######## fetch_unit ########
--- config.mk ---
export PLATFORM = sky130hd
export DESIGN_NAME = fetch_unit
export DESIGN_NICKNAME = d
export VERILOG_FILES = /design/src/rtl/common_types_pkg.sv /design/src/rtl/fetch_unit.sv
export SDC_FILE = /design/constraint.sdc
export NUM_CORES = 1
export LEC_CHECK = 0
export CAP_MARGIN = 20
export CORE_ASPECT_RATIO = 0.75
export CORE_MARGIN = 1
export CORE_UTILIZATION = 45
export DETAILED_ROUTE_END_ITERATION = 8
export PLACE_DENSITY = 0.74
export SLEW_MARGIN = 20
export SYNTH_ARGS = -nofsm -noshare
export SYNTH_HDL_FRONTEND = slang
export SYNTH_SLANG_ARGS = --single-unit
--- constraint.sdc ---
create_clock -name clk -period 8.1 [get_ports clk]
set_clock_uncertainty 0.05 [all_clocks]
set_input_delay 1.62 -clock clk [delete_from_list [all_inputs] [get_ports clk]]
set_output_delay 1.62 -clock clk [all_outputs]
set_load 0.005 [all_outputs]
--- src/rtl/common_types_pkg.sv ---
// -----------------------------------------------------------------------------
// common_types_pkg
// Shared types for the front end of the core.
//   word_t        : 32-bit machine word (addresses and instructions)
//   fetch_state_t : fetch unit controller states
//   align_word()  : clears the two low bits of a byte address
//   next_fetch_pc(): sequential / predicted successor of a fetch address
// -----------------------------------------------------------------------------
package common_types_pkg;

  typedef logic [31:0] word_t;

  typedef enum logic [1:0] {
    ST_FETCH   = 2'd0,
    ST_HOLD    = 2'd1,
    ST_DISCARD = 2'd2
  } fetch_state_t;

  localparam word_t INST_BYTES = 32'd4;
  localparam word_t ALIGN_MASK = 32'hFFFF_FFFC;

  // Masking (rather than slicing) keeps every input bit referenced.
  function automatic word_t align_word(input word_t addr);
    return addr & ALIGN_MASK;
  endfunction

  // Sequential successor wraps modulo 2^32 through plain unsigned overflow.
  function automatic word_t next_fetch_pc(input word_t pc,
                                          input logic  predict,
                                          input word_t target);
    return predict ? align_word(target) : (pc + INST_BYTES);
  endfunction

endpackage

--- src/rtl/fetch_unit.sv ---
// -----------------------------------------------------------------------------
// fetch_unit
// Instruction fetch controller. Issues one instruction-memory request at a
// time, forwards the response to the fetch/decode latch in the same cycle it
// arrives, parks it in a one-entry hold buffer while decode stalls, and
// follows execute-stage redirects (dropping any in-flight response).
//
// Ports
//   clk, nrst                 clock, synchronous active-low reset
//   imem_ren, imem_addr       read request / address to instruction memory
//   imem_ready, imem_rdata    response strobe / instruction word
//   bp_predict, bp_target     branch predictor lookup for imem_addr
//   stall                     decode latch not accepting
//   redirect, redirect_pc     execute-stage PC correction
//   fd_en, fd_flush           fetch/decode latch enable / flush
//   fd_pc, fd_inst,
//   fd_branch_predict,
//   fd_branch_target          fetch/decode latch payload
// -----------------------------------------------------------------------------
module fetch_unit
  import common_types_pkg::*;
#(
  parameter word_t RESET_PC = 32'h0000_0000
) (
  input  logic  clk,
  input  logic  nrst,
  output logic  imem_ren,
  output word_t imem_addr,
  input  logic  imem_ready,
  input  word_t imem_rdata,
  input  logic  bp_predict,
  input  word_t bp_target,
  input  logic  stall,
  input  logic  redirect,
  input  word_t redirect_pc,
  output logic  fd_en,
  output logic  fd_flush,
  output word_t fd_pc,
  output word_t fd_inst,
  output logic  fd_branch_predict,
  output word_t fd_branch_target
);

  fetch_state_t state_q, state_d;
  word_t        pc_q, pc_d;
  word_t        disc_addr_q, disc_addr_d;
  logic         hold_vld_q, hold_vld_d;
  // The held instruction's PC is not buffered: pc_q does not move while the
  // unit sits in HOLD, so it still names the buffered instruction.
  word_t        hold_inst_q, hold_inst_d;
  logic         hold_pred_q, hold_pred_d;
  word_t        hold_tgt_q, hold_tgt_d;

  always_comb begin
    state_d           = state_q;
    pc_d              = pc_q;
    disc_addr_d       = disc_addr_q;
    hold_vld_d        = hold_vld_q;
    hold_inst_d       = hold_inst_q;
    hold_pred_d       = hold_pred_q;
    hold_tgt_d        = hold_tgt_q;

    imem_ren          = 1'b0;
    imem_addr         = pc_q;
    fd_en             = 1'b0;
    fd_flush          = 1'b0;
    fd_pc             = pc_q;
    fd_inst           = imem_rdata;
    fd_branch_predict = bp_predict;
    fd_branch_target  = align_word(bp_target);

    case (state_q)
      ST_FETCH: begin
        imem_ren = 1'b1;
        if (redirect) begin
          fd_flush   = 1'b1;
          pc_d       = align_word(redirect_pc);
          hold_vld_d = 1'b0;
          // An unanswered request must still be drained; remember its address
          // so the request stays stable until memory responds.
          if (!imem_ready) begin
            state_d     = ST_DISCARD;
            disc_addr_d = pc_q;
          end
        end else if (imem_ready) begin
          if (!stall) begin
            fd_en = 1'b1;
            pc_d  = next_fetch_pc(pc_q, bp_predict, bp_target);
          end else begin
            hold_vld_d  = 1'b1;
            hold_inst_d = imem_rdata;
            hold_pred_d = bp_predict;
            hold_tgt_d  = align_word(bp_target);
            state_d     = ST_HOLD;
          end
        end
      end

      ST_HOLD: begin
        fd_inst           = hold_inst_q;
        fd_branch_predict = hold_pred_q;
        fd_branch_target  = hold_tgt_q;
        if (redirect) begin
          fd_flush   = 1'b1;
          pc_d       = align_word(redirect_pc);
          hold_vld_d = 1'b0;
          state_d    = ST_FETCH;
        end else if (!stall) begin
          fd_en      = hold_vld_q;
          pc_d       = next_fetch_pc(pc_q, hold_pred_q, hold_tgt_q);
          hold_vld_d = 1'b0;
          state_d    = ST_FETCH;
        end
      end

      ST_DISCARD: begin
        imem_ren  = 1'b1;
        imem_addr = disc_addr_q;
        if (redirect) begin
          fd_flush = 1'b1;
          pc_d     = align_word(redirect_pc);
        end
        // The stale response is consumed here and never reaches decode.
        if (imem_ready) begin
          state_d = ST_FETCH;
        end
      end

      default: begin
        state_d = ST_FETCH;
      end
    endcase

    // While reset is asserted the latch is flushed and all outputs are quiet.
    if (!nrst) begin
      imem_ren          = 1'b0;
      imem_addr         = '0;
      fd_en             = 1'b0;
      fd_flush          = 1'b1;
      fd_pc             = '0;
      fd_inst           = '0;
      fd_branch_predict = 1'b0;
      fd_branch_target  = '0;
    end
  end

  always_ff @(posedge clk) begin
    if (!nrst) begin
      state_q     <= ST_FETCH;
      pc_q        <= RESET_PC;
      disc_addr_q <= '0;
      hold_vld_q  <= 1'b0;
    end else begin
      state_q     <= state_d;
      pc_q        <= pc_d;
      disc_addr_q <= disc_addr_d;
      hold_vld_q  <= hold_vld_d;
    end
  end

  // Hold buffer payload is only observed while hold_vld_q is set, so it
  // carries no reset.
  always_ff @(posedge clk) begin
    hold_inst_q <= hold_inst_d;
    hold_pred_q <= hold_pred_d;
    hold_tgt_q  <= hold_tgt_d;
  end

endmodule

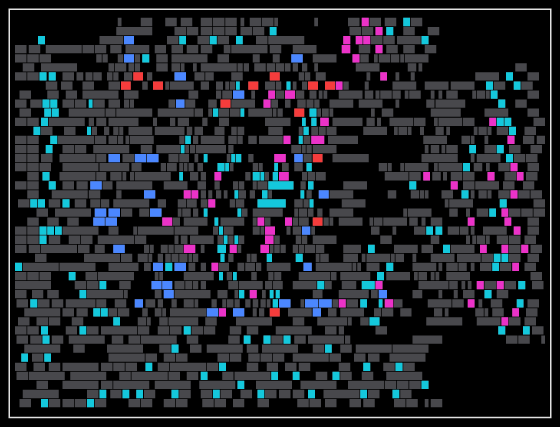
Fig. 1. Logic cells by family (fetch_unit).
[xor and xnor cells] red | cells: 12 | where: top middle
[non-inverting ao/oa cells] blue | cells: 34
[nor cells] cyan | cells: 151 | where: spread over the die
[and/or cells] magenta | cells: 57

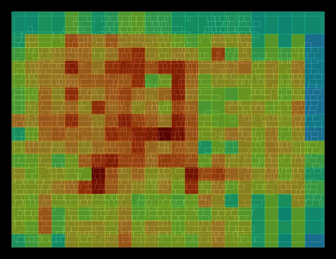
Fig. 2. Congestion heat map (fetch_unit).
grt peak-use layer: met1
met2 usage: 35.9%
post-layout util: 61.0%
routing usage on met3: 7.69%
drt wl/cell: 19.9 um

==> flow_metrics.tcl <==
# implementation run metrics
set metrics [dict create \
    status "completed" \
    fin_cells 1373 \
    drtAntennaViolNets 0 \
    ctsHoldBuffers 0 \
    setup-violations-final 0 \
    antenna_found_initial 0 \
    cp-end-kind "output pin" \
    dpl.hpwl_um 18900 \
    r2r-start "state_q[0]$_SDFFE_PN0P_" \
    grt_max_degree 104 \
    hold_class "reg2reg" \
    dp_slack_ns 2.90 \
    portBuffers 223 \
    ys_sh_mux_pct 12.0 \
    crit_path_max_fanout 103 \
    finalCritPeriodShare_pct 64.7 \
    cts-buffers-inserted 17 \
    synthFlopType "edfxtp_1" \
    hold_start "disc_addr_q[11]$_SDFFE_PN0P_" \
    placed_cell_area_um2 10700 \
    htree_num_levels 4 \
    slew_headroom_pct 30.9 \
    p_leak_nw 3.78 \
]
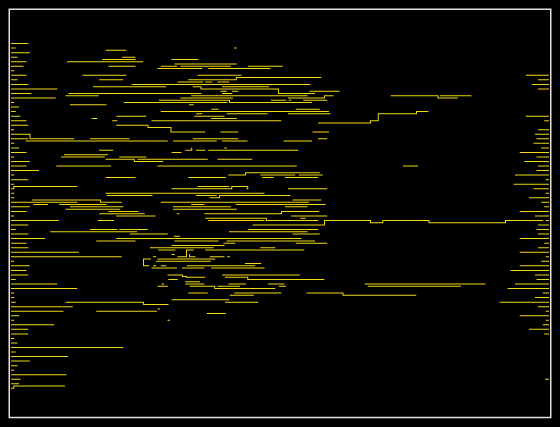
Fig. 3. The metal 3 layer (fetch_unit).
share of all routed wire: 12%
main direction: horizontal
wire length on this layer: 3230 um

[state kept, by name, indices dropped and copies added (netlist names)]
name and flops:
hold_tgt_q 30, hold_inst_q 32, state_q 2, hold_pred_q 1, disc_addr_q 30, hold_vld_q 1
pc_q 30
[layout make-up]
class | count | area, um2
Multi-Input combinational cell | 724 | 4860
Clock inverter | 15 | 268
Clock buffer | 17 | 425
Inverter | 12 | 45.0
Sequential cell | 126 | 3150
Tap cell | 247 | 309
Fill cell | 1585 | 7260
Timing Repair Buffer | 232 | 2300
[Yosys cell counts (all sizes together), types with 12 or more instances]
library cell / number
dfxtp: 63
buf: 34
a21oi: 33
nor3: 12
clkbuf: 59
o21ai: 52
a22oi: 13
a221oi: 16
nor2: 30
and2: 36
nand3: 20
mux2i: 102
edfxtp: 63
a221o: 15
a21boi: 30
nand2: 114
nor2b: 101
[report_power, final]
group / switching (mW) / total, mW / internal [mW]
Combinational: 0.325 / 0.642 / 0.317
Clock: 0.308 / 0.916 / 0.608
Sequential: 0.106 / 0.830 / 0.724
Total: 0.739 / 2.39 / 1.65
[critical path, cell delays in order]
cell and delay [ns]:
buf_4 0.60, buf_4 0.52, nor2b_1 0.23, clkdlybuf4s50_1 0.53

######## multi_button_debounce_flat ########
Fig. 4: multi_button_debounce_flat, logic cells by family
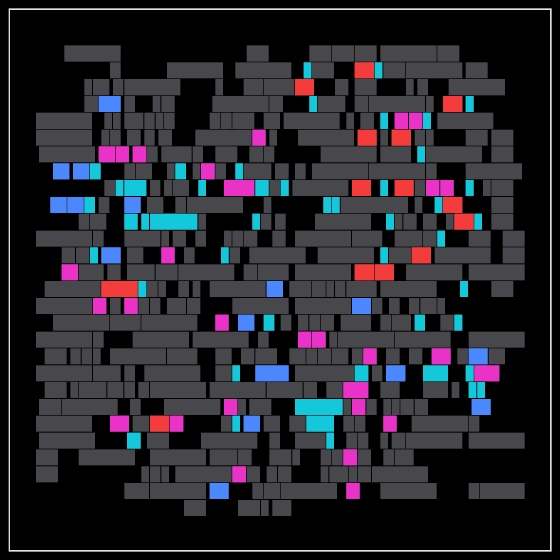
Fig. 5: multi_button_debounce_flat, the metal 2 layer
Bar = 20 um.
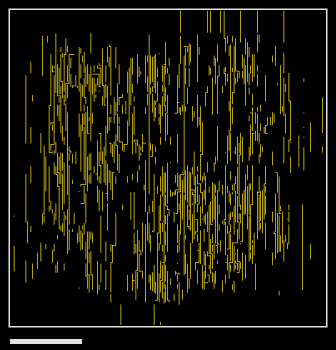
Fig. 6: multi_button_debounce_flat, congestion heat map
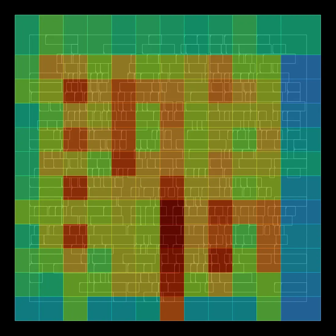
File: src/rtl/multi_button_debounce_if.sv
// Button-conditioner bus: raw pins and controls in, conditioned level/pulse/count out.
interface multi_button_debounce_if #(
    parameter int N     = 2,
    parameter int CNT_W = 8
);
    logic [N-1:0]       btn_in;
    logic [1:0]         edge_sel;
    logic               clr_count;
    logic [N-1:0]       level;
    logic [N-1:0]       pulse;
    logic               pulse_any;
    logic [N*CNT_W-1:0] count;

    modport master (
        output btn_in, edge_sel, clr_count,
        input  level, pulse, pulse_any, count
    );

    modport slave (
        input  btn_in, edge_sel, clr_count,
        output level, pulse, pulse_any, count
    );
endinterface

File: src/rtl/multi_button_debounce.sv
// N-channel button conditioner: synchroniser, per-channel debounce FSM,
// selectable one-cycle edge pulse and a wrapping event counter per channel.
module mbd_lane #(
    parameter int SYNC_STAGES     = 2,
    parameter int DEBOUNCE_CYCLES = 1000000,
    parameter bit ACTIVE_LOW      = 1'b0,
    parameter int CNT_W           = 8
) (
    input  logic             clk,
    input  logic             rst_n,
    input  logic             pin,
    input  logic [1:0]       edge_sel,
    input  logic             clr_count,
    output logic             level,
    output logic             pulse,
    output logic [CNT_W-1:0] count
);
    localparam int DW = $clog2(DEBOUNCE_CYCLES);
    localparam logic [DW-1:0] LAST = DW'(DEBOUNCE_CYCLES - 1);

    typedef enum logic [1:0] {IDLE_LO, WAIT_HI, IDLE_HI, WAIT_LO} st_t;

    logic [SYNC_STAGES-1:0] sync_q;
    logic                   sync;
    st_t                    state, state_nxt;
    logic [DW-1:0]          cnt, cnt_nxt;
    logic                   lvl_nxt, rise, fall, sel_rise, sel_fall;

    // Polarity is folded in before the first flop so everything after is active-high.
    always_ff @(posedge clk or negedge rst_n) begin
        if (!rst_n) sync_q <= '0;
        else        sync_q <= {sync_q[SYNC_STAGES-2:0], pin ^ ACTIVE_LOW};
    end
    assign sync = sync_q[SYNC_STAGES-1];

    always_ff @(posedge clk or negedge rst_n) begin
        if (!rst_n) begin
            state <= IDLE_LO;
            cnt   <= '0;
            level <= 1'b0;
        end else begin
            state <= state_nxt;
            cnt   <= cnt_nxt;
            level <= lvl_nxt;
        end
    end

    always_comb begin
        state_nxt = state;
        cnt_nxt   = cnt;
        lvl_nxt   = level;
        rise      = 1'b0;
        fall      = 1'b0;
        case (state)
            IDLE_LO: if (sync) begin
                state_nxt = WAIT_HI;
                cnt_nxt   = DW'(1);
            end
            WAIT_HI: if (!sync) begin
                state_nxt = IDLE_LO;
                cnt_nxt   = '0;
            end else if (cnt == LAST) begin
                state_nxt = IDLE_HI;
                cnt_nxt   = '0;
                lvl_nxt   = 1'b1;
                rise      = 1'b1;
            end else begin
                cnt_nxt   = cnt + DW'(1);
            end
            IDLE_HI: if (!sync) begin
                state_nxt = WAIT_LO;
                cnt_nxt   = DW'(1);
            end
            WAIT_LO: if (sync) begin
                state_nxt = IDLE_HI;
                cnt_nxt   = '0;
            end else if (cnt == LAST) begin
                state_nxt = IDLE_LO;
                cnt_nxt   = '0;
                lvl_nxt   = 1'b0;
                fall      = 1'b1;
            end else begin
                cnt_nxt   = cnt + DW'(1);
            end
            default: state_nxt = IDLE_LO;
        endcase
    end

    assign sel_rise = (edge_sel == 2'b00) || (edge_sel == 2'b10);
    assign sel_fall = (edge_sel == 2'b01) || (edge_sel == 2'b10);

    // Pulse registers on the same edge as level; the clear wins over a same-cycle pulse.
    always_ff @(posedge clk or negedge rst_n) begin
        if (!rst_n) begin
            pulse <= 1'b0;
            count <= '0;
        end else begin
            pulse <= (rise & sel_rise) | (fall & sel_fall);
            if (clr_count)  count <= '0;
            else if (pulse) count <= count + CNT_W'(1);
        end
    end
endmodule

module multi_button_debounce #(
    parameter int N               = 2,
    parameter int SYNC_STAGES     = 2,
    parameter int DEBOUNCE_CYCLES = 1000000,
    parameter bit ACTIVE_LOW      = 1'b0,
    parameter int CNT_W           = 8
) (
    input  logic                    clk,
    input  logic                    rst_n,
    multi_button_debounce_if.slave  bus
);
    logic [N-1:0][CNT_W-1:0] cnt;
    logic [N-1:0]            lvl, pul;

    for (genvar i = 0; i < N; i++) begin : g_lane
        mbd_lane #(
            .SYNC_STAGES    (SYNC_STAGES),
            .DEBOUNCE_CYCLES(DEBOUNCE_CYCLES),
            .ACTIVE_LOW     (ACTIVE_LOW),
            .CNT_W          (CNT_W)
        ) u_lane (
            .clk      (clk),
            .rst_n    (rst_n),
            .pin      (bus.btn_in[i]),
            .edge_sel (bus.edge_sel),
            .clr_count(bus.clr_count),
            .level    (lvl[i]),
            .pulse    (pul[i]),
            .count    (cnt[i])
        );
    end

    assign bus.level     = lvl;
    assign bus.pulse     = pul;
    assign bus.pulse_any = |pul;
    assign bus.count     = cnt;
endmodule

File: src/flat_wrapper.sv
// flat-port wrapper written by rule: the top's interface ports become plain ports
module multi_button_debounce_flat 
#(
    parameter int N               = 2,
    parameter int SYNC_STAGES     = 2,
    parameter int DEBOUNCE_CYCLES = 1000000,
    parameter bit ACTIVE_LOW      = 1'b0,
    parameter int CNT_W           = 8
)
  (clk, rst_n, bus_btn_in, bus_edge_sel, bus_clr_count, bus_level, bus_pulse, bus_pulse_any, bus_count);
  multi_button_debounce_if #(.N(N), .CNT_W(CNT_W)) bus_i ();
  input  logic clk;
  input  logic rst_n;
  input wire logic [$bits(bus_i.btn_in)-1:0] bus_btn_in;
  input wire logic [$bits(bus_i.edge_sel)-1:0] bus_edge_sel;
  input wire logic [$bits(bus_i.clr_count)-1:0] bus_clr_count;
  output wire logic [$bits(bus_i.level)-1:0] bus_level;
  output wire logic [$bits(bus_i.pulse)-1:0] bus_pulse;
  output wire logic [$bits(bus_i.pulse_any)-1:0] bus_pulse_any;
  output wire logic [$bits(bus_i.count)-1:0] bus_count;
  assign bus_i.btn_in = bus_btn_in;
  assign bus_i.edge_sel = bus_edge_sel;
  assign bus_i.clr_count = bus_clr_count;
  assign bus_level = bus_i.level;
  assign bus_pulse = bus_i.pulse;
  assign bus_pulse_any = bus_i.pulse_any;
  assign bus_count = bus_i.count;
  multi_button_debounce #(.N(N), .SYNC_STAGES(SYNC_STAGES), .DEBOUNCE_CYCLES(DEBOUNCE_CYCLES), .ACTIVE_LOW(ACTIVE_LOW), .CNT_W(CNT_W)) u_core (.clk(clk), .rst_n(rst_n), .bus(bus_i));
endmodule
File: config.mk
export PLATFORM = sky130hd
export DESIGN_NAME = multi_button_debounce_flat
export DESIGN_NICKNAME = d
export VERILOG_FILES = /design/src/rtl/multi_button_debounce_if.sv /design/src/rtl/multi_button_debounce.sv /design/src/flat_wrapper.sv
export SDC_FILE = /design/constraint.sdc
export NUM_CORES = 1
export LEC_CHECK = 0
export CORE_MARGIN = 4
export CORE_UTILIZATION = 58
export CTS_CLUSTER_SIZE = 8
export DETAILED_ROUTE_END_ITERATION = 6
export GPL_ROUTABILITY_DRIVEN = 0
export GPL_TIMING_DRIVEN = 1
export HOLD_SLACK_MARGIN = 0.06
export PLACE_DENSITY = 0.79
export SYNTH_ARGS = -nofsm -noshare
export SYNTH_HDL_FRONTEND = slang
export SYNTH_SLANG_ARGS = --single-unit
File: constraint.sdc
create_clock -name clk -period 2.2 [get_ports clk]
set_clock_uncertainty 0.05 [all_clocks]
set_input_delay 0.44 -clock clk [delete_from_list [all_inputs] [get_ports clk]]
set_output_delay 0.44 -clock clk [all_outputs]
set_load 0.005 [all_outputs]
==> flow_metrics.tcl <==
# implementation run metrics
set metrics [dict create \
    routed_wl_um 7550 \
    slew_headroom_pct 54.6 \
    power_mw 2.47 \
    finalCritPeriodShare_pct 96.3 \
    synth-adder-area-share_pct 2.06 \
    p_comb_share_pct 6.5 \
    yosys_warnings 0 \
    fmax_ghz 0.472 \
    synth_seq_share_pct 46.7 \
    antenna_found_initial 0 \
    post-route-util_pct 69.4 \
    synth_area_leader_cell "dfrtp_1" \
    critPathSlowestCell "dfrtp_2" \
    ys_cells 377 \
    placed_cell_area_um2 3960 \
    root_buffer "clkbuf_8" \
    wl_per_cell_um 15.5 \
    yosysUniqueCellTypes 56 \
    p_sw_share_pct 23.8 \
    drtAntennaViolNets 0 \
    p_sw_uw 588 \
    die_area_um2 7620 \
    clk_pin_slew_ns 0.07 \
    final_cell_mix "dfrtp_1 (67), nand2_1 (33), nor2_1 (33), a21oi_1 (26), clkdlybuf4s50_1 (26)" \
    cts-buffers-inserted 9 \
    seqCellArea_um2 1700 \
    htree_num_levels 3 \
    asyncSetResetFlopFracSynth_pct 100 \
    status "completed" \
    coreArea_um2 6030 \
    final_nets 421 \
    dp_slack_ns 0.0930 \
    layout_setup_ws_ns 0.0812 \
    peakVddDrop_uv 529 \
    clockPowerShare_pct 40.4 \
    syn_area_per_cell_um2 9.67 \
    die_w_um 87.3 \
    cts_tree "built" \
    ctsResizeCount 0 \
    vias 2988 \
    r2r-start "u_core.g_lane[0].u_lane.cnt[15]$_DFFE_PN0P_" \
    cp_top_family "simple AND/OR/NAND/NOR gates" \
]
Notes on Fig. 4 above:
[xor and xnor cells] red | cells: 14
[and/or cells] magenta | cells: 29
[non-inverting ao/oa cells] blue | cells: 16
[nor cells] cyan | cells: 47
Non-Filler Instances: 487
most numerous logic cell after layout: dfrtp_1
fraction of area in multi-input gates: 43.2%

Notes on Fig. 5 above:
nets with wire on the layer: 355
wire length on this layer: 3500 um
share of all routed wire: 46%
longest straight run: 43.9 um

Notes on Fig. 6 above:
met2 usage: 33.2%
grt peak-use layer: met2

-- state kept, by name, indices dropped and copies added (netlist names), named ones only --
signal / count
u_core.g_lane.u_lane.sync_q: 4
u_core.g_lane.u_lane.count: 16
u_core.g_lane.u_lane.cnt: 40
u_core.g_lane.u_lane.level: 2
u_core.g_lane.u_lane.pulse: 2
u_core.g_lane.u_lane.state: 2
-- power by group through the flow --
stage	logic, mW	registers [mW]	clock network, mW
floorplan	0.104	1.33	0
CTS	0.159	1.31	1.03
finish	0.160	1.31	0.999
detailed placement	0.159	1.34	0
global placement	0.155	1.33	0
global route	0.182	1.32	1.08
-- final cells by class --
cell class / count / share of cell area, %
clock buffer: 11 / 3.38
clock inverter: 4 / 1.20
inverter: 9 / 0.808
multi-input combinational: 283 / 43.2
sequential: 68 / 40.7
tap: 75 / 2.25
timing repair buffer: 37 / 8.44
-- worst register-to-register path, cell delays in order (launching register included) --
cell     delay, ns
dfrtp_2       0.43
or3b_4        0.41
nor4_4        0.41
buf_4         0.20
nand3_2       0.13
mux2_1        0.36
-- metal layers --
metal	routed length [um]	global-route usage, %	up-vias
li1	-	-	1439
met1	3430	29.3	1434
met2	3500	33.2	98
met3	464	5.11	17
met4	155	7.11	0
met5	0	0	-

######## uart_rx_fsm ########
Fig. 7: uart_rx_fsm, congestion heat map
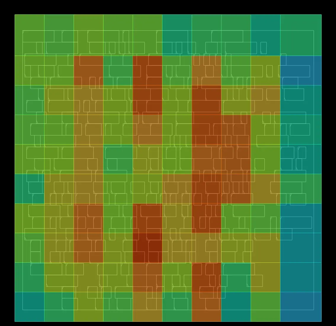
Fig. 8: uart_rx_fsm, the metal 3 layer
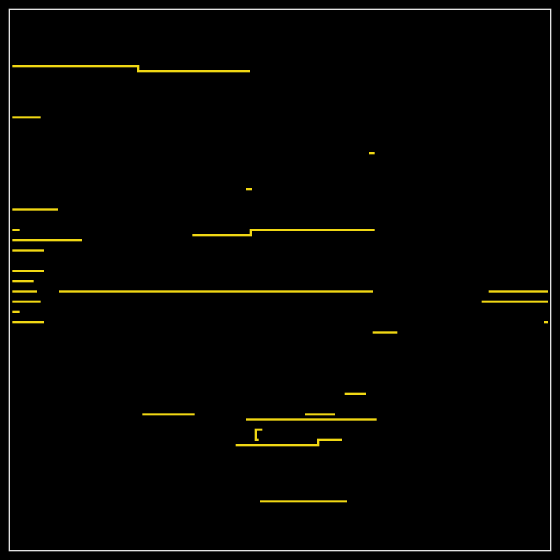
[src/rtl/uart_rx_pkg.sv]
// +--------------------------------------------------------------------+
// | uart_rx_pkg : shared encodings for the UART receive path           |
// | Rev 1.0                                                            |
// +--------------------------------------------------------------------+
`default_nettype none

package uart_rx_pkg;

  localparam logic [2:0] ST_IDLE   = 3'd0;
  localparam logic [2:0] ST_START  = 3'd1;
  localparam logic [2:0] ST_DATA   = 3'd2;
  localparam logic [2:0] ST_PARITY = 3'd3;
  localparam logic [2:0] ST_STOP   = 3'd4;

  typedef enum logic [2:0] {
    IDLE   = ST_IDLE,
    START  = ST_START,
    DATA   = ST_DATA,
    PARITY = ST_PARITY,
    STOP   = ST_STOP
  } rx_state_t;

  localparam int PRESCALE_8  = 8;
  localparam int PRESCALE_16 = 16;
  localparam int PRESCALE_32 = 32;

  // Shared with the TX parity calculator.
  localparam logic PARITY_EVEN = 1'b0;
  localparam logic PARITY_ODD  = 1'b1;

endpackage

`default_nettype wire

[src/rtl/uart_rx_sampler.sv]
// +--------------------------------------------------------------------+
// | uart_rx_sampler : per-bit edge counter with 3-sample majority vote |
// | Rev 1.0                                                            |
// +--------------------------------------------------------------------+
`default_nettype none

module uart_rx_sampler #(
  parameter int PRESCALE_W = 6
) (
  input  logic                  clk,
  input  logic                  rst,
  input  logic                  en,
  input  logic                  rx_in,
  input  logic [PRESCALE_W-1:0] prescale,
  output logic                  bit_done,
  output logic                  vote_ready,
  output logic                  bit_val
);

  localparam logic [PRESCALE_W-1:0] c_one = PRESCALE_W'(1);
  localparam logic [PRESCALE_W-1:0] c_two = PRESCALE_W'(2);

  logic [PRESCALE_W-1:0] r_edge_cnt;
  logic [2:0]            r_samples;
  logic [PRESCALE_W-1:0] w_half;
  logic [PRESCALE_W-1:0] w_last;

  assign w_half = prescale >> 1;
  assign w_last = prescale - c_one;

  // Counter idles at zero so the first cycle of a bit state is edge 0.
  always_ff @(posedge clk) begin
    if (!rst || !en) begin
      r_edge_cnt <= '0;
      r_samples  <= '0;
    end else begin
      if (r_edge_cnt == w_last) begin
        r_edge_cnt <= '0;
      end else begin
        r_edge_cnt <= r_edge_cnt + c_one;
      end
      if (r_edge_cnt == w_half - c_one) r_samples[0] <= rx_in;
      if (r_edge_cnt == w_half)         r_samples[1] <= rx_in;
      if (r_edge_cnt == w_half + c_one) r_samples[2] <= rx_in;
    end
  end

  assign bit_done   = en && (r_edge_cnt == w_last);
  assign vote_ready = en && (r_edge_cnt == w_half + c_two);
  assign bit_val    = (r_samples[0] & r_samples[1]) |
                      (r_samples[0] & r_samples[2]) |
                      (r_samples[1] & r_samples[2]);

endmodule

`default_nettype wire

[src/rtl/uart_rx_fsm.sv]
// +--------------------------------------------------------------------+
// | uart_rx_fsm : UART receiver, frame FSM with parity and stop checks |
// | Rev 1.0                                                            |
// +--------------------------------------------------------------------+
`default_nettype none

module uart_rx_fsm
  import uart_rx_pkg::*;
#(
  parameter int DATA_WIDTH = 8,
  parameter int PRESCALE_W = 6
) (
  input  logic                  clk,
  input  logic                  rst,
  input  logic                  rx_in,
  input  logic [PRESCALE_W-1:0] prescale,
  input  logic                  par_en,
  input  logic                  par_typ,
  output logic [DATA_WIDTH-1:0] p_data,
  output logic                  data_valid,
  output logic                  par_err,
  output logic                  stp_err
);

  localparam int c_cnt_w = $clog2(DATA_WIDTH > 1 ? DATA_WIDTH : 2);
  localparam logic [c_cnt_w-1:0] c_last_bit = c_cnt_w'(DATA_WIDTH - 1);

  rx_state_t             r_state,      w_state_nxt;
  logic [c_cnt_w-1:0]    r_bit_cnt,    w_bit_cnt_nxt;
  logic [DATA_WIDTH-1:0] r_shift,      w_shift_nxt;
  logic [DATA_WIDTH-1:0] r_p_data,     w_p_data_nxt;
  logic                  r_par_pend,   w_par_pend_nxt;
  logic [PRESCALE_W-1:0] r_prescale,   w_prescale_nxt;
  logic                  r_par_en,     w_par_en_nxt;
  logic                  r_par_typ,    w_par_typ_nxt;
  logic                  r_data_valid, w_data_valid_nxt;
  logic                  r_par_err,    w_par_err_nxt;
  logic                  r_stp_err,    w_stp_err_nxt;

  logic                  w_bit_done;
  logic                  w_vote_ready;
  logic                  w_bit_val;
  logic [PRESCALE_W-1:0] w_prescale_legal;

  assign w_prescale_legal =
    (prescale == PRESCALE_W'(PRESCALE_16) || prescale == PRESCALE_W'(PRESCALE_32))
      ? prescale : PRESCALE_W'(PRESCALE_8);

  uart_rx_sampler #(
    .PRESCALE_W (PRESCALE_W)
  ) u_sampler (
    .clk        (clk),
    .rst        (rst),
    .en         (r_state != IDLE),
    .rx_in      (rx_in),
    .prescale   (r_prescale),
    .bit_done   (w_bit_done),
    .vote_ready (w_vote_ready),
    .bit_val    (w_bit_val)
  );

  always_ff @(posedge clk) begin
    if (!rst) begin
      r_state      <= IDLE;
      r_bit_cnt    <= '0;
      r_shift      <= '0;
      r_p_data     <= '0;
      r_par_pend   <= 1'b0;
      r_prescale   <= PRESCALE_W'(PRESCALE_8);
      r_par_en     <= 1'b0;
      r_par_typ    <= PARITY_EVEN;
      r_data_valid <= 1'b0;
      r_par_err    <= 1'b0;
      r_stp_err    <= 1'b0;
    end else begin
      r_state      <= w_state_nxt;
      r_bit_cnt    <= w_bit_cnt_nxt;
      r_shift      <= w_shift_nxt;
      r_p_data     <= w_p_data_nxt;
      r_par_pend   <= w_par_pend_nxt;
      r_prescale   <= w_prescale_nxt;
      r_par_en     <= w_par_en_nxt;
      r_par_typ    <= w_par_typ_nxt;
      r_data_valid <= w_data_valid_nxt;
      r_par_err    <= w_par_err_nxt;
      r_stp_err    <= w_stp_err_nxt;
    end
  end

  always_comb begin
    w_state_nxt      = r_state;
    w_bit_cnt_nxt    = r_bit_cnt;
    w_shift_nxt      = r_shift;
    w_p_data_nxt     = r_p_data;
    w_par_pend_nxt   = r_par_pend;
    w_prescale_nxt   = r_prescale;
    w_par_en_nxt     = r_par_en;
    w_par_typ_nxt    = r_par_typ;
    w_data_valid_nxt = 1'b0;
    w_par_err_nxt    = 1'b0;
    w_stp_err_nxt    = 1'b0;

    case (r_state)
      IDLE: begin
        // Frame configuration is frozen at the start edge.
        if (!rx_in) begin
          w_state_nxt    = START;
          w_bit_cnt_nxt  = '0;
          w_par_pend_nxt = 1'b0;
          w_prescale_nxt = w_prescale_legal;
          w_par_en_nxt   = par_en;
          w_par_typ_nxt  = par_typ;
        end
      end
      START: begin
        if (w_vote_ready && w_bit_val) begin
          w_state_nxt = IDLE;
        end else if (w_bit_done) begin
          w_state_nxt = DATA;
        end
      end
      DATA: begin
        if (w_bit_done) begin
          w_shift_nxt = {w_bit_val, r_shift[DATA_WIDTH-1:1]};
          if (r_bit_cnt == c_last_bit) begin
            w_bit_cnt_nxt = '0;
            w_state_nxt   = r_par_en ? PARITY : STOP;
          end else begin
            w_bit_cnt_nxt = r_bit_cnt + c_cnt_w'(1);
          end
        end
      end
      PARITY: begin
        if (w_bit_done) begin
          w_par_pend_nxt = w_bit_val != ((^r_shift) ^ (r_par_typ == PARITY_ODD));
          w_state_nxt    = STOP;
        end
      end
      STOP: begin
        if (w_bit_done) begin
          w_par_err_nxt    = r_par_pend;
          w_stp_err_nxt    = !w_bit_val;
          w_data_valid_nxt = !r_par_pend && w_bit_val;
          if (!r_par_pend && w_bit_val) begin
            w_p_data_nxt = r_shift;
          end
          w_state_nxt = IDLE;
        end
      end
      default: w_state_nxt = IDLE;
    endcase
  end

  assign p_data     = r_p_data;
  assign data_valid = r_data_valid;
  assign par_err    = r_par_err;
  assign stp_err    = r_stp_err;

endmodule

`default_nettype wire

[config.mk]
export PLATFORM = sky130hd
export DESIGN_NAME = uart_rx_fsm
export DESIGN_NICKNAME = d
export VERILOG_FILES = /design/src/rtl/uart_rx_pkg.sv /design/src/rtl/uart_rx_sampler.sv /design/src/rtl/uart_rx_fsm.sv
export SDC_FILE = /design/constraint.sdc
export NUM_CORES = 1
export LEC_CHECK = 0
export CELL_PAD_IN_SITES_DETAIL_PLACEMENT = 1
export CELL_PAD_IN_SITES_GLOBAL_PLACEMENT = 1
export CORE_MARGIN = 1.5
export CORE_UTILIZATION = 51
export CTS_BUF_LIST = sky130_fd_sc_hd__clkbuf_8
export CTS_CLUSTER_DIAMETER = 200
export DETAILED_ROUTE_END_ITERATION = 12
export DONT_BUFFER_PORTS = 1
export HOLD_SLACK_MARGIN = 0.1
export PLACE_DENSITY_LB_ADDON = 0.3
export SYNTH_ARGS = -nofsm -noshare
export SYNTH_HDL_FRONTEND = slang
export SYNTH_SLANG_ARGS = --single-unit
export TNS_END_PERCENT = 20
[constraint.sdc]
create_clock -name clk -period 2.9 [get_ports clk]
set_input_delay 0.29 -clock clk [delete_from_list [all_inputs] [get_ports clk]]
set_output_delay 0.29 -clock clk [all_outputs]
set_load 0.05 [all_outputs]
==> flow_metrics.tcl <==
# implementation run metrics
set metrics [dict create \
    status "completed" \
    internal_power_uw 784 \
    final_nets 280 \
    grt_pass1_vias 1855 \
    insertion_delay_ns 0.30 \
    fin_worst_skew_ns 0.00433 \
    netlist_area_um2 2410 \
    synthFlopType "dfxtp_1" \
    tightestPinTransition_ns 0.597 \
    critPathRequiredTime_ns 3.13 \
    worst_ep_arrival_time_ns 2.73 \
    post-route-util_pct 56.4 \
    power_mw 1.05 \
    avgViaCountPerCell 5.79 \
    synth_cells 263 \
    met1_length_um 2620 \
    ys_sh_mux_pct 9.14 \
    p_seq_uw 605 \
    finalCritPeriodShare_pct 86.1 \
    maxCapViolations 0 \
    firstDrtPassIters 6 \
    p_comb_share_pct 5.3 \
    cts-buffers-inserted 5 \
    diodes 0 \
    syn_area_per_cell_um2 9.16 \
    seq-cell-share_pct 34.3 \
    clk_pin_slew_ns 0.08 \
    clock_sinks 43 \
    synth.top_cell.area_share_pct 35.7 \
    synth-adder-area-share_pct 5.09 \
    slew_headroom_pct 59.9 \
    p_leak_nw 1.08 \
    coreArea_um2 4440 \
    finalMaxSlewViolations 0 \
    grt_pass1_wl_um 9080 \
    lay_top_count "dfxtp_1" \
    min_period_ns 2.50 \
    highest_layer "met4" \
    clk_share_pct 3.39 \
]
About Fig. 7:
met2 usage: 35.7%
total track usage: 22.9%
drt wl/cell: 17.0 um

About Fig. 8:
main direction: horizontal
wire length on this layer: 216 um
share of all routed wire: 4.1%
nets with wire on the layer: 21
longest straight run: 41.4 um

-- critical path, cell delays in order, from the launching register on --
cell and delay (ns):
dfxtp_1 0.39, inv_1 0.14, ha_1 0.26, a21boi_1 0.25, nand2_1 0.10, xnor2_1 0.18
nor3_4 0.52, nand4_4 0.33, mux2i_1 0.24
-- stage by stage --
| stage | instances | setup WS (ns) |
|---|---|---|
| 5_1_grt | 313 | 0.188 |
| 3_3_place_gp | 304 | 0.562 |
| 2_1_floorplan | 263 | 0.908 |
| 3_5_place_dp | 304 | 0.428 |
| 4_1_cts | 313 | 0.388 |
| 6_report | 313 | 0.404 |
-- worst min-delay path by stage --
stage / start / to / slack [ns] / depth (start not counted)
2_1_floorplan: r_bit_cnt[2]$_SDFFE_PN0P_ / r_bit_cnt[2]$_SDFFE_PN0P_ / 0.43 / 2
3_3_place_gp: rst / r_prescale[3]$_SDFFE_PN1P_ / 0.37 / 1
3_5_place_dp: rst / r_prescale[3]$_SDFFE_PN1P_ / 0.40 / 1
4_1_cts: rst / r_state[1]$_SDFFE_PN0P_ / 0.11 / 2
5_1_grt: rst / r_state[2]$_SDFFE_PN0P_ / 0.11 / 1
6_report: rst / r_state[1]$_SDFFE_PN0P_ / 0.11 / 2

######## phy_link_ctrl ########
Fig. 9: phy_link_ctrl, the metal 3 layer
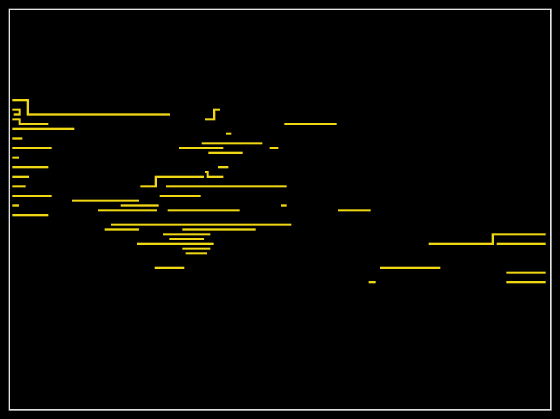
Fig. 10: phy_link_ctrl, logic cells by family
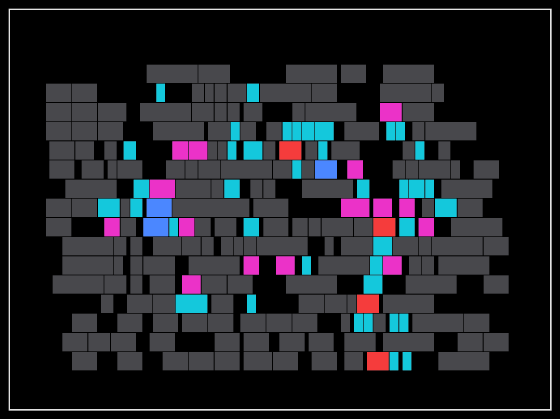
## src/rtl/phy_pkg.sv

```systemverilog
// Shared types and constants for the PCIe PHY link controller and the receive-side aligner.
package phy_pkg;

    localparam int unsigned LANES   = 4;
    localparam int unsigned BYTE_W  = 8;
    localparam int unsigned STATE_W = 3;

    localparam logic [BYTE_W-1:0] COM_SYM = 8'hBC;

    typedef enum logic [STATE_W-1:0] {
        ST_RESET   = 3'd0,
        ST_SEARCH  = 3'd1,
        ST_ALIGN   = 3'd2,
        ST_ACTIVE  = 3'd3,
        ST_RECOVER = 3'd4
    } state_e;

endpackage

```

## src/rtl/phy_com_detect.sv

```systemverilog
// Combinational COM ordered-set and lane-skew detection across the four lanes.
module phy_com_detect
    import phy_pkg::*;
#(
    parameter logic [BYTE_W-1:0] COM = COM_SYM
) (
    input  logic [BYTE_W-1:0] in0,
    input  logic [BYTE_W-1:0] in1,
    input  logic [BYTE_W-1:0] in2,
    input  logic [BYTE_W-1:0] in3,
    input  logic [LANES-1:0]  validin,
    output logic              all_com_c,
    output logic              skew_c,
    output logic [LANES-1:0]  skew_mask_c
);

    logic [2:0] pop;
    logic       majority;

    assign all_com_c = (validin == 4'hF) && (in0 == COM) && (in1 == COM)
                     && (in2 == COM) && (in3 == COM);

    assign skew_c = (validin != 4'h0) && (validin != 4'hF);

    assign pop = 3'(validin[0]) + 3'(validin[1]) + 3'(validin[2]) + 3'(validin[3]);
    assign majority = (pop >= 3'd2);

    // Lanes that disagree with the majority vote; zero when lanes agree.
    assign skew_mask_c = skew_c ? (validin ^ {LANES{majority}}) : 4'h0;

endmodule

```

## src/rtl/phy_link_ctrl.sv

```systemverilog
// Link-training and lane-sequencing controller for the 4-lane PHY datapath.
// Optional PHY_LINK_STATS_EN adds a saturating retrain counter output.
module phy_link_ctrl
    import phy_pkg::*;
#(
    parameter logic [BYTE_W-1:0] COM        = COM_SYM,
    parameter int unsigned       ALIGN_CNT  = 4,
    parameter int unsigned       ERR_MAX    = 3,
    parameter int unsigned       RECOVER_TO = 16,
    parameter int unsigned       CNT_W      = 5
) (
    input  logic                clk4f,
    input  logic                reset,
    input  logic [BYTE_W-1:0]   in0,
    input  logic [BYTE_W-1:0]   in1,
    input  logic [BYTE_W-1:0]   in2,
    input  logic [BYTE_W-1:0]   in3,
    input  logic [LANES-1:0]    validin,
    output logic                link_up,
    output logic                recir_sel,
    output logic [LANES-1:0]    valid_gated,
    output logic [STATE_W-1:0]  state,
    output logic [LANES-1:0]    lane_skew
`ifdef PHY_LINK_STATS_EN
    ,
    output logic [15:0]         retrain_cnt
`endif
);

    logic             all_com_c;
    logic             skew_c;
    logic [LANES-1:0] skew_mask_c;

    state_e           st, nxt_st;
    logic [CNT_W-1:0] align_cnt, nxt_align_cnt;
    logic [CNT_W-1:0] err_cnt, nxt_err_cnt;
    logic [CNT_W-1:0] to_cnt, nxt_to_cnt;

    phy_com_detect #(.COM(COM)) u_detect (
        .in0         (in0),
        .in1         (in1),
        .in2         (in2),
        .in3         (in3),
        .validin     (validin),
        .all_com_c   (all_com_c),
        .skew_c      (skew_c),
        .skew_mask_c (skew_mask_c)
    );

    // Next-state and counter decode; counters compare against terminal-1 so they never wrap.
    always_comb begin
        nxt_st        = st;
        nxt_align_cnt = align_cnt;
        nxt_err_cnt   = err_cnt;
        nxt_to_cnt    = to_cnt;
        case (st)
            ST_RESET: begin
                nxt_st        = ST_SEARCH;
                nxt_align_cnt = '0;
                nxt_err_cnt   = '0;
                nxt_to_cnt    = '0;
            end
            ST_SEARCH: begin
                if (all_com_c) begin
                    nxt_st        = ST_ALIGN;
                    nxt_align_cnt = CNT_W'(1);
                end
            end
            ST_ALIGN: begin
                if (!all_com_c) begin
                    nxt_st        = ST_SEARCH;
                    nxt_align_cnt = '0;
                end else if (align_cnt == CNT_W'(ALIGN_CNT - 1)) begin
                    nxt_st        = ST_ACTIVE;
                    nxt_align_cnt = '0;
                end else begin
                    nxt_align_cnt = align_cnt + CNT_W'(1);
                end
            end
            ST_ACTIVE: begin
                if (!skew_c) begin
                    nxt_err_cnt = '0;
                end else if (err_cnt == CNT_W'(ERR_MAX - 1)) begin
                    nxt_st      = ST_RECOVER;
                    nxt_err_cnt = '0;
                end else begin
                    nxt_err_cnt = err_cnt + CNT_W'(1);
                end
            end
            ST_RECOVER: begin
                if (all_com_c) begin
                    nxt_st        = ST_ALIGN;
                    nxt_align_cnt = CNT_W'(1);
                    nxt_to_cnt    = '0;
                end else if (to_cnt == CNT_W'(RECOVER_TO - 1)) begin
                    nxt_st     = ST_SEARCH;
                    nxt_to_cnt = '0;
                end else begin
                    nxt_to_cnt = to_cnt + CNT_W'(1);
                end
            end
            default: begin
                nxt_st        = ST_SEARCH;
                nxt_align_cnt = '0;
                nxt_err_cnt   = '0;
                nxt_to_cnt    = '0;
            end
        endcase
    end

    always_ff @(posedge clk4f) begin
        if (reset) begin
            st          <= ST_RESET;
            align_cnt   <= '0;
            err_cnt     <= '0;
            to_cnt      <= '0;
            link_up     <= 1'b0;
            recir_sel   <= 1'b1;
            valid_gated <= '0;
            lane_skew   <= '0;
        end else begin
            st          <= nxt_st;
            align_cnt   <= nxt_align_cnt;
            err_cnt     <= nxt_err_cnt;
            to_cnt      <= nxt_to_cnt;
            link_up     <= (nxt_st == ST_ACTIVE);
            recir_sel   <= (nxt_st != ST_ACTIVE);
            // Ordered sets are consumed here and never reach the striping stage.
            valid_gated <= ((nxt_st == ST_ACTIVE) && !all_com_c) ? validin : 4'h0;
            lane_skew   <= skew_mask_c;
        end
    end

    assign state = st;

`ifdef PHY_LINK_STATS_EN
    always_ff @(posedge clk4f) begin
        if (reset) begin
            retrain_cnt <= '0;
        end else if ((st == ST_ACTIVE) && (nxt_st == ST_RECOVER) && (retrain_cnt != 16'hFFFF)) begin
            retrain_cnt <= retrain_cnt + 16'd1;
        end
    end
`endif

endmodule

```

## config.mk

```make
export PLATFORM = sky130hd
export DESIGN_NAME = phy_link_ctrl
export DESIGN_NICKNAME = d
export VERILOG_FILES = /design/src/rtl/phy_pkg.sv /design/src/rtl/phy_com_detect.sv /design/src/rtl/phy_link_ctrl.sv
export SDC_FILE = /design/constraint.sdc
export NUM_CORES = 1
export LEC_CHECK = 0
export CAP_MARGIN = 20
export CORE_ASPECT_RATIO = 0.7
export CORE_MARGIN = 5
export CORE_UTILIZATION = 48
export DETAILED_ROUTE_END_ITERATION = 8
export PLACE_DENSITY = 0.84
export SLEW_MARGIN = 20
export SYNTH_ARGS = -nofsm -noshare
export SYNTH_HDL_FRONTEND = slang
export SYNTH_SLANG_ARGS = --single-unit
```

## constraint.sdc

```tcl
create_clock -name clk4f -period 5.2 [get_ports clk4f]
set_input_delay 0.78 -clock clk4f [delete_from_list [all_inputs] [get_ports clk4f]]
set_output_delay 0.78 -clock clk4f [all_outputs]
set_load 0.02 [all_outputs]
```

==> flow_metrics.tcl <==
# implementation run metrics
set metrics [dict create \
    num_rows 16 \
    cp-start-kind "primary input" \
    ys_seq_elements 28 \
    n_all_inverters 4 \
    synthFlopType "dfxtp_1" \
    drc_errors 0 \
    final_cell_mix "clkdlybuf4s50_1 (50), dfxtp_1 (28), nor2_1 (21), a21oi_1 (14), o21ai_0 (11)" \
    drtAntennaViolNets 0 \
    die_w_um 76.7 \
    maxCapViolations 0 \
    ys_cells 174 \
    fin_worst_skew_ns 0.00429 \
    status "completed" \
    finalMaxSlewViolations 0 \
    worstHoldPathCells 2 \
    io-pin-count 51 \
    grt_pass1_wl_um 7040 \
    synthTopLogicFamily "simple AND/OR/NAND/NOR gates" \
    final-comb-area_um2 888 \
    r2r-start "state[2]$_SDFF_PP0_" \
]
About Fig. 9:
wire length on this layer: 287 um
main direction: horizontal
share of all routed wire: 7.0%

About Fig. 10:
[non-inverting ao/oa cells] blue | cells: 3
[and/or cells] magenta | cells: 15 | where: middle
[xor and xnor cells] red | cells: 4
[nor cells] cyan | cells: 39
Non-Filler Instances: 258
most numerous logic cell after layout: clkdlybuf4s50_1
fraction of area in multi-input gates: 42.7%

-- report_power, final --
| group | internal, mW | switching (mW) |
|---|---|---|
| registers | 0.218 | 0.00271 |
| logic | 0.0420 | 0.0285 |
| clock network | 0.103 | 0.0683 |
| total | 0.363 | 0.0995 |
-- sequential cells by signal, summed over array words and instances, names as in the netlist --
name,cells
align_cnt,5
to_cnt,5
valid_gated,4
err_cnt,5
state,3
recir_sel,1
link_up,1
lane_skew,4
-- layer usage --
layer / part of all wire, % / routed length (um) / track usage [%] / vias to the layer above
li1: - / - / - / 745
met1: 40 / 1640 / 23.0 / 704
met2: 52 / 2110 / 35.7 / 68
met3: 7.0 / 286 / 4.47 / 11
met4: 1.2 / 48 / 3.99 / 0
met5: 0 / 0 / 0 / -
-- logic make-up after synthesis --
group	after synthesis
flip-flops	28
XOR/XNOR	4
AND-OR/OR-AND	40
AND/OR/NAND/NOR	84
buffers and inverters	10
adder cells (fa/ha/maj)	7
multiplexers	1
-- critical path, cell delays in order --
cell	delay [ns]
clkdlybuf4s50_1	0.49
inv_1	0.09
ha_1	0.20
nor3b_1	0.15
or4_1	0.64
or3_1	0.40
a21oi_1	0.17

######## coh_req_arb ########
Fig. 11: coh_req_arb, congestion heat map
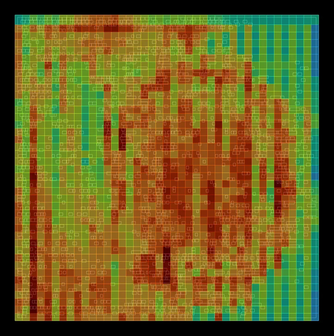
Fig. 12: coh_req_arb, sequential cells coloured by netlist name
Bar = 100 um. Other sequential cells in the stronger grey, the rest of the logic in the fainter grey.
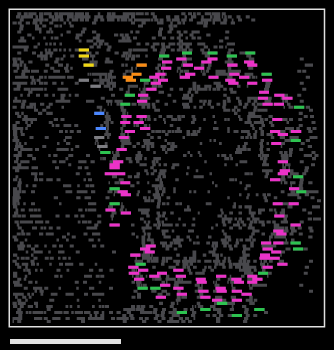
Fig. 13: coh_req_arb, the metal 3 layer
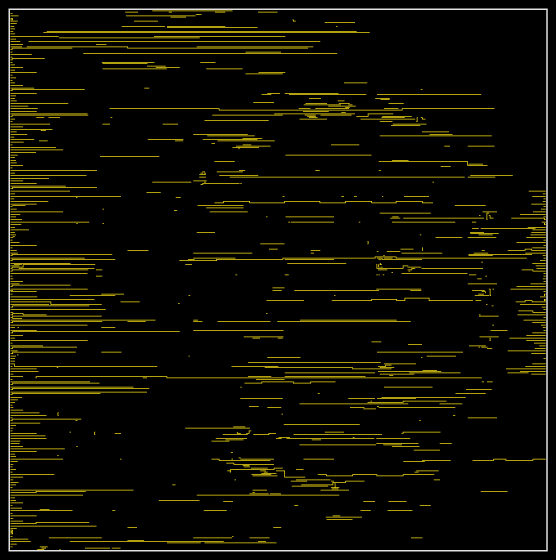
`config.mk`:
```
export PLATFORM = sky130hd
export DESIGN_NAME = coh_req_arb
export DESIGN_NICKNAME = d
export VERILOG_FILES = /design/src/rtl/coh_req_arb.sv
export SDC_FILE = /design/constraint.sdc
export NUM_CORES = 1
export LEC_CHECK = 0
export CAP_MARGIN = 20
export CORE_AREA = 2 2 281 283
export DETAILED_ROUTE_END_ITERATION = 10
export DIE_AREA = 0 0 283 285
export PLACE_DENSITY = 0.43
export RECOVER_POWER = 100
export SYNTH_ARGS = -nofsm -noshare
export SYNTH_HDL_FRONTEND = slang
export SYNTH_SLANG_ARGS = --single-unit
export TNS_END_PERCENT = 50
```
`constraint.sdc`:
```
create_clock -name clk -period 14.2 [get_ports clk]
set_input_delay 1.42 -clock clk [delete_from_list [all_inputs] [get_ports clk]]
set_output_delay 1.42 -clock clk [all_outputs]
set_load 0.005 [all_outputs]
```
`src/rtl/coh_req_arb.sv`:
```
// Round-robin arbiter sharing the L2 coherence request port between NREQ L1D caches.
// Blocks grants to lines with an in-flight miss and routes L2 responses back by destination ID.
module coh_req_arb #(
  parameter int unsigned NREQ     = 4,
  parameter int unsigned OFFSET_W = 5,
  parameter int unsigned CMD_W    = 3,
  parameter int unsigned LINE_W   = 256,
  parameter logic [CMD_W-1:0] CMD_DATA      = 'd2,
  parameter logic [CMD_W-1:0] CMD_DATA_EXCL = 'd3,
  localparam int unsigned SRC_W = $clog2(NREQ)
) (
  input  logic                  clk,
  input  logic                  rst,
  input  logic [NREQ-1:0]       req_valid,
  output logic [NREQ-1:0]       req_ready,
  input  logic [NREQ*CMD_W-1:0] req_cmd,
  input  logic [NREQ*32-1:0]    req_addr,
  output logic                  l2_req_valid,
  input  logic                  l2_req_ready,
  output logic [CMD_W-1:0]      l2_req_cmd,
  output logic [31:0]           l2_req_addr,
  output logic [SRC_W-1:0]      l2_req_src,
  input  logic                  l2_resp_valid,
  output logic                  l2_resp_ready,
  input  logic [SRC_W-1:0]      l2_resp_dst,
  input  logic [CMD_W-1:0]      l2_resp_cmd,
  input  logic [LINE_W-1:0]     l2_resp_line,
  output logic [NREQ-1:0]       resp_valid,
  input  logic [NREQ-1:0]       resp_ready,
  output logic [CMD_W-1:0]      resp_cmd,
  output logic [LINE_W-1:0]     resp_line
);

  localparam int unsigned LA_W = 32 - OFFSET_W;
  localparam logic [31:0] OFF_MASK = ~((32'd1 << OFFSET_W) - 32'd1);

  typedef enum logic {StEmpty, StFull} state_e;

  state_e           state;
  logic [NREQ-1:0]  busy;
  logic [LA_W-1:0]  busy_line [NREQ];
  logic [SRC_W-1:0] rr_ptr;

  logic [31:0]      req_addr_w [NREQ];
  logic [CMD_W-1:0] req_cmd_w  [NREQ];
  logic [LA_W-1:0]  req_line   [NREQ];
  logic [NREQ-1:0]  conflict;
  logic [NREQ-1:0]  eligible;
  logic             grant_any;
  logic [SRC_W-1:0] grant_idx;
  logic [SRC_W-1:0] rr_idx;
  logic             resp_clear;

  always_comb begin
    for (int i = 0; i < NREQ; i++) begin
      req_addr_w[i] = req_addr[i*32 +: 32];
      req_cmd_w[i]  = req_cmd[i*CMD_W +: CMD_W];
      req_line[i]   = req_addr_w[i][31:OFFSET_W];
    end
  end

  always_comb begin
    conflict = '0;
    eligible = '0;
    for (int i = 0; i < NREQ; i++) begin
      for (int j = 0; j < NREQ; j++) begin
        if (j != i && busy[j] && busy_line[j] == req_line[i]) conflict[i] = 1'b1;
      end
      if (l2_req_valid && l2_req_addr[31:OFFSET_W] == req_line[i]) conflict[i] = 1'b1;
      eligible[i] = req_valid[i] && !busy[i] && !conflict[i];
    end
  end

  // Scan downward from the farthest offset so the nearest eligible index at/after rr_ptr wins.
  always_comb begin
    grant_any = 1'b0;
    grant_idx = '0;
    rr_idx    = '0;
    for (int k = int'(NREQ) - 1; k >= 0; k--) begin
      rr_idx = rr_ptr + SRC_W'(k);
      if (eligible[rr_idx]) begin
        grant_any = 1'b1;
        grant_idx = rr_idx;
      end
    end
  end

  always_comb begin
    req_ready = '0;
    if (!rst && state == StEmpty && grant_any) req_ready[grant_idx] = 1'b1;
  end

  always_comb begin
    resp_valid    = '0;
    l2_resp_ready = 1'b0;
    if (!rst) begin
      resp_valid[l2_resp_dst] = l2_resp_valid;
      l2_resp_ready           = resp_ready[l2_resp_dst];
    end
  end

  assign resp_cmd   = rst ? '0 : l2_resp_cmd;
  assign resp_line  = rst ? '0 : l2_resp_line;
  assign resp_clear = l2_resp_valid && l2_resp_ready &&
                      (l2_resp_cmd == CMD_DATA || l2_resp_cmd == CMD_DATA_EXCL);

  always_ff @(posedge clk or posedge rst) begin
    if (rst) begin
      state        <= StEmpty;
      busy         <= '0;
      rr_ptr       <= '0;
      l2_req_valid <= 1'b0;
      l2_req_cmd   <= '0;
      l2_req_addr  <= '0;
      l2_req_src   <= '0;
      for (int i = 0; i < NREQ; i++) busy_line[i] <= '0;
    end else begin
      if (resp_clear) busy[l2_resp_dst] <= 1'b0;
      unique case (state)
        StEmpty: begin
          if (grant_any) begin
            state                <= StFull;
            l2_req_valid         <= 1'b1;
            l2_req_cmd           <= req_cmd_w[grant_idx];
            l2_req_addr          <= req_addr_w[grant_idx] & OFF_MASK;
            l2_req_src           <= grant_idx;
            busy[grant_idx]      <= 1'b1;
            busy_line[grant_idx] <= req_line[grant_idx];
            rr_ptr               <= grant_idx + 1'b1;
          end
        end
        StFull: begin
          if (l2_req_ready) begin
            state        <= StEmpty;
            l2_req_valid <= 1'b0;
          end
        end
        default: state <= StEmpty;
      endcase
    end
  end

  // A destination outside the core range would route a response to nobody.
  assert property (@(posedge clk) disable iff (rst) l2_resp_valid |-> int'(l2_resp_dst) < int'(NREQ));

endmodule

```
==> flow_metrics.tcl <==
# implementation run metrics
set metrics [dict create \
    status "complete, but fails checks" \
    violations "max-capacitance violations, max-slew violations" \
    final_nets 2545 \
    slew_headroom_pct -139 \
    synth.top_cell.area_share_pct 26.0 \
    drtAntennaViolNets 0 \
    portBuffers 693 \
    ctsHoldBuffers 0 \
    firstDrtPassIters 5 \
    synth_top_cell_by_count "xnor2_1" \
    clock_sinks 148 \
    gp_congestion 1.04 \
    crit_buf_inv 3 \
    taps 1050 \
    xor_area_share_pct 26.5 \
    antenna_found_initial 50 \
    power.density_nw_per_um2 165 \
    drive_gt1_share_pct 3.88 \
    synthTopLogicFamily "XOR/XNOR gates" \
    topCellsByArea "dfrtp_1 (26%), xnor2_1 (21%), nor2b_1 (12%)" \
    synth-adder-area-share_pct 0.351 \
    r2r_slack_ns 7.92 \
    syn_to_final_growth_pct 53.7 \
    cp_top_family "buffers and inverters" \
    grt_pass1_vias 15800 \
    p_leak_nw 8.17 \
    grt_max_degree 92 \
    die_area_um2 80700 \
    crit_end "req_ready[0]" \
    syn_area_per_cell_um2 8.83 \
    worstPathCellList "clkbuf_1 > clkinvlp_2 > and3_1 > dlygate4sd3_1" \
    ys_sh_mux_pct 5.16 \
    asyncSetResetFlopFracSynth_pct 100 \
    finalMaxSlewViolations 413 \
    overflow 0 \
    p_sw_share_pct 52.8 \
    maxCapViolations 10 \
    buf_share_pct 31.9 \
    ys_area_um2 14300 \
    fin_worst_skew_ns 0.0158 \
    aoi_share_pct 9.59 \
    fin_cells 3200 \
]
About Fig. 11:
post-layout util: 28.1%
routing usage on met3: 7.90%
met1 Track Usage GR: 38.1%
total track usage: 31.8%

About Fig. 12:
[l2_req_addr] green | sequential cells: 27
[busy] orange | sequential cells: 4 | where: top middle
[rr_ptr] blue | sequential cells: 2
[busy_line] magenta | sequential cells: 108
[l2_req_cmd] yellow | sequential cells: 3
not coloured: 4
Storage cell area: 3700 um2
Seq/total area: 16.9%

About Fig. 13:
longest straight run: 172 um
nets with wire on the layer: 521
share of all routed wire: 8.2%
wire length on this layer: 10800 um
main direction: horizontal
via count: 15900
final wirelength: 132000 um

==> power by group through the flow <==
stage          sequential [mW]  combinational (mW)  clock (mW)
2_1_floorplan            0.840                1.23           0
3_3_place_gp              1.06                2.09           0
3_5_place_dp              1.07                2.09           0
4_1_cts                   1.06                2.10       0.474
5_1_grt                   1.09                2.15       0.490
6_report                  1.07                2.08       0.470
==> flip-flops by register name (all words and copies together), names as in the netlist <==
register,cells
busy_line,108
l2_req_addr,27
busy,4
l2_req_cmd,3
l2_req_src,2
rr_ptr,2
l2_req_valid,1
state,1
==> metal layers <==
layer,global-route usage (%),share of wire (%),vias to the layer above
met2,56.1,50,985
met5,0,0.16,-
met1,38.1,39,8143
met3,7.90,8.2,187
li1,-,-,6533
met4,8.71,3.4,34
==> through the flow <==
stage	power (mW)	hold WS, ns	area [um2]	worst slack (ns)
4_1_cts	3.64	0.499	22000	6.85
3_5_place_dp	3.15	0.479	21400	6.86
2_1_floorplan	2.07	0.471	14300	7.37
5_1_grt	3.73	0.523	21900	3.77
6_report	3.62	0.492	21900	4.47
3_3_place_gp	3.16	0.475	21400	6.86
==> worst min-delay path, stage by stage, from the launching register on <==
cell and delay (ns):
dfrtp_1 0.34, nand2_1 0.05, o221ai_1 0.06

######## csr_regfile ########
Fig. 14: csr_regfile, logic cells by family
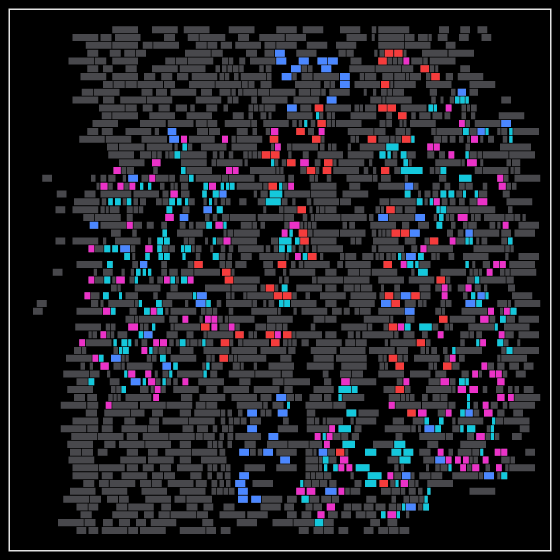
Fig. 15: csr_regfile, congestion heat map
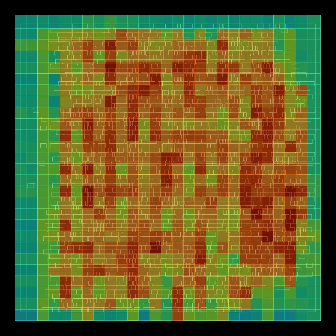
==> config.mk <==
export PLATFORM = sky130hd
export DESIGN_NAME = csr_regfile
export DESIGN_NICKNAME = d
export VERILOG_FILES = /design/src/rtl/csr_pkg.sv /design/src/rtl/csr_counter64.sv /design/src/rtl/csr_regfile.sv
export SDC_FILE = /design/constraint.sdc
export NUM_CORES = 1
export LEC_CHECK = 0
export CAP_MARGIN = 30
export CORE_MARGIN = 3
export CORE_UTILIZATION = 47
export DETAILED_ROUTE_END_ITERATION = 10
export PLACE_DENSITY = 0.68
export SETUP_SLACK_MARGIN = 0.02
export SYNTH_ARGS = -nofsm -noshare
export SYNTH_HDL_FRONTEND = slang
export SYNTH_HIERARCHICAL = 1
export SYNTH_SLANG_ARGS = --single-unit
==> constraint.sdc <==
create_clock -name clk_i -period 6.15 [get_ports clk_i]
set_clock_uncertainty 0.2 [all_clocks]
set_input_delay 1.23 -clock clk_i [delete_from_list [all_inputs] [get_ports clk_i]]
set_output_delay 1.23 -clock clk_i [all_outputs]
set_load 0.03 [all_outputs]
==> src/rtl/csr_pkg.sv <==
// Shared CSR definitions: architectural addresses, a compact index used for
// decoding, and the writable/read-only masks over that index.
package csr_pkg;

    localparam logic [11:0] CSR_MTVEC     = 12'h305;
    localparam logic [11:0] CSR_MSCRATCH  = 12'h340;
    localparam logic [11:0] CSR_MEPC      = 12'h341;
    localparam logic [11:0] CSR_MCAUSE    = 12'h342;
    localparam logic [11:0] CSR_MCYCLE    = 12'hB00;
    localparam logic [11:0] CSR_MCYCLEH   = 12'hB80;
    localparam logic [11:0] CSR_MINSTRET  = 12'hB02;
    localparam logic [11:0] CSR_MINSTRETH = 12'hB82;
    localparam logic [11:0] CSR_CYCLE     = 12'hC00;
    localparam logic [11:0] CSR_CYCLEH    = 12'hC80;
    localparam logic [11:0] CSR_INSTRET   = 12'hC02;
    localparam logic [11:0] CSR_INSTRETH  = 12'hC82;

    typedef enum logic [3:0] {
        IDX_MTVEC,
        IDX_MSCRATCH,
        IDX_MEPC,
        IDX_MCAUSE,
        IDX_MCYCLE,
        IDX_MCYCLEH,
        IDX_MINSTRET,
        IDX_MINSTRETH,
        IDX_CYCLE,
        IDX_CYCLEH,
        IDX_INSTRET,
        IDX_INSTRETH,
        IDX_NONE
    } csr_idx_e;

    localparam int NUM_IDX = 13;

    // Bit n of each mask corresponds to csr_idx_e value n.
    localparam logic [NUM_IDX-1:0] WRITABLE_MASK  = 13'b0_0000_1111_1111;
    localparam logic [NUM_IDX-1:0] READONLY_MASK  = 13'b0_1111_0000_0000;
    localparam logic [NUM_IDX-1:0] IMPLEMENT_MASK = WRITABLE_MASK | READONLY_MASK;

    function automatic csr_idx_e csr_decode(input logic [11:0] addr);
        csr_idx_e idx;
        case (addr)
            CSR_MTVEC:     idx = IDX_MTVEC;
            CSR_MSCRATCH:  idx = IDX_MSCRATCH;
            CSR_MEPC:      idx = IDX_MEPC;
            CSR_MCAUSE:    idx = IDX_MCAUSE;
            CSR_MCYCLE:    idx = IDX_MCYCLE;
            CSR_MCYCLEH:   idx = IDX_MCYCLEH;
            CSR_MINSTRET:  idx = IDX_MINSTRET;
            CSR_MINSTRETH: idx = IDX_MINSTRETH;
            CSR_CYCLE:     idx = IDX_CYCLE;
            CSR_CYCLEH:    idx = IDX_CYCLEH;
            CSR_INSTRET:   idx = IDX_INSTRET;
            CSR_INSTRETH:  idx = IDX_INSTRETH;
            default:       idx = IDX_NONE;
        endcase
        return idx;
    endfunction

endpackage

==> src/rtl/csr_counter64.sv <==
// 64-bit free-running counter whose halves can be overwritten independently;
// a write to either half takes priority over the increment.
module csr_counter64 (
    input  logic        clk,
    input  logic        rst,
    input  logic        inc,
    input  logic        wr_lo,
    input  logic        wr_hi,
    input  logic [31:0] wdata,
    output logic [63:0] count
);

    logic [63:0] count_reg;

    always_ff @(posedge clk or posedge rst) begin
        if (rst) begin
            count_reg <= '0;
        end else if (wr_lo) begin
            count_reg[31:0] <= wdata;
        end else if (wr_hi) begin
            count_reg[63:32] <= wdata;
        end else if (inc) begin
            count_reg <= count_reg + 64'd1;
        end
    end

    assign count = count_reg;

endmodule

==> src/rtl/csr_regfile.sv <==
// Machine-mode CSR file: trap CSRs, cycle/instret counters and their user
// read-only shadows. Reads are combinational from registered state only.
module csr_regfile #(
    parameter int WIDTH = 32
) (
    input  logic             clk_i,
    input  logic             reset_i,
    input  logic [11:0]      csr_raddr_i,
    output logic [WIDTH-1:0] csr_rdata_o,
    input  logic             csr_we_i,
    input  logic [11:0]      csr_waddr_i,
    input  logic [WIDTH-1:0] csr_wdata_i,
    input  logic             retire_i,
    output logic             csr_illegal_o
);

    import csr_pkg::*;

    csr_idx_e ridx;
    csr_idx_e widx;
    logic     wr_ok;

    assign ridx  = csr_decode(csr_raddr_i);
    assign widx  = csr_decode(csr_waddr_i);
    assign wr_ok = csr_we_i && WRITABLE_MASK[widx];

    logic [WIDTH-1:0] mtvec_reg;
    logic [WIDTH-1:0] mscratch_reg;
    logic [WIDTH-1:0] mepc_reg;
    logic [WIDTH-1:0] mcause_reg;

    // mepc is word aligned; mtvec bit 1 is hardwired low so only direct and
    // vectored modes can be stored.
    always_ff @(posedge clk_i or posedge reset_i) begin
        if (reset_i) begin
            mtvec_reg    <= '0;
            mscratch_reg <= '0;
            mepc_reg     <= '0;
            mcause_reg   <= '0;
        end else if (wr_ok) begin
            case (widx)
                IDX_MTVEC:    mtvec_reg    <= csr_wdata_i & ~WIDTH'(2);
                IDX_MSCRATCH: mscratch_reg <= csr_wdata_i;
                IDX_MEPC:     mepc_reg     <= csr_wdata_i & ~WIDTH'(3);
                IDX_MCAUSE:   mcause_reg   <= csr_wdata_i;
                default:      ;
            endcase
        end
    end

    logic [31:0] wdata_lo;
    logic [63:0] mcycle;
    logic [63:0] minstret;

    assign wdata_lo = 32'(csr_wdata_i);

    csr_counter64 u_mcycle (
        .clk   (clk_i),
        .rst   (reset_i),
        .inc   (1'b1),
        .wr_lo (wr_ok && (widx == IDX_MCYCLE)),
        .wr_hi (wr_ok && (widx == IDX_MCYCLEH)),
        .wdata (wdata_lo),
        .count (mcycle)
    );

    csr_counter64 u_minstret (
        .clk   (clk_i),
        .rst   (reset_i),
        .inc   (retire_i),
        .wr_lo (wr_ok && (widx == IDX_MINSTRET)),
        .wr_hi (wr_ok && (widx == IDX_MINSTRETH)),
        .wdata (wdata_lo),
        .count (minstret)
    );

    always_comb begin
        csr_rdata_o = '0;
        if (!reset_i) begin
            case (ridx)
                IDX_MTVEC:                  csr_rdata_o = mtvec_reg;
                IDX_MSCRATCH:               csr_rdata_o = mscratch_reg;
                IDX_MEPC:                   csr_rdata_o = mepc_reg;
                IDX_MCAUSE:                 csr_rdata_o = mcause_reg;
                IDX_MCYCLE, IDX_CYCLE:      csr_rdata_o = WIDTH'(mcycle[31:0]);
                IDX_MCYCLEH, IDX_CYCLEH:    csr_rdata_o = WIDTH'(mcycle[63:32]);
                IDX_MINSTRET, IDX_INSTRET:  csr_rdata_o = WIDTH'(minstret[31:0]);
                IDX_MINSTRETH, IDX_INSTRETH: csr_rdata_o = WIDTH'(minstret[63:32]);
                default:                    csr_rdata_o = '0;
            endcase
        end
    end

    assign csr_illegal_o = !reset_i &&
                           (!IMPLEMENT_MASK[ridx] || (csr_we_i && !WRITABLE_MASK[widx]));

endmodule

==> flow_metrics.tcl <==
# implementation run metrics
set metrics [dict create \
    diodes 0 \
    status "completed" \
    overflow 0 \
    drc_errors 0 \
    final_cell_mix "dfrtp_1 (253), mux2_2 (159), nand3_1 (154), nand2_1 (142), o21ai_0 (80)" \
    highest_layer "met4" \
    worstHoldPathCells 1 \
    cp-start-kind "primary input" \
    hold_class "reg2reg" \
    grt_pass1_vias 13900 \
    r2r_cells 5 \
    finalCritPeriodShare_pct 95.5 \
    synthTopCellsByCount "dfrtp_1 (253), mux2_2 (159), nand3_1 (154)" \
    crit_end "csr_rdata_o[20]" \
    ys_seq_elements 253 \
    dp_slack_ns 0.315 \
    root_buffer "clkbuf_16" \
    floorplan.core_util_pct 48.4 \
    synth_seq_share_pct 40.8 \
    die_area_um2 35200 \
    post-route-util_pct 57.8 \
    worst_ep_arrival_time_ns 4.44 \
    rsz0062_at_grt "no" \
    power_mw 4.02 \
    power.density_nw_per_um2 217 \
]
About Fig. 14:
[and/or cells] magenta | cells: 128
[nor cells] cyan | cells: 188
[xor and xnor cells] red | cells: 61
[non-inverting ao/oa cells] blue | cells: 62
most numerous logic cell after layout: dfrtp_1
fraction of area in multi-input gates: 47.4%
Non-Filler Instances: 2173

About Fig. 15:
met1 Track Usage GR: 41.8%
total track usage: 30.3%

worst max-delay path: stages:
cell	delay, ns
clkdlybuf4s50_1	0.46
nor4b_1	0.42
nand2_1	0.16
nor2_1	0.21
inv_1	0.09
ha_1	0.36
o31a_1	0.36
and2_1	0.17
and2_1	0.15
buf_4	0.25
a221o_1	0.41
buf_12	0.17
where the power goes:
group / switching [mW] / internal, mW
logic: 0.212 / 0.130
registers: 0.0907 / 1.72
clock network: 0.715 / 1.16
kinds of logic after synthesis:
logic type                 after synthesis  synth area share [%]
other                                    1                0.0242
and+or+nand+nor                        708                  24.9
adders and majority gates                5                 0.403
buffers and inverters                  141                  3.75
xor gates and xnor gates                61                  3.44
DFF                                    253                  40.8
muxes                                  174                  12.5
AOI/OAI and AO/OA                      304                  14.2
per-stage QoR:
step,instances,cell area (um2)
finish,2173,18500
global route,2173,18500
CTS,2171,18500
detailed placement,2121,17400
global placement,2119,17400
floorplan,1653,15500
cell type report:
type / instances / area, um2
tap: 435 / 544
timing repair buffer: 147 / 1720
fill: 2823 / 13500
clock buffer: 38 / 800
sequential: 253 / 6330
multi-input combinational: 1259 / 8780
inverter: 29 / 113
clock inverter: 12 / 223

######## reg_write_arbiter_flat ########
### config.mk
export PLATFORM = sky130hd
export DESIGN_NAME = reg_write_arbiter_flat
export DESIGN_NICKNAME = d
export VERILOG_FILES = /design/src/rtl/reg_write_arbiter_if.sv /design/src/rtl/reg_write_arbiter.sv /design/src/flat_wrapper.sv
export SDC_FILE = /design/constraint.sdc
export NUM_CORES = 1
export LEC_CHECK = 0
export ABC_AREA = 0
export CORE_ASPECT_RATIO = 0.7
export CORE_MARGIN = 3
export CORE_UTILIZATION = 50
export CTS_BUF_LIST = sky130_fd_sc_hd__clkbuf_16
export DETAILED_ROUTE_END_ITERATION = 12
export PLACE_DENSITY = 0.85
export SYNTH_ARGS = -nofsm -noshare
export SYNTH_HDL_FRONTEND = slang
export SYNTH_SLANG_ARGS = --single-unit
export TNS_END_PERCENT = 100
### constraint.sdc
create_clock -name clock -period 2.9 [get_ports clock]
set_input_delay 0.725 -clock clock [delete_from_list [all_inputs] [get_ports clock]]
set_output_delay 0.725 -clock clock [all_outputs]
set_load 0.02 [all_outputs]
### src/rtl/reg_write_arbiter_if.sv
// Bundle of request, data and shared-register signals between three writers and the arbiter.
// The master side is the requesters. The slave side is the arbiter driving the shared register.
interface reg_write_arbiter_if #(
    parameter int WIDTH = 8
);
    logic [2:0]       req;
    logic [WIDTH-1:0] data0;
    logic [WIDTH-1:0] data1;
    logic [WIDTH-1:0] data2;
    logic [2:0]       grant;
    logic [2:0]       ack;
    logic             reg_en;
    logic [WIDTH-1:0] reg_data;
    logic             busy;
    logic [7:0]       write_count;

    modport master (
        output req, data0, data1, data2,
        input  grant, ack, reg_en, reg_data, busy, write_count
    );

    modport slave (
        input  req, data0, data1, data2,
        output grant, ack, reg_en, reg_data, busy, write_count
    );
endinterface

### src/rtl/reg_write_arbiter.sv
// Round-robin arbiter that gives three requesters access to one shared register.
// Each write runs IDLE -> GRANT -> WRITE. Every output comes straight from a flop.
module reg_write_arbiter #(
    parameter int WIDTH = 8
) (
    input  logic              clock,
    input  logic              reset,
    reg_write_arbiter_if.slave bus
);
    typedef enum logic [1:0] {IDLE, GRANT, WRITE} state_t;

    state_t           state_reg, state_next;
    logic [1:0]       ptr_reg, ptr_next;
    logic [1:0]       winner_reg, winner_next;
    logic [2:0]       grant_reg, grant_next;
    logic [2:0]       ack_reg, ack_next;
    logic             reg_en_reg, reg_en_next;
    logic [WIDTH-1:0] reg_data_reg, reg_data_next;
    logic             busy_reg, busy_next;
    logic [7:0]       count_reg, count_next;

    logic             rr_found;
    logic [1:0]       rr_winner;
    logic [2:0]       rr_idx;
    logic [WIDTH-1:0] winner_data;

    function automatic logic [2:0] onehot(input logic [1:0] idx);
        return 3'b001 << idx;
    endfunction

    // Search order is ptr, ptr+1, ptr+2 (mod 3). The first active request wins.
    always_comb begin
        rr_found  = 1'b0;
        rr_winner = ptr_reg;
        rr_idx    = 3'd0;
        for (int k = 0; k < 3; k++) begin
            rr_idx = {1'b0, ptr_reg} + 3'(k);
            if (rr_idx >= 3'd3)
                rr_idx = rr_idx - 3'd3;
            if (!rr_found && bus.req[rr_idx[1:0]]) begin
                rr_found  = 1'b1;
                rr_winner = rr_idx[1:0];
            end
        end
    end

    always_comb begin
        case (winner_reg)
            2'd0:    winner_data = bus.data0;
            2'd1:    winner_data = bus.data1;
            default: winner_data = bus.data2;
        endcase
    end

    always_ff @(posedge clock or posedge reset) begin
        if (reset) begin
            state_reg    <= IDLE;
            ptr_reg      <= 2'd0;
            winner_reg   <= 2'd0;
            grant_reg    <= 3'b000;
            ack_reg      <= 3'b000;
            reg_en_reg   <= 1'b0;
            reg_data_reg <= '0;
            busy_reg     <= 1'b0;
            count_reg    <= 8'd0;
        end else begin
            state_reg    <= state_next;
            ptr_reg      <= ptr_next;
            winner_reg   <= winner_next;
            grant_reg    <= grant_next;
            ack_reg      <= ack_next;
            reg_en_reg   <= reg_en_next;
            reg_data_reg <= reg_data_next;
            busy_reg     <= busy_next;
            count_reg    <= count_next;
        end
    end

    // Pulse-type outputs default to zero. Pointer, winner, data and count hold.
    always_comb begin
        state_next    = state_reg;
        ptr_next      = ptr_reg;
        winner_next   = winner_reg;
        grant_next    = 3'b000;
        ack_next      = 3'b000;
        reg_en_next   = 1'b0;
        reg_data_next = reg_data_reg;
        busy_next     = 1'b0;
        count_next    = count_reg;
        case (state_reg)
            IDLE: begin
                if (rr_found) begin
                    state_next  = GRANT;
                    winner_next = rr_winner;
                    grant_next  = onehot(rr_winner);
                    busy_next   = 1'b1;
                end
            end
            GRANT: begin
                // A requester that has dropped its request by now aborts the write.
                if (bus.req[winner_reg]) begin
                    state_next    = WRITE;
                    grant_next    = grant_reg;
                    ack_next      = onehot(winner_reg);
                    reg_en_next   = 1'b1;
                    reg_data_next = winner_data;
                    busy_next     = 1'b1;
                end else begin
                    state_next = IDLE;
                end
            end
            WRITE: begin
                state_next = IDLE;
                ptr_next   = (winner_reg == 2'd2) ? 2'd0 : winner_reg + 2'd1;
                count_next = count_reg + 8'd1;
            end
            default: state_next = IDLE;
        endcase
    end

    assign bus.grant       = grant_reg;
    assign bus.ack         = ack_reg;
    assign bus.reg_en      = reg_en_reg;
    assign bus.reg_data    = reg_data_reg;
    assign bus.busy        = busy_reg;
    assign bus.write_count = count_reg;
endmodule

### src/flat_wrapper.sv
// flat-port wrapper written by rule: the top's interface ports become plain ports
module reg_write_arbiter_flat 
#(
    parameter int WIDTH = 8
)
  (clock, reset, bus_req, bus_data0, bus_data1, bus_data2, bus_grant, bus_ack, bus_reg_en, bus_reg_data, bus_busy, bus_write_count);
  reg_write_arbiter_if #(.WIDTH(WIDTH)) bus_i ();
  input  logic clock;
  input  logic reset;
  input wire logic [$bits(bus_i.req)-1:0] bus_req;
  input wire logic [$bits(bus_i.data0)-1:0] bus_data0;
  input wire logic [$bits(bus_i.data1)-1:0] bus_data1;
  input wire logic [$bits(bus_i.data2)-1:0] bus_data2;
  output wire logic [$bits(bus_i.grant)-1:0] bus_grant;
  output wire logic [$bits(bus_i.ack)-1:0] bus_ack;
  output wire logic [$bits(bus_i.reg_en)-1:0] bus_reg_en;
  output wire logic [$bits(bus_i.reg_data)-1:0] bus_reg_data;
  output wire logic [$bits(bus_i.busy)-1:0] bus_busy;
  output wire logic [$bits(bus_i.write_count)-1:0] bus_write_count;
  assign bus_i.req = bus_req;
  assign bus_i.data0 = bus_data0;
  assign bus_i.data1 = bus_data1;
  assign bus_i.data2 = bus_data2;
  assign bus_grant = bus_i.grant;
  assign bus_ack = bus_i.ack;
  assign bus_reg_en = bus_i.reg_en;
  assign bus_reg_data = bus_i.reg_data;
  assign bus_busy = bus_i.busy;
  assign bus_write_count = bus_i.write_count;
  reg_write_arbiter #(.WIDTH(WIDTH)) u_core (.clock(clock), .reset(reset), .bus(bus_i));
endmodule
==> flow_metrics.tcl <==
# implementation run metrics
set metrics [dict create \
    warning_count 27 \
    num_rows 17 \
    finalMaxSlewViolations 0 \
    cp-start-kind "primary input" \
    grt.busiest_layer "met2" \
    ys_cells 175 \
    grt_use_met1_pct 30.1 \
    hold_viol_final 0 \
    grt_max_degree 31 \
    synth_area_leader_cell "dfrtp_1" \
    post-route-util_pct 74.7 \
    gr-usage-met3_pct 8.26 \
    dieHeight_um 54.8 \
    finalCritPeriodShare_pct 86.9 \
    maxCapViolations 0 \
    status "completed" \
    fin_worst_skew_ns 0.00349 \
    synthTopLogicFamily "simple AND/OR/NAND/NOR gates" \
    synthTopCellsByCount "dfrtp_1 (30), nand2_1 (24), nor2_1 (15)" \
    min_period_ns 2.52 \
    met1_length_um 1900 \
    synth.top_cell.area_share_pct 44.2 \
    routed_wl_um 4260 \
    worst_ep_arrival_time_ns 2.68 \
    crit_buf_inv 1 \
    tightestPinTransition_ns 0.658 \
    highest_layer "met4" \
    wl_met3_um 255 \
    postCtsSetupBuffers 0 \
    final_cell_area_um2 2400 \
    firstDrtPassIters 4 \
    critPathRequiredTime_ns 3.06 \
    drtAntennaViolNets 0 \
    fmax_ghz 0.397 \
    portBuffers 52 \
    simple_gate_area_share_pct 18.2 \
    layout_setup_ws_ns 0.379 \
    critPathLaunch "bus_req[2]" \
    rsz0062_at_grt "no" \
    place_inst 266 \
    dp_slack_ns 0.177 \
    aoi_share_pct 17.8 \
    drtIter0Drc 100 \
    synth_seq_share_pct 44.2 \
]
cell usage in the layout, fill, tap and decap left out, types with 5 or more instances in the layout:
cell type,instances
clkbuf_16,5
mux2i_1,9
o21ai_0,10
clkdlybuf4s50_1,52
xnor2_1,5
nor2_1,15
a21oi_1,10
dfrtp_1,30
inv_1,8
nand2_1,24
power groups by stage:
stage | registers [mW] | logic, mW | clock network, mW
5_1_grt | 0.739 | 1.27 | 0.704
3_5_place_dp | 0.715 | 1.15 | 0
6_report | 0.713 | 1.17 | 0.675
2_1_floorplan | 0.793 | 0.696 | 0
3_3_place_gp | 0.707 | 1.10 | 0
4_1_cts | 0.711 | 1.17 | 0.677
layout make-up:
cell class                      count  area [um2]  share of cell area (%)
Clock buffer                        5         125                    5.22
Clock inverter                      3        63.8                    2.66
Inverter                            8        30.0                    1.25
Multi-Input combinational cell    126         827                    34.5
Sequential cell                    30         751                    31.3
Tap cell                           47        58.8                    2.45
Timing Repair Buffer               55         543                    22.6
cell families after synthesis:
family | count (synthesis)
DFF | 30
AOI/OAI and AO/OA | 43
and+or+nand+nor | 62
adders and majority gates | 4
xor gates and xnor gates | 7
muxes | 10
buffers and inverters | 19
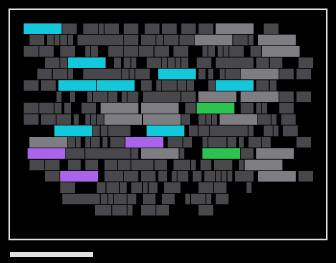
Fig. 16. Sequential cells coloured by netlist name (reg_write_arbiter_flat).
Bar = 20 um. Other sequential cells in the stronger grey, the rest of the logic in the fainter grey.
[u_core.bus.grant] purple | sequential cells: 3
[u_core.ptr_reg] green | sequential cells: 2
[u_core.bus.reg_data] cyan | sequential cells: 8
not coloured: 17

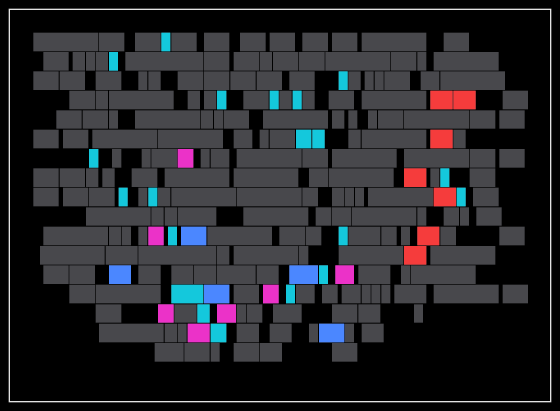
Fig. 17. Logic cells by family (reg_write_arbiter_flat).
[non-inverting ao/oa cells] blue | cells: 5
[xor and xnor cells] red | cells: 7
[nor cells] cyan | cells: 20
[and/or cells] magenta | cells: 7
Non-Filler Instances: 274
most numerous logic cell after layout: clkdlybuf4s50_1
fraction of area in multi-input gates: 34.5%


######## dram_ctrl ########
### src/rtl/dram_pkg.sv
// dram_pkg: state encoding and default parameters shared by the DRAM controller files.
package dram_pkg;
  typedef enum logic [2:0] {IDLE, ROW, COL, HOLD, PRE, RCAS, RRAS, RPRE} state_t;
  localparam int ROW_W_DEF = 12;
  localparam int COL_W_DEF = 10;
  localparam int BANKS_DEF = 2;
  localparam int TRCD_DEF = 1;
  localparam int TRP_DEF = 2;
  localparam int REF_PERIOD_DEF = 250;
  localparam int CNT_W = 8;
endpackage

### src/rtl/dram_refresh_timer.sv
// dram_refresh_timer: periodic refresh request generator, built only with DRAM_INTREF_EN.
// Pending refreshes saturate at two; the second one escalates to an urgent request.
`ifdef DRAM_INTREF_EN
module dram_refresh_timer
  import dram_pkg::*;
#(
  parameter int REF_PERIOD = REF_PERIOD_DEF
) (
  input  logic CLK,
  input  logic Reset,
  input  logic ref_start,
  output logic ref_req,
  output logic ref_urg
);
  localparam int TW = $clog2(REF_PERIOD + 1);
  logic [TW-1:0] tmr_q, tmr_d;
  logic [1:0] pend_q, pend_d;
  logic tick, dec;
  always_comb begin
    tick = tmr_q == TW'(REF_PERIOD - 1);
    dec = ref_start & (pend_q != 2'd0);
    tmr_d = tick ? '0 : tmr_q + 1'b1;
    pend_d = (pend_q == 2'd2 && tick && !dec) ? 2'd2 : pend_q + {1'b0, tick} - {1'b0, dec};
  end
  always_ff @(posedge CLK) begin
    if (Reset) begin
      tmr_q <= '0;
      pend_q <= '0;
    end else begin
      tmr_q <= tmr_d;
      pend_q <= pend_d;
    end
  end
  assign ref_req = pend_q != 2'd0;
  assign ref_urg = pend_q == 2'd2;
endmodule
`endif

### src/rtl/dram_ctrl.sv
// dram_ctrl: 68000 bus to asynchronous DRAM controller with CAS-before-RAS refresh.
// Define DRAM_INTREF_EN to replace the RefReq/RefUrgent inputs with an internal refresh timer.
module dram_ctrl
  import dram_pkg::*;
#(
  parameter int ROW_W = ROW_W_DEF,
  parameter int COL_W = COL_W_DEF,
  parameter int BANKS = BANKS_DEF,
  parameter int TRCD = TRCD_DEF,
  parameter int TRP = TRP_DEF,
  parameter int REF_PERIOD = REF_PERIOD_DEF,
  localparam int BW = $clog2(BANKS),
  localparam int AW = ROW_W + COL_W + BW
) (
  input  logic             CLK,
  input  logic             Reset,
  input  logic [AW:1]      A,
  input  logic             nWE,
  input  logic             nAS,
  input  logic             nLDS,
  input  logic             nUDS,
  input  logic             ASActive,
  input  logic             ASInactive,
  input  logic             RAMCS,
  input  logic             RefReq,
  input  logic             RefUrgent,
  output logic             Ready,
  output logic             RefAck,
  output logic [ROW_W-1:0] RA,
  output logic [BANKS-1:0] nRAS,
  output logic             nLCAS,
  output logic             nUCAS,
  output logic             nDWE
);
  state_t state_q, state_d;
  logic [CNT_W-1:0] cnt_q, cnt_d;
  logic once_q, once_d;
  logic [AW:1] addr_q, addr_d;
  logic [2:0] strb_q, strb_d;
  logic ref_req, ref_urg, bus_req, cnt_done, in_acc, in_cas;
  logic [BW-1:0] bank;
  logic [ROW_W-1:0] row, col;
  logic unused_nas;
  assign unused_nas = nAS;
`ifdef DRAM_INTREF_EN
  logic ref_start, unused_ref;
  assign unused_ref = RefReq ^ RefUrgent;
  assign ref_start = (state_q == IDLE) && (state_d == RCAS);
  dram_refresh_timer #(.REF_PERIOD(REF_PERIOD)) u_timer (
    .CLK(CLK),
    .Reset(Reset),
    .ref_start(ref_start),
    .ref_req(ref_req),
    .ref_urg(ref_urg)
  );
`else
  assign ref_req = RefReq;
  assign ref_urg = RefUrgent;
`endif
  assign bus_req = ASActive & RAMCS;
  assign cnt_done = cnt_q == '0;
  assign bank = addr_q[AW:ROW_W+COL_W+1];
  assign row = addr_q[ROW_W+COL_W:COL_W+1];
  assign col = ROW_W'(addr_q[COL_W:1]);
  // Timed states load cnt with their length minus one and leave when it reaches zero.
  always_comb begin
    state_d = state_q;
    cnt_d = cnt_done ? cnt_q : cnt_q - 1'b1;
    once_d = once_q & ~ASInactive;
    addr_d = addr_q;
    strb_d = strb_q;
    case (state_q)
      IDLE:
        if (ref_urg) state_d = RCAS;
        else if (bus_req & ~once_q) begin
          state_d = ROW;
          cnt_d = CNT_W'(TRCD - 1);
          once_d = 1'b1;
          addr_d = A;
        end else if (ref_req & ~bus_req) state_d = RCAS;
      ROW: state_d = cnt_done ? COL : ROW;
      COL: begin
        state_d = HOLD;
        strb_d = {nUDS, nLDS, nWE};
      end
      HOLD:
        if (ASInactive) begin
          state_d = PRE;
          cnt_d = CNT_W'(TRP - 1);
        end
      PRE: state_d = cnt_done ? IDLE : PRE;
      RCAS: begin
        state_d = RRAS;
        cnt_d = CNT_W'(1);
      end
      RRAS:
        if (cnt_done) begin
          state_d = RPRE;
          cnt_d = CNT_W'(TRP - 1);
        end
      RPRE: state_d = cnt_done ? IDLE : RPRE;
      default: state_d = IDLE;
    endcase
  end
  always_ff @(posedge CLK) begin
    if (Reset) begin
      state_q <= IDLE;
      cnt_q <= '0;
      once_q <= 1'b0;
      addr_q <= '0;
      strb_q <= '1;
    end else begin
      state_q <= state_d;
      cnt_q <= cnt_d;
      once_q <= once_d;
      addr_q <= addr_d;
      strb_q <= strb_d;
    end
  end
  // HOLD replays the byte strobes and write enable sampled during COL.
  assign in_acc = state_q inside {ROW, COL, HOLD};
  assign in_cas = state_q inside {RCAS, RRAS};
  assign RA = (state_q == ROW) ? row : (state_q inside {COL, HOLD}) ? col : '0;
  assign nRAS = (state_q == RRAS) ? '0 : in_acc ? ~(BANKS'(1) << bank) : '1;
  assign nLCAS = (state_q == COL) ? nLDS : (state_q == HOLD) ? strb_q[1] : ~in_cas;
  assign nUCAS = (state_q == COL) ? nUDS : (state_q == HOLD) ? strb_q[2] : ~in_cas;
  assign nDWE = (state_q == COL) ? nWE : (state_q == HOLD) ? strb_q[0] : 1'b1;
  assign RefAck = state_q inside {RCAS, RRAS, RPRE};
  assign Ready = ~RAMCS | (state_q inside {COL, HOLD});
endmodule
### config.mk
export PLATFORM = sky130hd
export DESIGN_NAME = dram_ctrl
export DESIGN_NICKNAME = d
export VERILOG_FILES = /design/src/rtl/dram_pkg.sv /design/src/rtl/dram_refresh_timer.sv /design/src/rtl/dram_ctrl.sv
export SDC_FILE = /design/constraint.sdc
export NUM_CORES = 1
export LEC_CHECK = 0
export ABC_AREA = 1
export CAP_MARGIN = 20
export CORE_ASPECT_RATIO = 1.75
export CORE_MARGIN = 10
export CORE_UTILIZATION = 44
export CTS_BUF_LIST = sky130_fd_sc_hd__clkbuf_8
export DETAILED_ROUTE_END_ITERATION = 10
export PLACE_DENSITY = 0.78
export RECOVER_POWER = 100
export SETUP_SLACK_MARGIN = 0.3
export SYNTH_ARGS = -nofsm -noshare
export SYNTH_HDL_FRONTEND = slang
export SYNTH_SLANG_ARGS = --single-unit
### constraint.sdc
create_clock -name CLK -period 1.5 [get_ports CLK]
set_input_delay 0.3 -clock CLK [delete_from_list [all_inputs] [get_ports CLK]]
set_output_delay 0.3 -clock CLK [all_outputs]
set_load 0.1 [all_outputs]
==> flow_metrics.tcl <==
# implementation run metrics
set metrics [dict create \
    status "complete, but fails checks" \
    violations "negative setup slack" \
    setup-violations-final 54 \
    clk_pin_slew_ns 0.09 \
    min_period_ns 1.84 \
    tightestPinTransition_ns 0.318 \
    ys_cells 253 \
    die_w_um 68.7 \
    firstDrtPassIters 6 \
    floorplan.core_util_pct 44.9 \
    critPathRequiredTime_ns 1.20 \
    final_nets 383 \
    avgViaCountPerCell 6.60 \
    overflow 0 \
    antenna_found_initial 0 \
    layout_setup_ws_ns -0.344 \
    power_mw 8.74 \
]
[through the flow]
step	cells	utilization, %
floorplan	253	-
global placement	362	73.9
detailed placement	362	73.9
CTS	390	90.4
global route	396	96.9
finish	396	96.9
[worst max-delay path: stages (launching register included)]
cell and delay, ns:
dfxtp_4 0.40, clkinv_4 0.06, nand2_4 0.06, nor2_4 0.15, mux2i_4 0.30, nand2_4 0.08, buf_12 0.16
[Yosys cell counts (all sizes together)]
cell type | instances | area share [%]
a21oi | 15 | 4.1
clkbuf | 3 | 0.62
nand4 | 1 | 0.34
a32o | 10 | 5.5
ha | 3 | 2.1
xor2 | 4 | 1.9
mux2i | 1 | 0.55
inv | 24 | 4.9
nand2 | 31 | 6.8
o21ai | 32 | 9.0
xnor2 | 2 | 0.96
dfxtp | 38 | 42
nor2 | 66 | 14
buf | 8 | 3.2
nor3 | 3 | 0.82
clkinv | 1 | 0.27
nand3 | 11 | 3.3
[layer usage]
metal | vias up | part of all wire (%)
met5 | - | 0
met2 | 269 | 51
met4 | 0 | 9.2
li1 | 1015 | -
met3 | 109 | 8.9
met1 | 1222 | 31
[state kept, by name, indices dropped and copies added, names as in the netlist]
signal,cells
once_q,1
state_q,3
strb_q,3
addr_q,23
cnt_q,8
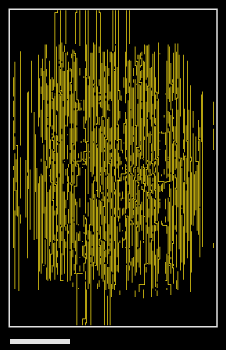
Fig. 18. The metal 2 layer (dram_ctrl).
Bar = 20 um.
nets with wire on the layer: 368
longest straight run: 51.7 um

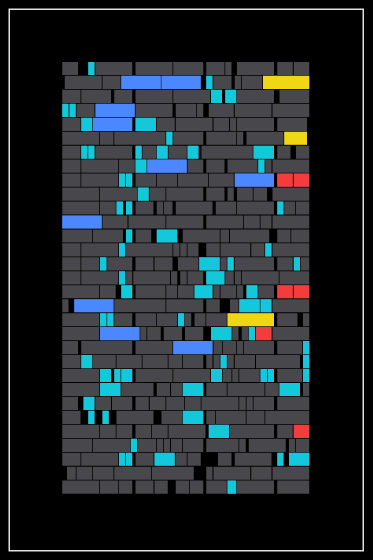
Fig. 19. Logic cells by family (dram_ctrl).
[nor cells] cyan | cells: 69
[xor and xnor cells] red | cells: 6 | where: right middle
[non-inverting ao/oa cells] blue | cells: 10
[fa/ha/maj cells] yellow | cells: 3
Non-Filler Instances: 396
fraction of area in multi-input gates: 40.6%
most numerous logic cell after layout: nor2_1


######## crc_shift_ctrl ########
Fig. 20: crc_shift_ctrl, congestion heat map
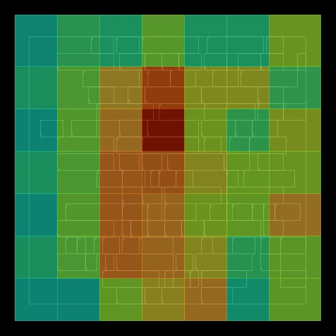
Fig. 21: crc_shift_ctrl, logic cells by family
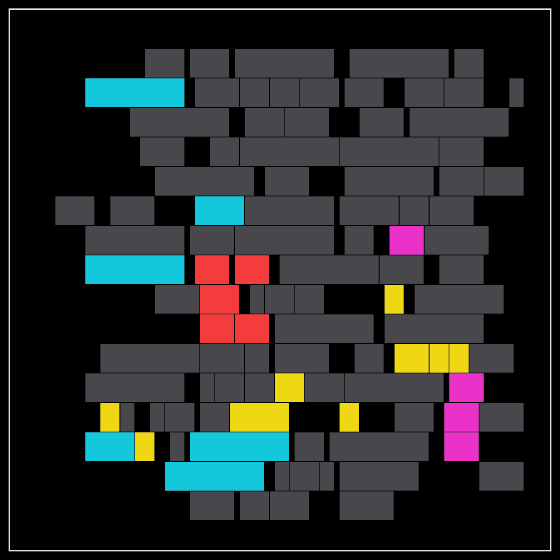
Fig. 22: crc_shift_ctrl, sequential cells coloured by netlist name
Bar = 10 um. Other sequential cells in the stronger grey, the rest of the logic in the fainter grey.
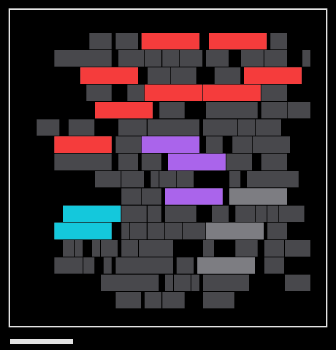
## src/rtl/crc_ctrl_pkg.sv

```systemverilog
// Shared definitions for the CRC-3 shift controller: state encoding,
// polynomial constants and the single-step remainder update.
package crc_ctrl_pkg;

  localparam int unsigned CRC_W   = 3;
  localparam int unsigned STATE_W = 2;

  // Low-order taps of x^3+x+1; the x^3 term is implied by the feedback.
  localparam logic [CRC_W-1:0] POLY = 3'b011;

  localparam logic [STATE_W-1:0] ST_IDLE  = 2'd0;
  localparam logic [STATE_W-1:0] ST_SHIFT = 2'd1;
  localparam logic [STATE_W-1:0] ST_DONE  = 2'd2;

  // One MSB-first shift step of msg*x^3 mod g (no augmentation bits needed).
  function automatic logic [CRC_W-1:0] crc_next(input logic [CRC_W-1:0] r,
                                                input logic             din);
    logic fb;
    fb = din ^ r[CRC_W-1];
    return {r[CRC_W-2:0], 1'b0} ^ ({CRC_W{fb}} & POLY);
  endfunction

endpackage

```

## src/rtl/crc3_shift_reg.sv

```systemverilog
// Three-flop feedback shift register for CRC-3, with synchronous clear
// (priority over shifting) and a shift enable.
module crc3_shift_reg
  import crc_ctrl_pkg::*;
(
  input  logic             clk,
  input  logic             rst_n,
  input  logic             clr,
  input  logic             en,
  input  logic             din,
  output logic [CRC_W-1:0] r
);

  // Remainder register: clear at word start, advance one bit per enable.
  always_ff @(posedge clk or negedge rst_n) begin
    if (!rst_n) begin
      r <= '0;
    end else if (clr) begin
      r <= '0;
    end else if (en) begin
      r <= crc_next(r, din);
    end
  end

endmodule

```

## src/rtl/crc_shift_ctrl.sv

```systemverilog
// Sequencing controller for the CRC-3 shift register: accepts a word over
// valid/ready, feeds it MSB-first into crc3_shift_reg, and holds the
// remainder under a valid/ready handshake.
// Optional feature macro: CRC_CHECK_EN (compare remainder against in_crc).
module crc_shift_ctrl
  import crc_ctrl_pkg::*;
#(
  parameter int unsigned DATA_W = 8
) (
  input  logic              clk,
  input  logic              rst_n,
  input  logic              in_valid,
  output logic              in_ready,
  input  logic [DATA_W-1:0] in_data,
  input  logic [CRC_W-1:0]  in_crc,
  input  logic              in_check,
  output logic              out_valid,
  input  logic              out_ready,
  output logic [CRC_W-1:0]  crc_out,
  output logic              crc_err,
  output logic              busy,
  output logic              ser_bit
);

  localparam int unsigned      CNT_W    = (DATA_W > 1) ? $clog2(DATA_W) : 1;
  localparam logic [CNT_W-1:0] CNT_LAST = CNT_W'(DATA_W - 1);

  logic [STATE_W-1:0] state_q, state_d;
  logic [CNT_W-1:0]   cnt_q, cnt_d;
  logic [DATA_W-1:0]  data_q, data_d;
  logic               sr_clr;
  logic               sr_en;
  logic               data_bit;
  logic [CRC_W-1:0]   remainder;

`ifdef CRC_CHECK_EN
  logic [CRC_W-1:0]   exp_crc_q, exp_crc_d;
  logic               check_q, check_d;
`else
  // Generate-only build: check inputs are kept on the port list but unused.
  logic               unused_check_inputs;
  assign unused_check_inputs = ^{in_crc, in_check};
`endif

  // State, counter and latched word registers.
  always_ff @(posedge clk or negedge rst_n) begin
    if (!rst_n) begin
      state_q   <= ST_IDLE;
      cnt_q     <= '0;
      data_q    <= '0;
`ifdef CRC_CHECK_EN
      exp_crc_q <= '0;
      check_q   <= 1'b0;
`endif
    end else begin
      state_q   <= state_d;
      cnt_q     <= cnt_d;
      data_q    <= data_d;
`ifdef CRC_CHECK_EN
      exp_crc_q <= exp_crc_d;
      check_q   <= check_d;
`endif
    end
  end

  // Next-state, counter and latch-enable logic.
  always_comb begin
    state_d   = state_q;
    cnt_d     = cnt_q;
    data_d    = data_q;
    sr_clr    = 1'b0;
    sr_en     = 1'b0;
`ifdef CRC_CHECK_EN
    exp_crc_d = exp_crc_q;
    check_d   = check_q;
`endif
    case (state_q)
      ST_IDLE: begin
        if (in_valid) begin
          data_d    = in_data;
          cnt_d     = '0;
          sr_clr    = 1'b1;
          state_d   = ST_SHIFT;
`ifdef CRC_CHECK_EN
          exp_crc_d = in_crc;
          check_d   = in_check;
`endif
        end
      end
      ST_SHIFT: begin
        sr_en = 1'b1;
        if (cnt_q == CNT_LAST) begin
          state_d = ST_DONE;
        end else begin
          cnt_d = cnt_q + CNT_W'(1);
        end
      end
      ST_DONE: begin
        if (out_ready) begin
          state_d = ST_IDLE;
        end
      end
      default: begin
        state_d = ST_IDLE;
      end
    endcase
  end

  // Select the current message bit, MSB first.
  if (DATA_W == 1) begin : g_single
    assign data_bit = data_q[0];
  end else begin : g_multi
    logic [CNT_W-1:0] bit_idx;
    assign bit_idx  = CNT_LAST - cnt_q;
    assign data_bit = data_q[bit_idx];
  end

  crc3_shift_reg u_sr (
    .clk   (clk),
    .rst_n (rst_n),
    .clr   (sr_clr),
    .en    (sr_en),
    .din   (data_bit),
    .r     (remainder)
  );

  // Handshake and status decodes of the registered state.
  always_comb begin
    in_ready  = (state_q == ST_IDLE);
    out_valid = (state_q == ST_DONE);
    busy      = (state_q == ST_SHIFT) || (state_q == ST_DONE);
    ser_bit   = (state_q == ST_SHIFT) ? data_bit : 1'b0;
    crc_out   = (state_q == ST_DONE) ? remainder : '0;
`ifdef CRC_CHECK_EN
    crc_err   = (state_q == ST_DONE) && check_q && (remainder != exp_crc_q);
`else
    crc_err   = 1'b0;
`endif
  end

endmodule

```

## config.mk

```make
export PLATFORM = sky130hd
export DESIGN_NAME = crc_shift_ctrl
export DESIGN_NICKNAME = d
export VERILOG_FILES = /design/src/rtl/crc_ctrl_pkg.sv /design/src/rtl/crc3_shift_reg.sv /design/src/rtl/crc_shift_ctrl.sv
export SDC_FILE = /design/constraint.sdc
export NUM_CORES = 1
export LEC_CHECK = 0
export CAP_MARGIN = 20
export CORE_MARGIN = 2
export CORE_UTILIZATION = 41
export CTS_CLUSTER_DIAMETER = 80
export DETAILED_ROUTE_END_ITERATION = 16
export HOLD_SLACK_MARGIN = 0.03
export PLACE_DENSITY = 0.73
export SLEW_MARGIN = 20
export SYNTH_ARGS = -nofsm -noshare
export SYNTH_HDL_FRONTEND = slang
export SYNTH_SLANG_ARGS = --single-unit
```

## constraint.sdc

```tcl
create_clock -name clk -period 1.61 [get_ports clk]
set_input_delay 0.322 -clock clk [delete_from_list [all_inputs] [get_ports clk]]
set_output_delay 0.322 -clock clk [all_outputs]
set_load 0.03 [all_outputs]
```

==> flow_metrics.tcl <==
# implementation run metrics
set metrics [dict create \
    grt_pass1_vias 624 \
    htree_num_levels 1 \
    synth_nets 89 \
    synth_area_leader_cell "dfrtp_1" \
    slowest_delay_ns 0.51 \
    final_cell_area_um2 1330 \
    synthTopCellsByCount "dfrtp_1 (16), mux2_2 (9), ha_1 (6)" \
    postCtsSetupBuffers 4 \
    gp_congestion 0.675 \
    setup-violations-final 8 \
    drive_gt1_share_pct 52.4 \
    synth_seq_share_pct 46.6 \
    warning_count 36 \
    insertion_delay_ns 0.30 \
    cp.depth 4 \
    cp_top_family "multiplexers" \
    drtIter0Drc 11 \
    firstDrtPassIters 3 \
    netlist_area_um2 860 \
    overflow 0 \
    violations "negative setup slack" \
    yosys_warnings 0 \
    layout_setup_ws_ns -0.496 \
    cts_max_path_buffers 2 \
    finalCritPeriodShare_pct 131 \
    crit_end "ser_bit" \
    coreArea_um2 1960 \
    floorplan.core_util_pct 43.8 \
    die_area_um2 2480 \
    status "complete, but fails checks" \
    place_inst 120 \
]
Notes on Fig. 20 above:
grt peak-use layer: met2
met2 usage: 25.8%
routing usage on met3: 0.909%

Notes on Fig. 21 above:
[non-inverting ao/oa cells] red | cells: 5 | where: middle
[aoi and oai cells] yellow | cells: 9
[fa/ha/maj cells] cyan | cells: 6
[and/or cells] magenta | cells: 4
Non-Filler Instances: 130
most numerous logic cell after layout: dfrtp_1
fraction of area in multi-input gates: 38.6%

Notes on Fig. 22 above:
[data_q] red | sequential cells: 8
[state_q] cyan | sequential cells: 2
[cnt_q] purple | sequential cells: 3
not coloured: 3
post-layout util: 67.6%
flip-flop and latch power: 713 uW
Seq/total area: 30.2%
Storage cell area: 400 um2

-- cell families after synthesis --
group                    Yosys count  synth area share, %
multiplexers                      13                 20.8
other                              1                0.436
XOR/XNOR                           2                 3.64
buffers and inverters              6                 3.06
AND/OR/NAND/NOR                    9                 5.53
flip-flops                        16                 46.6
adder cells (fa/ha/maj)            6                 8.73
AND-OR/OR-AND                     14                 11.2
-- metrics by stage --
stage	hold slack, ns	power [mW]
after floorplan	0.0264	1.63
after global placement	0.492	2.01
after detailed placement	0.494	2.05
after CTS	0.337	2.59
after global routing	0.370	2.88
final	0.335	2.71
-- power by group --
part | switching (mW) | internal (mW) | leakage, nW
Clock | 0.139 | 0.138 | 0.0210
Combinational | 0.696 | 1.02 | 0.381
Sequential | 0.125 | 0.588 | 0.197
-- layout make-up --
cell class | instances | area share [%]
Timing Repair Buffer | 34 | 24.8
Sequential cell | 16 | 30.2
Multi-Input combinational cell | 45 | 38.6
Inverter | 4 | 1.13
Tap cell | 27 | 2.55
Clock buffer | 4 | 2.74
-- registers in the layout, summed over array words and instances, names as in the netlist --
register,count
cnt_q,3
data_q,8
state_q,2
u_sr.r,3

######## ddr3_cmd_responder_flat ########
Fig. 23: ddr3_cmd_responder_flat, sequential cells coloured by netlist name
Bar = 200 um. Other sequential cells in the stronger grey, the rest of the logic in the fainter grey.
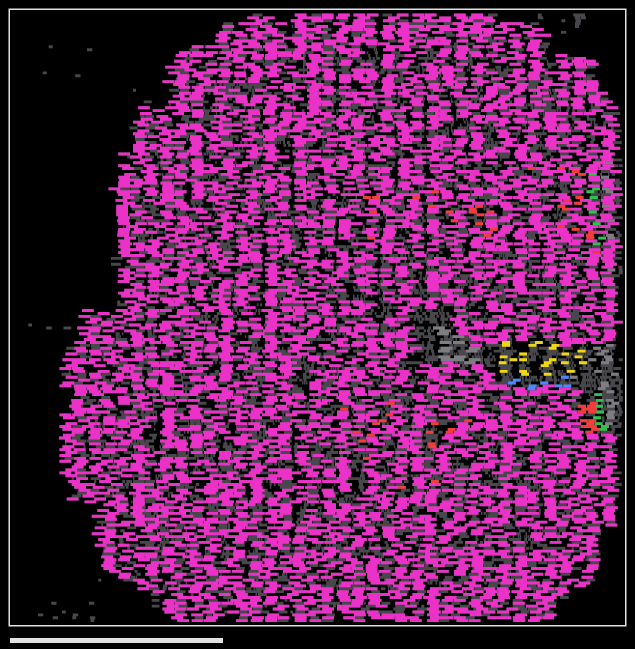
**src/rtl/ddr3_pkg.sv**
```systemverilog
// Shared DDR3 command encodings, violation codes and state typedefs
// used by the responder and by controller-side benches.
package ddr3_pkg;

  localparam int BA_W   = 3;
  localparam int ADDR_W = 15;
  localparam int DQ_W   = 16;

  // {RAS,CAS,WE} while CS is low
  typedef enum logic [2:0] {
    CMD_MRS = 3'b000,
    CMD_REF = 3'b001,
    CMD_PRE = 3'b010,
    CMD_ACT = 3'b011,
    CMD_WR  = 3'b100,
    CMD_RD  = 3'b101,
    CMD_ZQ  = 3'b110,
    CMD_NOP = 3'b111
  } cmd_e;

  typedef enum logic [2:0] {
    ERR_NONE      = 3'd0,
    ERR_ACT_OPEN  = 3'd1,
    ERR_CLOSED    = 3'd2,
    ERR_TRCD      = 3'd3,
    ERR_TRP       = 3'd4,
    ERR_REFRESH   = 3'd5,
    ERR_BANK_OPEN = 3'd6
  } err_e;

  typedef enum logic {BANK_CLOSED = 1'b0, BANK_OPEN = 1'b1} bank_st_e;
  typedef enum logic {DEV_READY = 1'b0, DEV_REFRESH = 1'b1} dev_st_e;

  function automatic cmd_e decode(input logic cs, input logic ras,
                                  input logic cas, input logic we);
    return cs ? CMD_NOP : cmd_e'({ras, cas, we});
  endfunction

endpackage

```
**src/rtl/ddr3_cmd_responder_if.sv**
```systemverilog
// DDR3 command/data pins between a controller (master) and the
// responder (slave), plus the responder's status outputs.
interface ddr3_cmd_responder_if #(
  parameter int NUM_BANKS = 8
);
  import ddr3_pkg::*;

  logic                   CS, RAS, CAS, WE;
  logic [ADDR_W-1:0]      Addr;
  logic [BA_W-1:0]        BA;
  logic                   LDM, UDM;
  logic [DQ_W-1:0]        DQ_in;
  logic [DQ_W-1:0]        DQ_out;
  logic                   DQ_oe, LDQS, UDQS;
  logic [NUM_BANKS-1:0]   bank_open;
  logic                   err;
  logic [2:0]             err_code;

  modport master (
    output CS, RAS, CAS, WE, Addr, BA, LDM, UDM, DQ_in,
    input  DQ_out, DQ_oe, LDQS, UDQS, bank_open, err, err_code
  );

  modport slave (
    input  CS, RAS, CAS, WE, Addr, BA, LDM, UDM, DQ_in,
    output DQ_out, DQ_oe, LDQS, UDQS, bank_open, err, err_code
  );

endinterface

```
**src/rtl/ddr3_read_pipe.sv**
```systemverilog
// Fixed-latency valid+data shift register; flush clears only the
// valid bits, data lanes are don't-care when invalid.
module ddr3_read_pipe #(
  parameter int DEPTH = 5,
  parameter int W     = 16
) (
  input  logic         clk_i,
  input  logic         flush_i,
  input  logic         vld_i,
  input  logic [W-1:0] data_i,
  output logic         vld_o,
  output logic [W-1:0] data_o
);

  logic [DEPTH-1:0]        vld_pipe;
  logic [DEPTH-1:0][W-1:0] dat_pipe;

  always_ff @(posedge clk_i) begin
    if (flush_i) vld_pipe <= '0;
    else         vld_pipe <= {vld_pipe[DEPTH-2:0], vld_i};
  end

  always_ff @(posedge clk_i) begin
    dat_pipe <= {dat_pipe[DEPTH-2:0], data_i};
  end

  assign vld_o  = vld_pipe[DEPTH-1];
  assign data_o = dat_pipe[DEPTH-1];

endmodule

```
**src/rtl/ddr3_cmd_responder.sv**
```systemverilog
// DDR3 device-side responder: decodes commands, tracks bank/refresh
// timing, stores write data, returns reads after CL, flags violations.
module ddr3_cmd_responder
  import ddr3_pkg::*;
#(
  parameter int NUM_BANKS = 8,
  parameter int CL        = 5,
  parameter int T_RCD     = 4,
  parameter int T_RP      = 4,
  parameter int T_RFC     = 10,
  parameter int ROW_SEL   = 2,
  parameter int COL_SEL   = 3
) (
  input  logic                 CLK,
  input  logic                 RESET,
  ddr3_cmd_responder_if.slave  bus
);

  localparam int CNT_W  = $clog2(((T_RCD > T_RP) ? T_RCD : T_RP) + 1);
  localparam int RFC_W  = $clog2(T_RFC + 1);
  localparam int MEM_AW = BA_W + ROW_SEL + COL_SEL;

  cmd_e                              cmd;
  err_e                              viol;
  logic                              accept, busy, a10, ref_go;
  logic                              act_go, rd_go, wr_go;
  logic [BA_W-1:0]                   ba;
  bank_st_e [NUM_BANKS-1:0]          bank_q, bank_d;
  logic [NUM_BANKS-1:0][CNT_W-1:0]   cnt_q, cnt_d;
  logic [NUM_BANKS-1:0][ROW_SEL-1:0] row_q;
  logic                              err_q, err_d;
  logic [2:0]                        err_code_q, err_code_d;
  dev_st_e                           dev_q, dev_d;
  logic [RFC_W-1:0]                  rfc_q, rfc_d;
  logic [DQ_W-1:0]                   mem [2**MEM_AW];
  logic [MEM_AW-1:0]                 maddr;
  logic [DQ_W-1:0]                   rd_data, pipe_dat, dq_out_q;
  logic                              pipe_vld, dq_oe_q;
  logic                              unused_addr;

  assign cmd         = decode(bus.CS, bus.RAS, bus.CAS, bus.WE);
  assign ba          = bus.BA;
  assign a10         = bus.Addr[10];
  assign maddr       = {ba, row_q[ba], bus.Addr[COL_SEL-1:0]};
  assign unused_addr = ^bus.Addr;

  // Refresh lockout takes priority over every per-command check
  always_comb begin
    viol = ERR_NONE;
    if (busy && cmd != CMD_NOP) viol = ERR_REFRESH;
    else begin
      case (cmd)
        CMD_ACT:
          if (bank_q[ba] == BANK_OPEN) viol = ERR_ACT_OPEN;
          else if (cnt_q[ba] != '0)    viol = ERR_TRP;
        CMD_RD, CMD_WR:
          if (bank_q[ba] == BANK_CLOSED) viol = ERR_CLOSED;
          else if (cnt_q[ba] != '0)      viol = ERR_TRCD;
        CMD_REF, CMD_MRS, CMD_ZQ:
          for (int b = 0; b < NUM_BANKS; b++)
            if (bank_q[b] == BANK_OPEN) viol = ERR_BANK_OPEN;
        default: ;
      endcase
    end
  end

  assign accept = (viol == ERR_NONE);
  assign ref_go = accept && cmd == CMD_REF;
  assign act_go = accept && cmd == CMD_ACT && !RESET;
  assign rd_go  = accept && cmd == CMD_RD  && !RESET;
  assign wr_go  = accept && cmd == CMD_WR  && !RESET;

  // An open bank's counter is tRCD, a closed bank's counter is tRP
  always_comb begin
    bank_d = bank_q;
    cnt_d  = cnt_q;
    for (int b = 0; b < NUM_BANKS; b++)
      if (cnt_q[b] != '0) cnt_d[b] = cnt_q[b] - 1'b1;
    if (accept) begin
      case (cmd)
        CMD_ACT: begin
          bank_d[ba] = BANK_OPEN;
          cnt_d[ba]  = CNT_W'(T_RCD - 1);
        end
        CMD_RD, CMD_WR:
          if (a10) begin
            bank_d[ba] = BANK_CLOSED;
            cnt_d[ba]  = CNT_W'(T_RP - 1);
          end
        CMD_PRE:
          for (int b = 0; b < NUM_BANKS; b++)
            if (bank_q[b] == BANK_OPEN && (a10 || ba == BA_W'(b))) begin
              bank_d[b] = BANK_CLOSED;
              cnt_d[b]  = CNT_W'(T_RP - 1);
            end
        default: ;
      endcase
    end
    err_d      = err_q | !accept;
    err_code_d = (!err_q && !accept) ? viol : err_code_q;
  end

  always_ff @(posedge CLK) begin
    if (RESET) begin
      for (int b = 0; b < NUM_BANKS; b++) bank_q[b] <= BANK_CLOSED;
      cnt_q      <= '0;
      err_q      <= 1'b0;
      err_code_q <= '0;
    end else begin
      bank_q     <= bank_d;
      cnt_q      <= cnt_d;
      err_q      <= err_d;
      err_code_q <= err_code_d;
    end
  end

  // Device FSM: state register / next state / output
  always_ff @(posedge CLK) begin
    if (RESET) begin
      dev_q <= DEV_READY;
      rfc_q <= '0;
    end else begin
      dev_q <= dev_d;
      rfc_q <= rfc_d;
    end
  end

  always_comb begin
    dev_d = dev_q;
    rfc_d = (rfc_q != '0) ? rfc_q - 1'b1 : rfc_q;
    case (dev_q)
      DEV_READY:   if (ref_go) dev_d = DEV_REFRESH;
      DEV_REFRESH: if (!ref_go && rfc_q == '0) dev_d = DEV_READY;
      default: ;
    endcase
    if (ref_go) rfc_d = RFC_W'(T_RFC - 1);
  end

  always_comb busy = (dev_q == DEV_REFRESH) && (rfc_q != '0);

  always_ff @(posedge CLK) begin
    if (act_go) row_q[ba] <= bus.Addr[ROW_SEL-1:0];
  end

  always_ff @(posedge CLK) begin
    if (wr_go) begin
      if (!bus.LDM) mem[maddr][7:0]  <= bus.DQ_in[7:0];
      if (!bus.UDM) mem[maddr][15:8] <= bus.DQ_in[15:8];
    end
  end

  assign rd_data = mem[maddr];

  ddr3_read_pipe #(.DEPTH(CL), .W(DQ_W)) u_rd_pipe (
    .clk_i   (CLK),
    .flush_i (RESET),
    .vld_i   (rd_go),
    .data_i  (rd_data),
    .vld_o   (pipe_vld),
    .data_o  (pipe_dat)
  );

  always_ff @(posedge CLK) begin
    if (RESET) begin
      dq_oe_q  <= 1'b0;
      dq_out_q <= '0;
    end else begin
      dq_oe_q  <= pipe_vld;
      dq_out_q <= pipe_vld ? pipe_dat : '0;
    end
  end

  assign bus.DQ_out   = dq_out_q;
  assign bus.DQ_oe    = dq_oe_q;
  assign bus.LDQS     = dq_oe_q;
  assign bus.UDQS     = dq_oe_q;
  assign bus.err      = err_q;
  assign bus.err_code = err_code_q;

  for (genvar b = 0; b < NUM_BANKS; b++) begin : g_open
    assign bus.bank_open[b] = (bank_q[b] == BANK_OPEN);
  end

endmodule
```
**src/flat_wrapper.sv**
```systemverilog
// flat-port wrapper written by rule: the top's interface ports become plain ports
module ddr3_cmd_responder_flat import ddr3_pkg::*;
#(
  parameter int NUM_BANKS = 8,
  parameter int CL        = 5,
  parameter int T_RCD     = 4,
  parameter int T_RP      = 4,
  parameter int T_RFC     = 10,
  parameter int ROW_SEL   = 2,
  parameter int COL_SEL   = 3
)
  (CLK, RESET, bus_CS, bus_RAS, bus_CAS, bus_WE, bus_Addr, bus_BA, bus_LDM, bus_UDM, bus_DQ_in, bus_DQ_out, bus_DQ_oe, bus_LDQS, bus_UDQS, bus_bank_open, bus_err, bus_err_code);
  ddr3_cmd_responder_if #(.NUM_BANKS(NUM_BANKS)) bus_i ();
  input  logic CLK;
  input  logic RESET;
  input wire logic [$bits(bus_i.CS)-1:0] bus_CS;
  input wire logic [$bits(bus_i.RAS)-1:0] bus_RAS;
  input wire logic [$bits(bus_i.CAS)-1:0] bus_CAS;
  input wire logic [$bits(bus_i.WE)-1:0] bus_WE;
  input wire logic [$bits(bus_i.Addr)-1:0] bus_Addr;
  input wire logic [$bits(bus_i.BA)-1:0] bus_BA;
  input wire logic [$bits(bus_i.LDM)-1:0] bus_LDM;
  input wire logic [$bits(bus_i.UDM)-1:0] bus_UDM;
  input wire logic [$bits(bus_i.DQ_in)-1:0] bus_DQ_in;
  output wire logic [$bits(bus_i.DQ_out)-1:0] bus_DQ_out;
  output wire logic [$bits(bus_i.DQ_oe)-1:0] bus_DQ_oe;
  output wire logic [$bits(bus_i.LDQS)-1:0] bus_LDQS;
  output wire logic [$bits(bus_i.UDQS)-1:0] bus_UDQS;
  output wire logic [$bits(bus_i.bank_open)-1:0] bus_bank_open;
  output wire logic [$bits(bus_i.err)-1:0] bus_err;
  output wire logic [$bits(bus_i.err_code)-1:0] bus_err_code;
  assign bus_i.CS = bus_CS;
  assign bus_i.RAS = bus_RAS;
  assign bus_i.CAS = bus_CAS;
  assign bus_i.WE = bus_WE;
  assign bus_i.Addr = bus_Addr;
  assign bus_i.BA = bus_BA;
  assign bus_i.LDM = bus_LDM;
  assign bus_i.UDM = bus_UDM;
  assign bus_i.DQ_in = bus_DQ_in;
  assign bus_DQ_out = bus_i.DQ_out;
  assign bus_DQ_oe = bus_i.DQ_oe;
  assign bus_LDQS = bus_i.LDQS;
  assign bus_UDQS = bus_i.UDQS;
  assign bus_bank_open = bus_i.bank_open;
  assign bus_err = bus_i.err;
  assign bus_err_code = bus_i.err_code;
  ddr3_cmd_responder #(.NUM_BANKS(NUM_BANKS), .CL(CL), .T_RCD(T_RCD), .T_RP(T_RP), .T_RFC(T_RFC), .ROW_SEL(ROW_SEL), .COL_SEL(COL_SEL)) u_core (.CLK(CLK), .RESET(RESET), .bus(bus_i));
endmodule
```
**config.mk**
```make
export PLATFORM = sky130hd
export DESIGN_NAME = ddr3_cmd_responder_flat
export DESIGN_NICKNAME = d
export VERILOG_FILES = /design/src/rtl/ddr3_pkg.sv /design/src/rtl/ddr3_cmd_responder_if.sv /design/src/rtl/ddr3_read_pipe.sv /design/src/rtl/ddr3_cmd_responder.sv /design/src/flat_wrapper.sv
export SDC_FILE = /design/constraint.sdc
export NUM_CORES = 2
export LEC_CHECK = 0
export CORE_MARGIN = 2
export CORE_UTILIZATION = 50
export DETAILED_ROUTE_END_ITERATION = 8
export HOLD_SLACK_MARGIN = 0.03
export PLACE_DENSITY_LB_ADDON = 0.25
export SETUP_SLACK_MARGIN = 0.05
export SLEW_MARGIN = 25
export SYNTH_ARGS = -nofsm -noshare
export SYNTH_HDL_FRONTEND = slang
export SYNTH_SLANG_ARGS = --single-unit
```
**constraint.sdc**
```tcl
create_clock -name CLK -period 4.8 [get_ports CLK]
set_clock_uncertainty 0.2 [all_clocks]
set_input_delay 0.48 -clock CLK [delete_from_list [all_inputs] [get_ports CLK]]
set_output_delay 0.48 -clock CLK [all_outputs]
set_load 0.01 [all_outputs]
```
==> flow_metrics.tcl <==
# implementation run metrics
set metrics [dict create \
    reg_top3 "u_core.mem x4096, u_core.u_rd_pipe.dat_pipe x64, u_core.cnt_q x24" \
    grt_pass1_wl_um 632000 \
    firstDrtPassIters 8 \
    critPathRequiredTime_ns 5.25 \
    holdPathEnd "u_core.mem[151][1]$_DFFE_PP_" \
    yosysUniqueCellTypes 69 \
    power.density_nw_per_um2 413 \
    largest_register_ffs 4096 \
    hold_start "bus_DQ_in[1]" \
    synth.top_cell.area_share_pct 75.2 \
    coreArea_um2 327000 \
    vias 85200 \
    grt_use_met1_pct 38.8 \
    ys_area_um2 164000 \
    regMostFlops "u_core.mem" \
    internal_power_mw 61.2 \
    synth_seq_share_pct 76.9 \
    critPathLaunch "u_core.cnt_q[7]$_SDFF_PP0_" \
    slowest_delay_ns 0.52 \
    clk_pin_slew_ns 0.06 \
    yosys_warnings 0 \
    simple_gate_area_share_pct 3.79 \
    drtAntennaViolNets 0 \
    crit_type "reg2reg" \
    aoi_share_pct 1.39 \
    postCtsSetupBuffers 0 \
    dpl.hpwl_um 280000 \
    status "completed" \
    synthTopLogicFamily "multiplexers" \
    r2r_slack_ns 0.56 \
    synth_cells 7856 \
    cp-end-kind "flop" \
    die_area_um2 333000 \
    fin_cells 13500 \
    grt.busiest_layer "met2" \
    p_comb_share_pct 6.4 \
    worstHoldPathCells 1 \
    crit_path_max_fanout 14 \
    warning_count 105 \
    p_leak_nw 61.2 \
    worst_ep_arrival_time_ns 4.69 \
]
About Fig. 23:
[u_core.mem] magenta | sequential cells: 4096 | where: spread over the die
[u_core.u_rd_pipe.dat_pipe] red | sequential cells: 64
[u_core.bus.bank_open] blue | sequential cells: 8 | where: right middle
[u_core.u_rd_pipe.data_o] green | sequential cells: 16 | where: right middle
[u_core.cnt_q] yellow | sequential cells: 24 | where: right middle
not coloured: 47

-- cell type report --
type | instances | area share [%]
Multi-Input combinational cell | 3102 | 18.8
Antenna cell | 9 | 0.0119
Clock inverter | 243 | 1.25
Timing Repair Buffer | 1007 | 4.72
Inverter | 25 | 0.0507
Clock buffer | 520 | 5.83
Tap cell | 4346 | 2.86
Sequential cell | 4255 | 66.5
-- metrics by stage --
stage	power [mW]	area [um2]	worst slack [ns]	util, %	hold WS (ns)
2_1_floorplan	44.4	164000	0.957	-	0.110
5_1_grt	80.5	190000	0.342	58.1	0.0934
3_5_place_dp	46.8	176000	0.0827	53.9	0.112
3_3_place_gp	46.7	176000	0.0555	53.9	0.110
4_1_cts	78.8	190000	0.578	58.0	0.0322
6_report	78.5	190000	0.563	58.1	0.0815
-- power by group through the flow --
| stage | Sequential (mW) | Combinational (mW) | Clock (mW) |
|---|---|---|---|
| after floorplan | 41.8 | 2.58 | 0 |
| after global placement | 41.9 | 4.84 | 0 |
| after detailed placement | 41.9 | 4.94 | 0 |
| after CTS | 41.1 | 4.97 | 32.8 |
| after global routing | 41.1 | 5.25 | 34.2 |
| final | 41.1 | 5.01 | 32.4 |


==> gallery <==
The metal 3 layer.
image #1
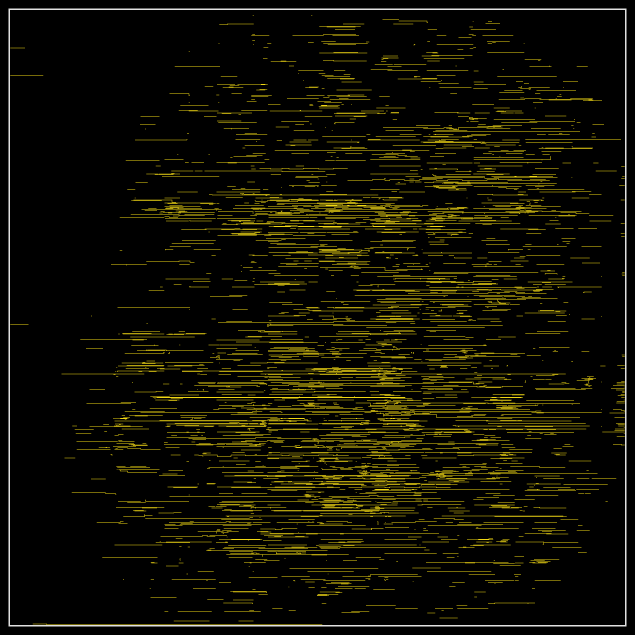
image #2
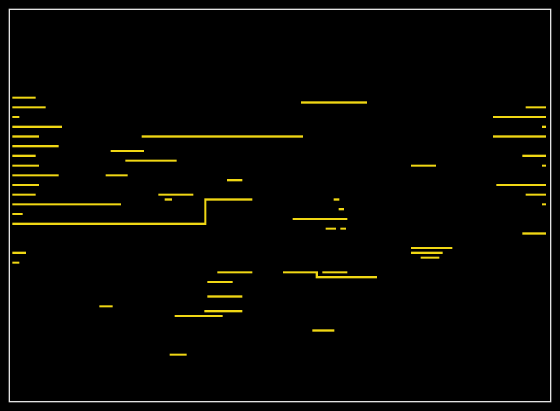
image #3
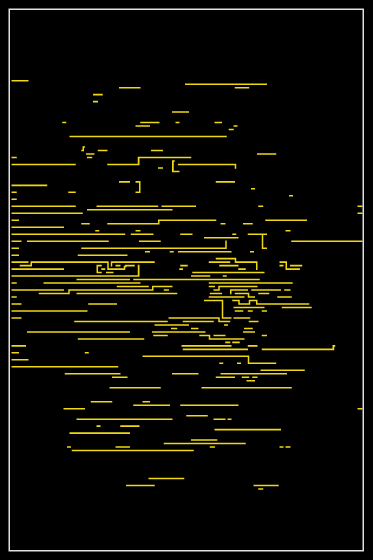
image #4
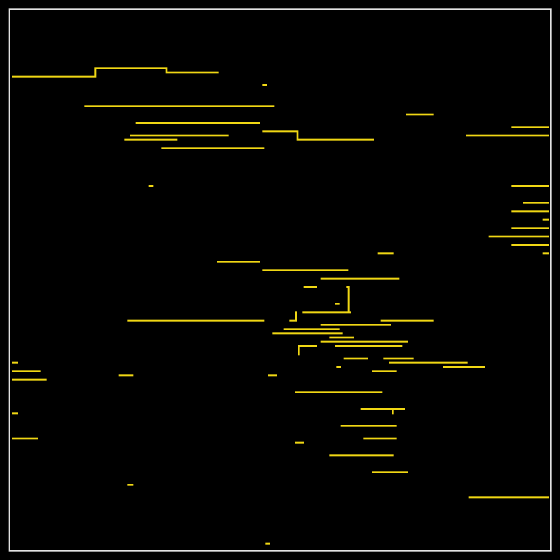
image #5
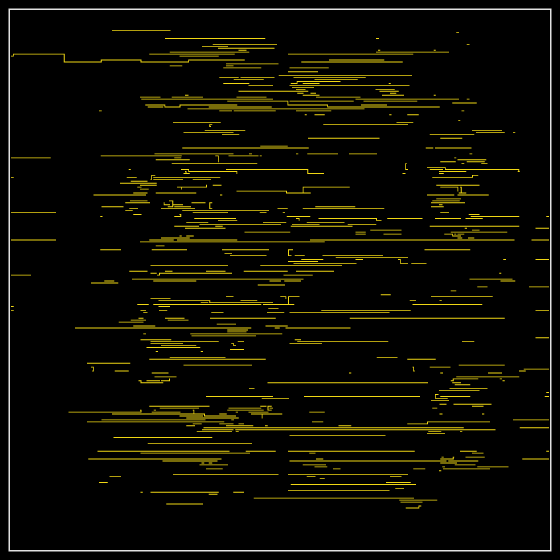
Image #3 comes from dram_ctrl.
Image #2 comes from reg_write_arbiter_flat.
Image #1 comes from ddr3_cmd_responder_flat.
Image #5 comes from csr_regfile.
Image #4 comes from multi_button_debounce_flat.


==> screenshots <==
The metal 2 layer.
picture 1
Bar = 20 um.
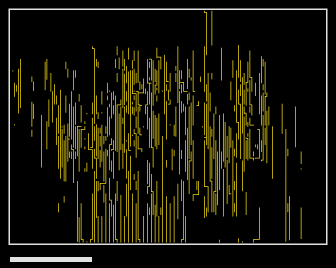
picture 2
Bar = 100 um.
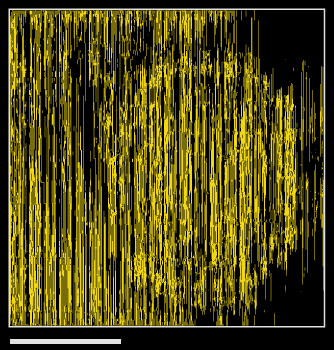
picture 3
Bar = 50 um.
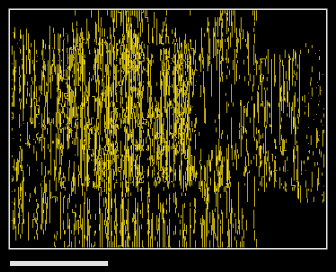
picture 4
Bar = 10 um.
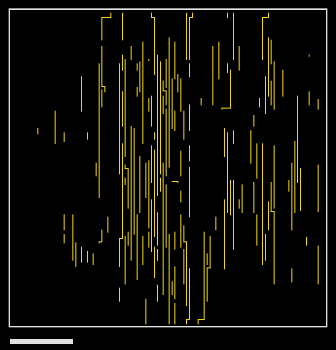
picture 5
Bar = 20 um.
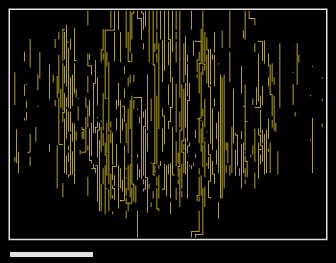
picture 6
Bar = 20 um.
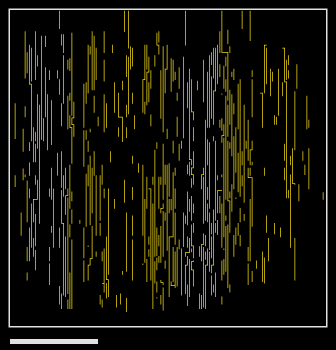
coh_req_arb is picture 2.
crc_shift_ctrl is picture 4.
fetch_unit is picture 3.
phy_link_ctrl is picture 1.
reg_write_arbiter_flat is picture 5.
uart_rx_fsm is picture 6.
- smallest die: picture 4
- largest die: picture 2

Power figures rest on the tool's default switching activity, not on a simulated workload.
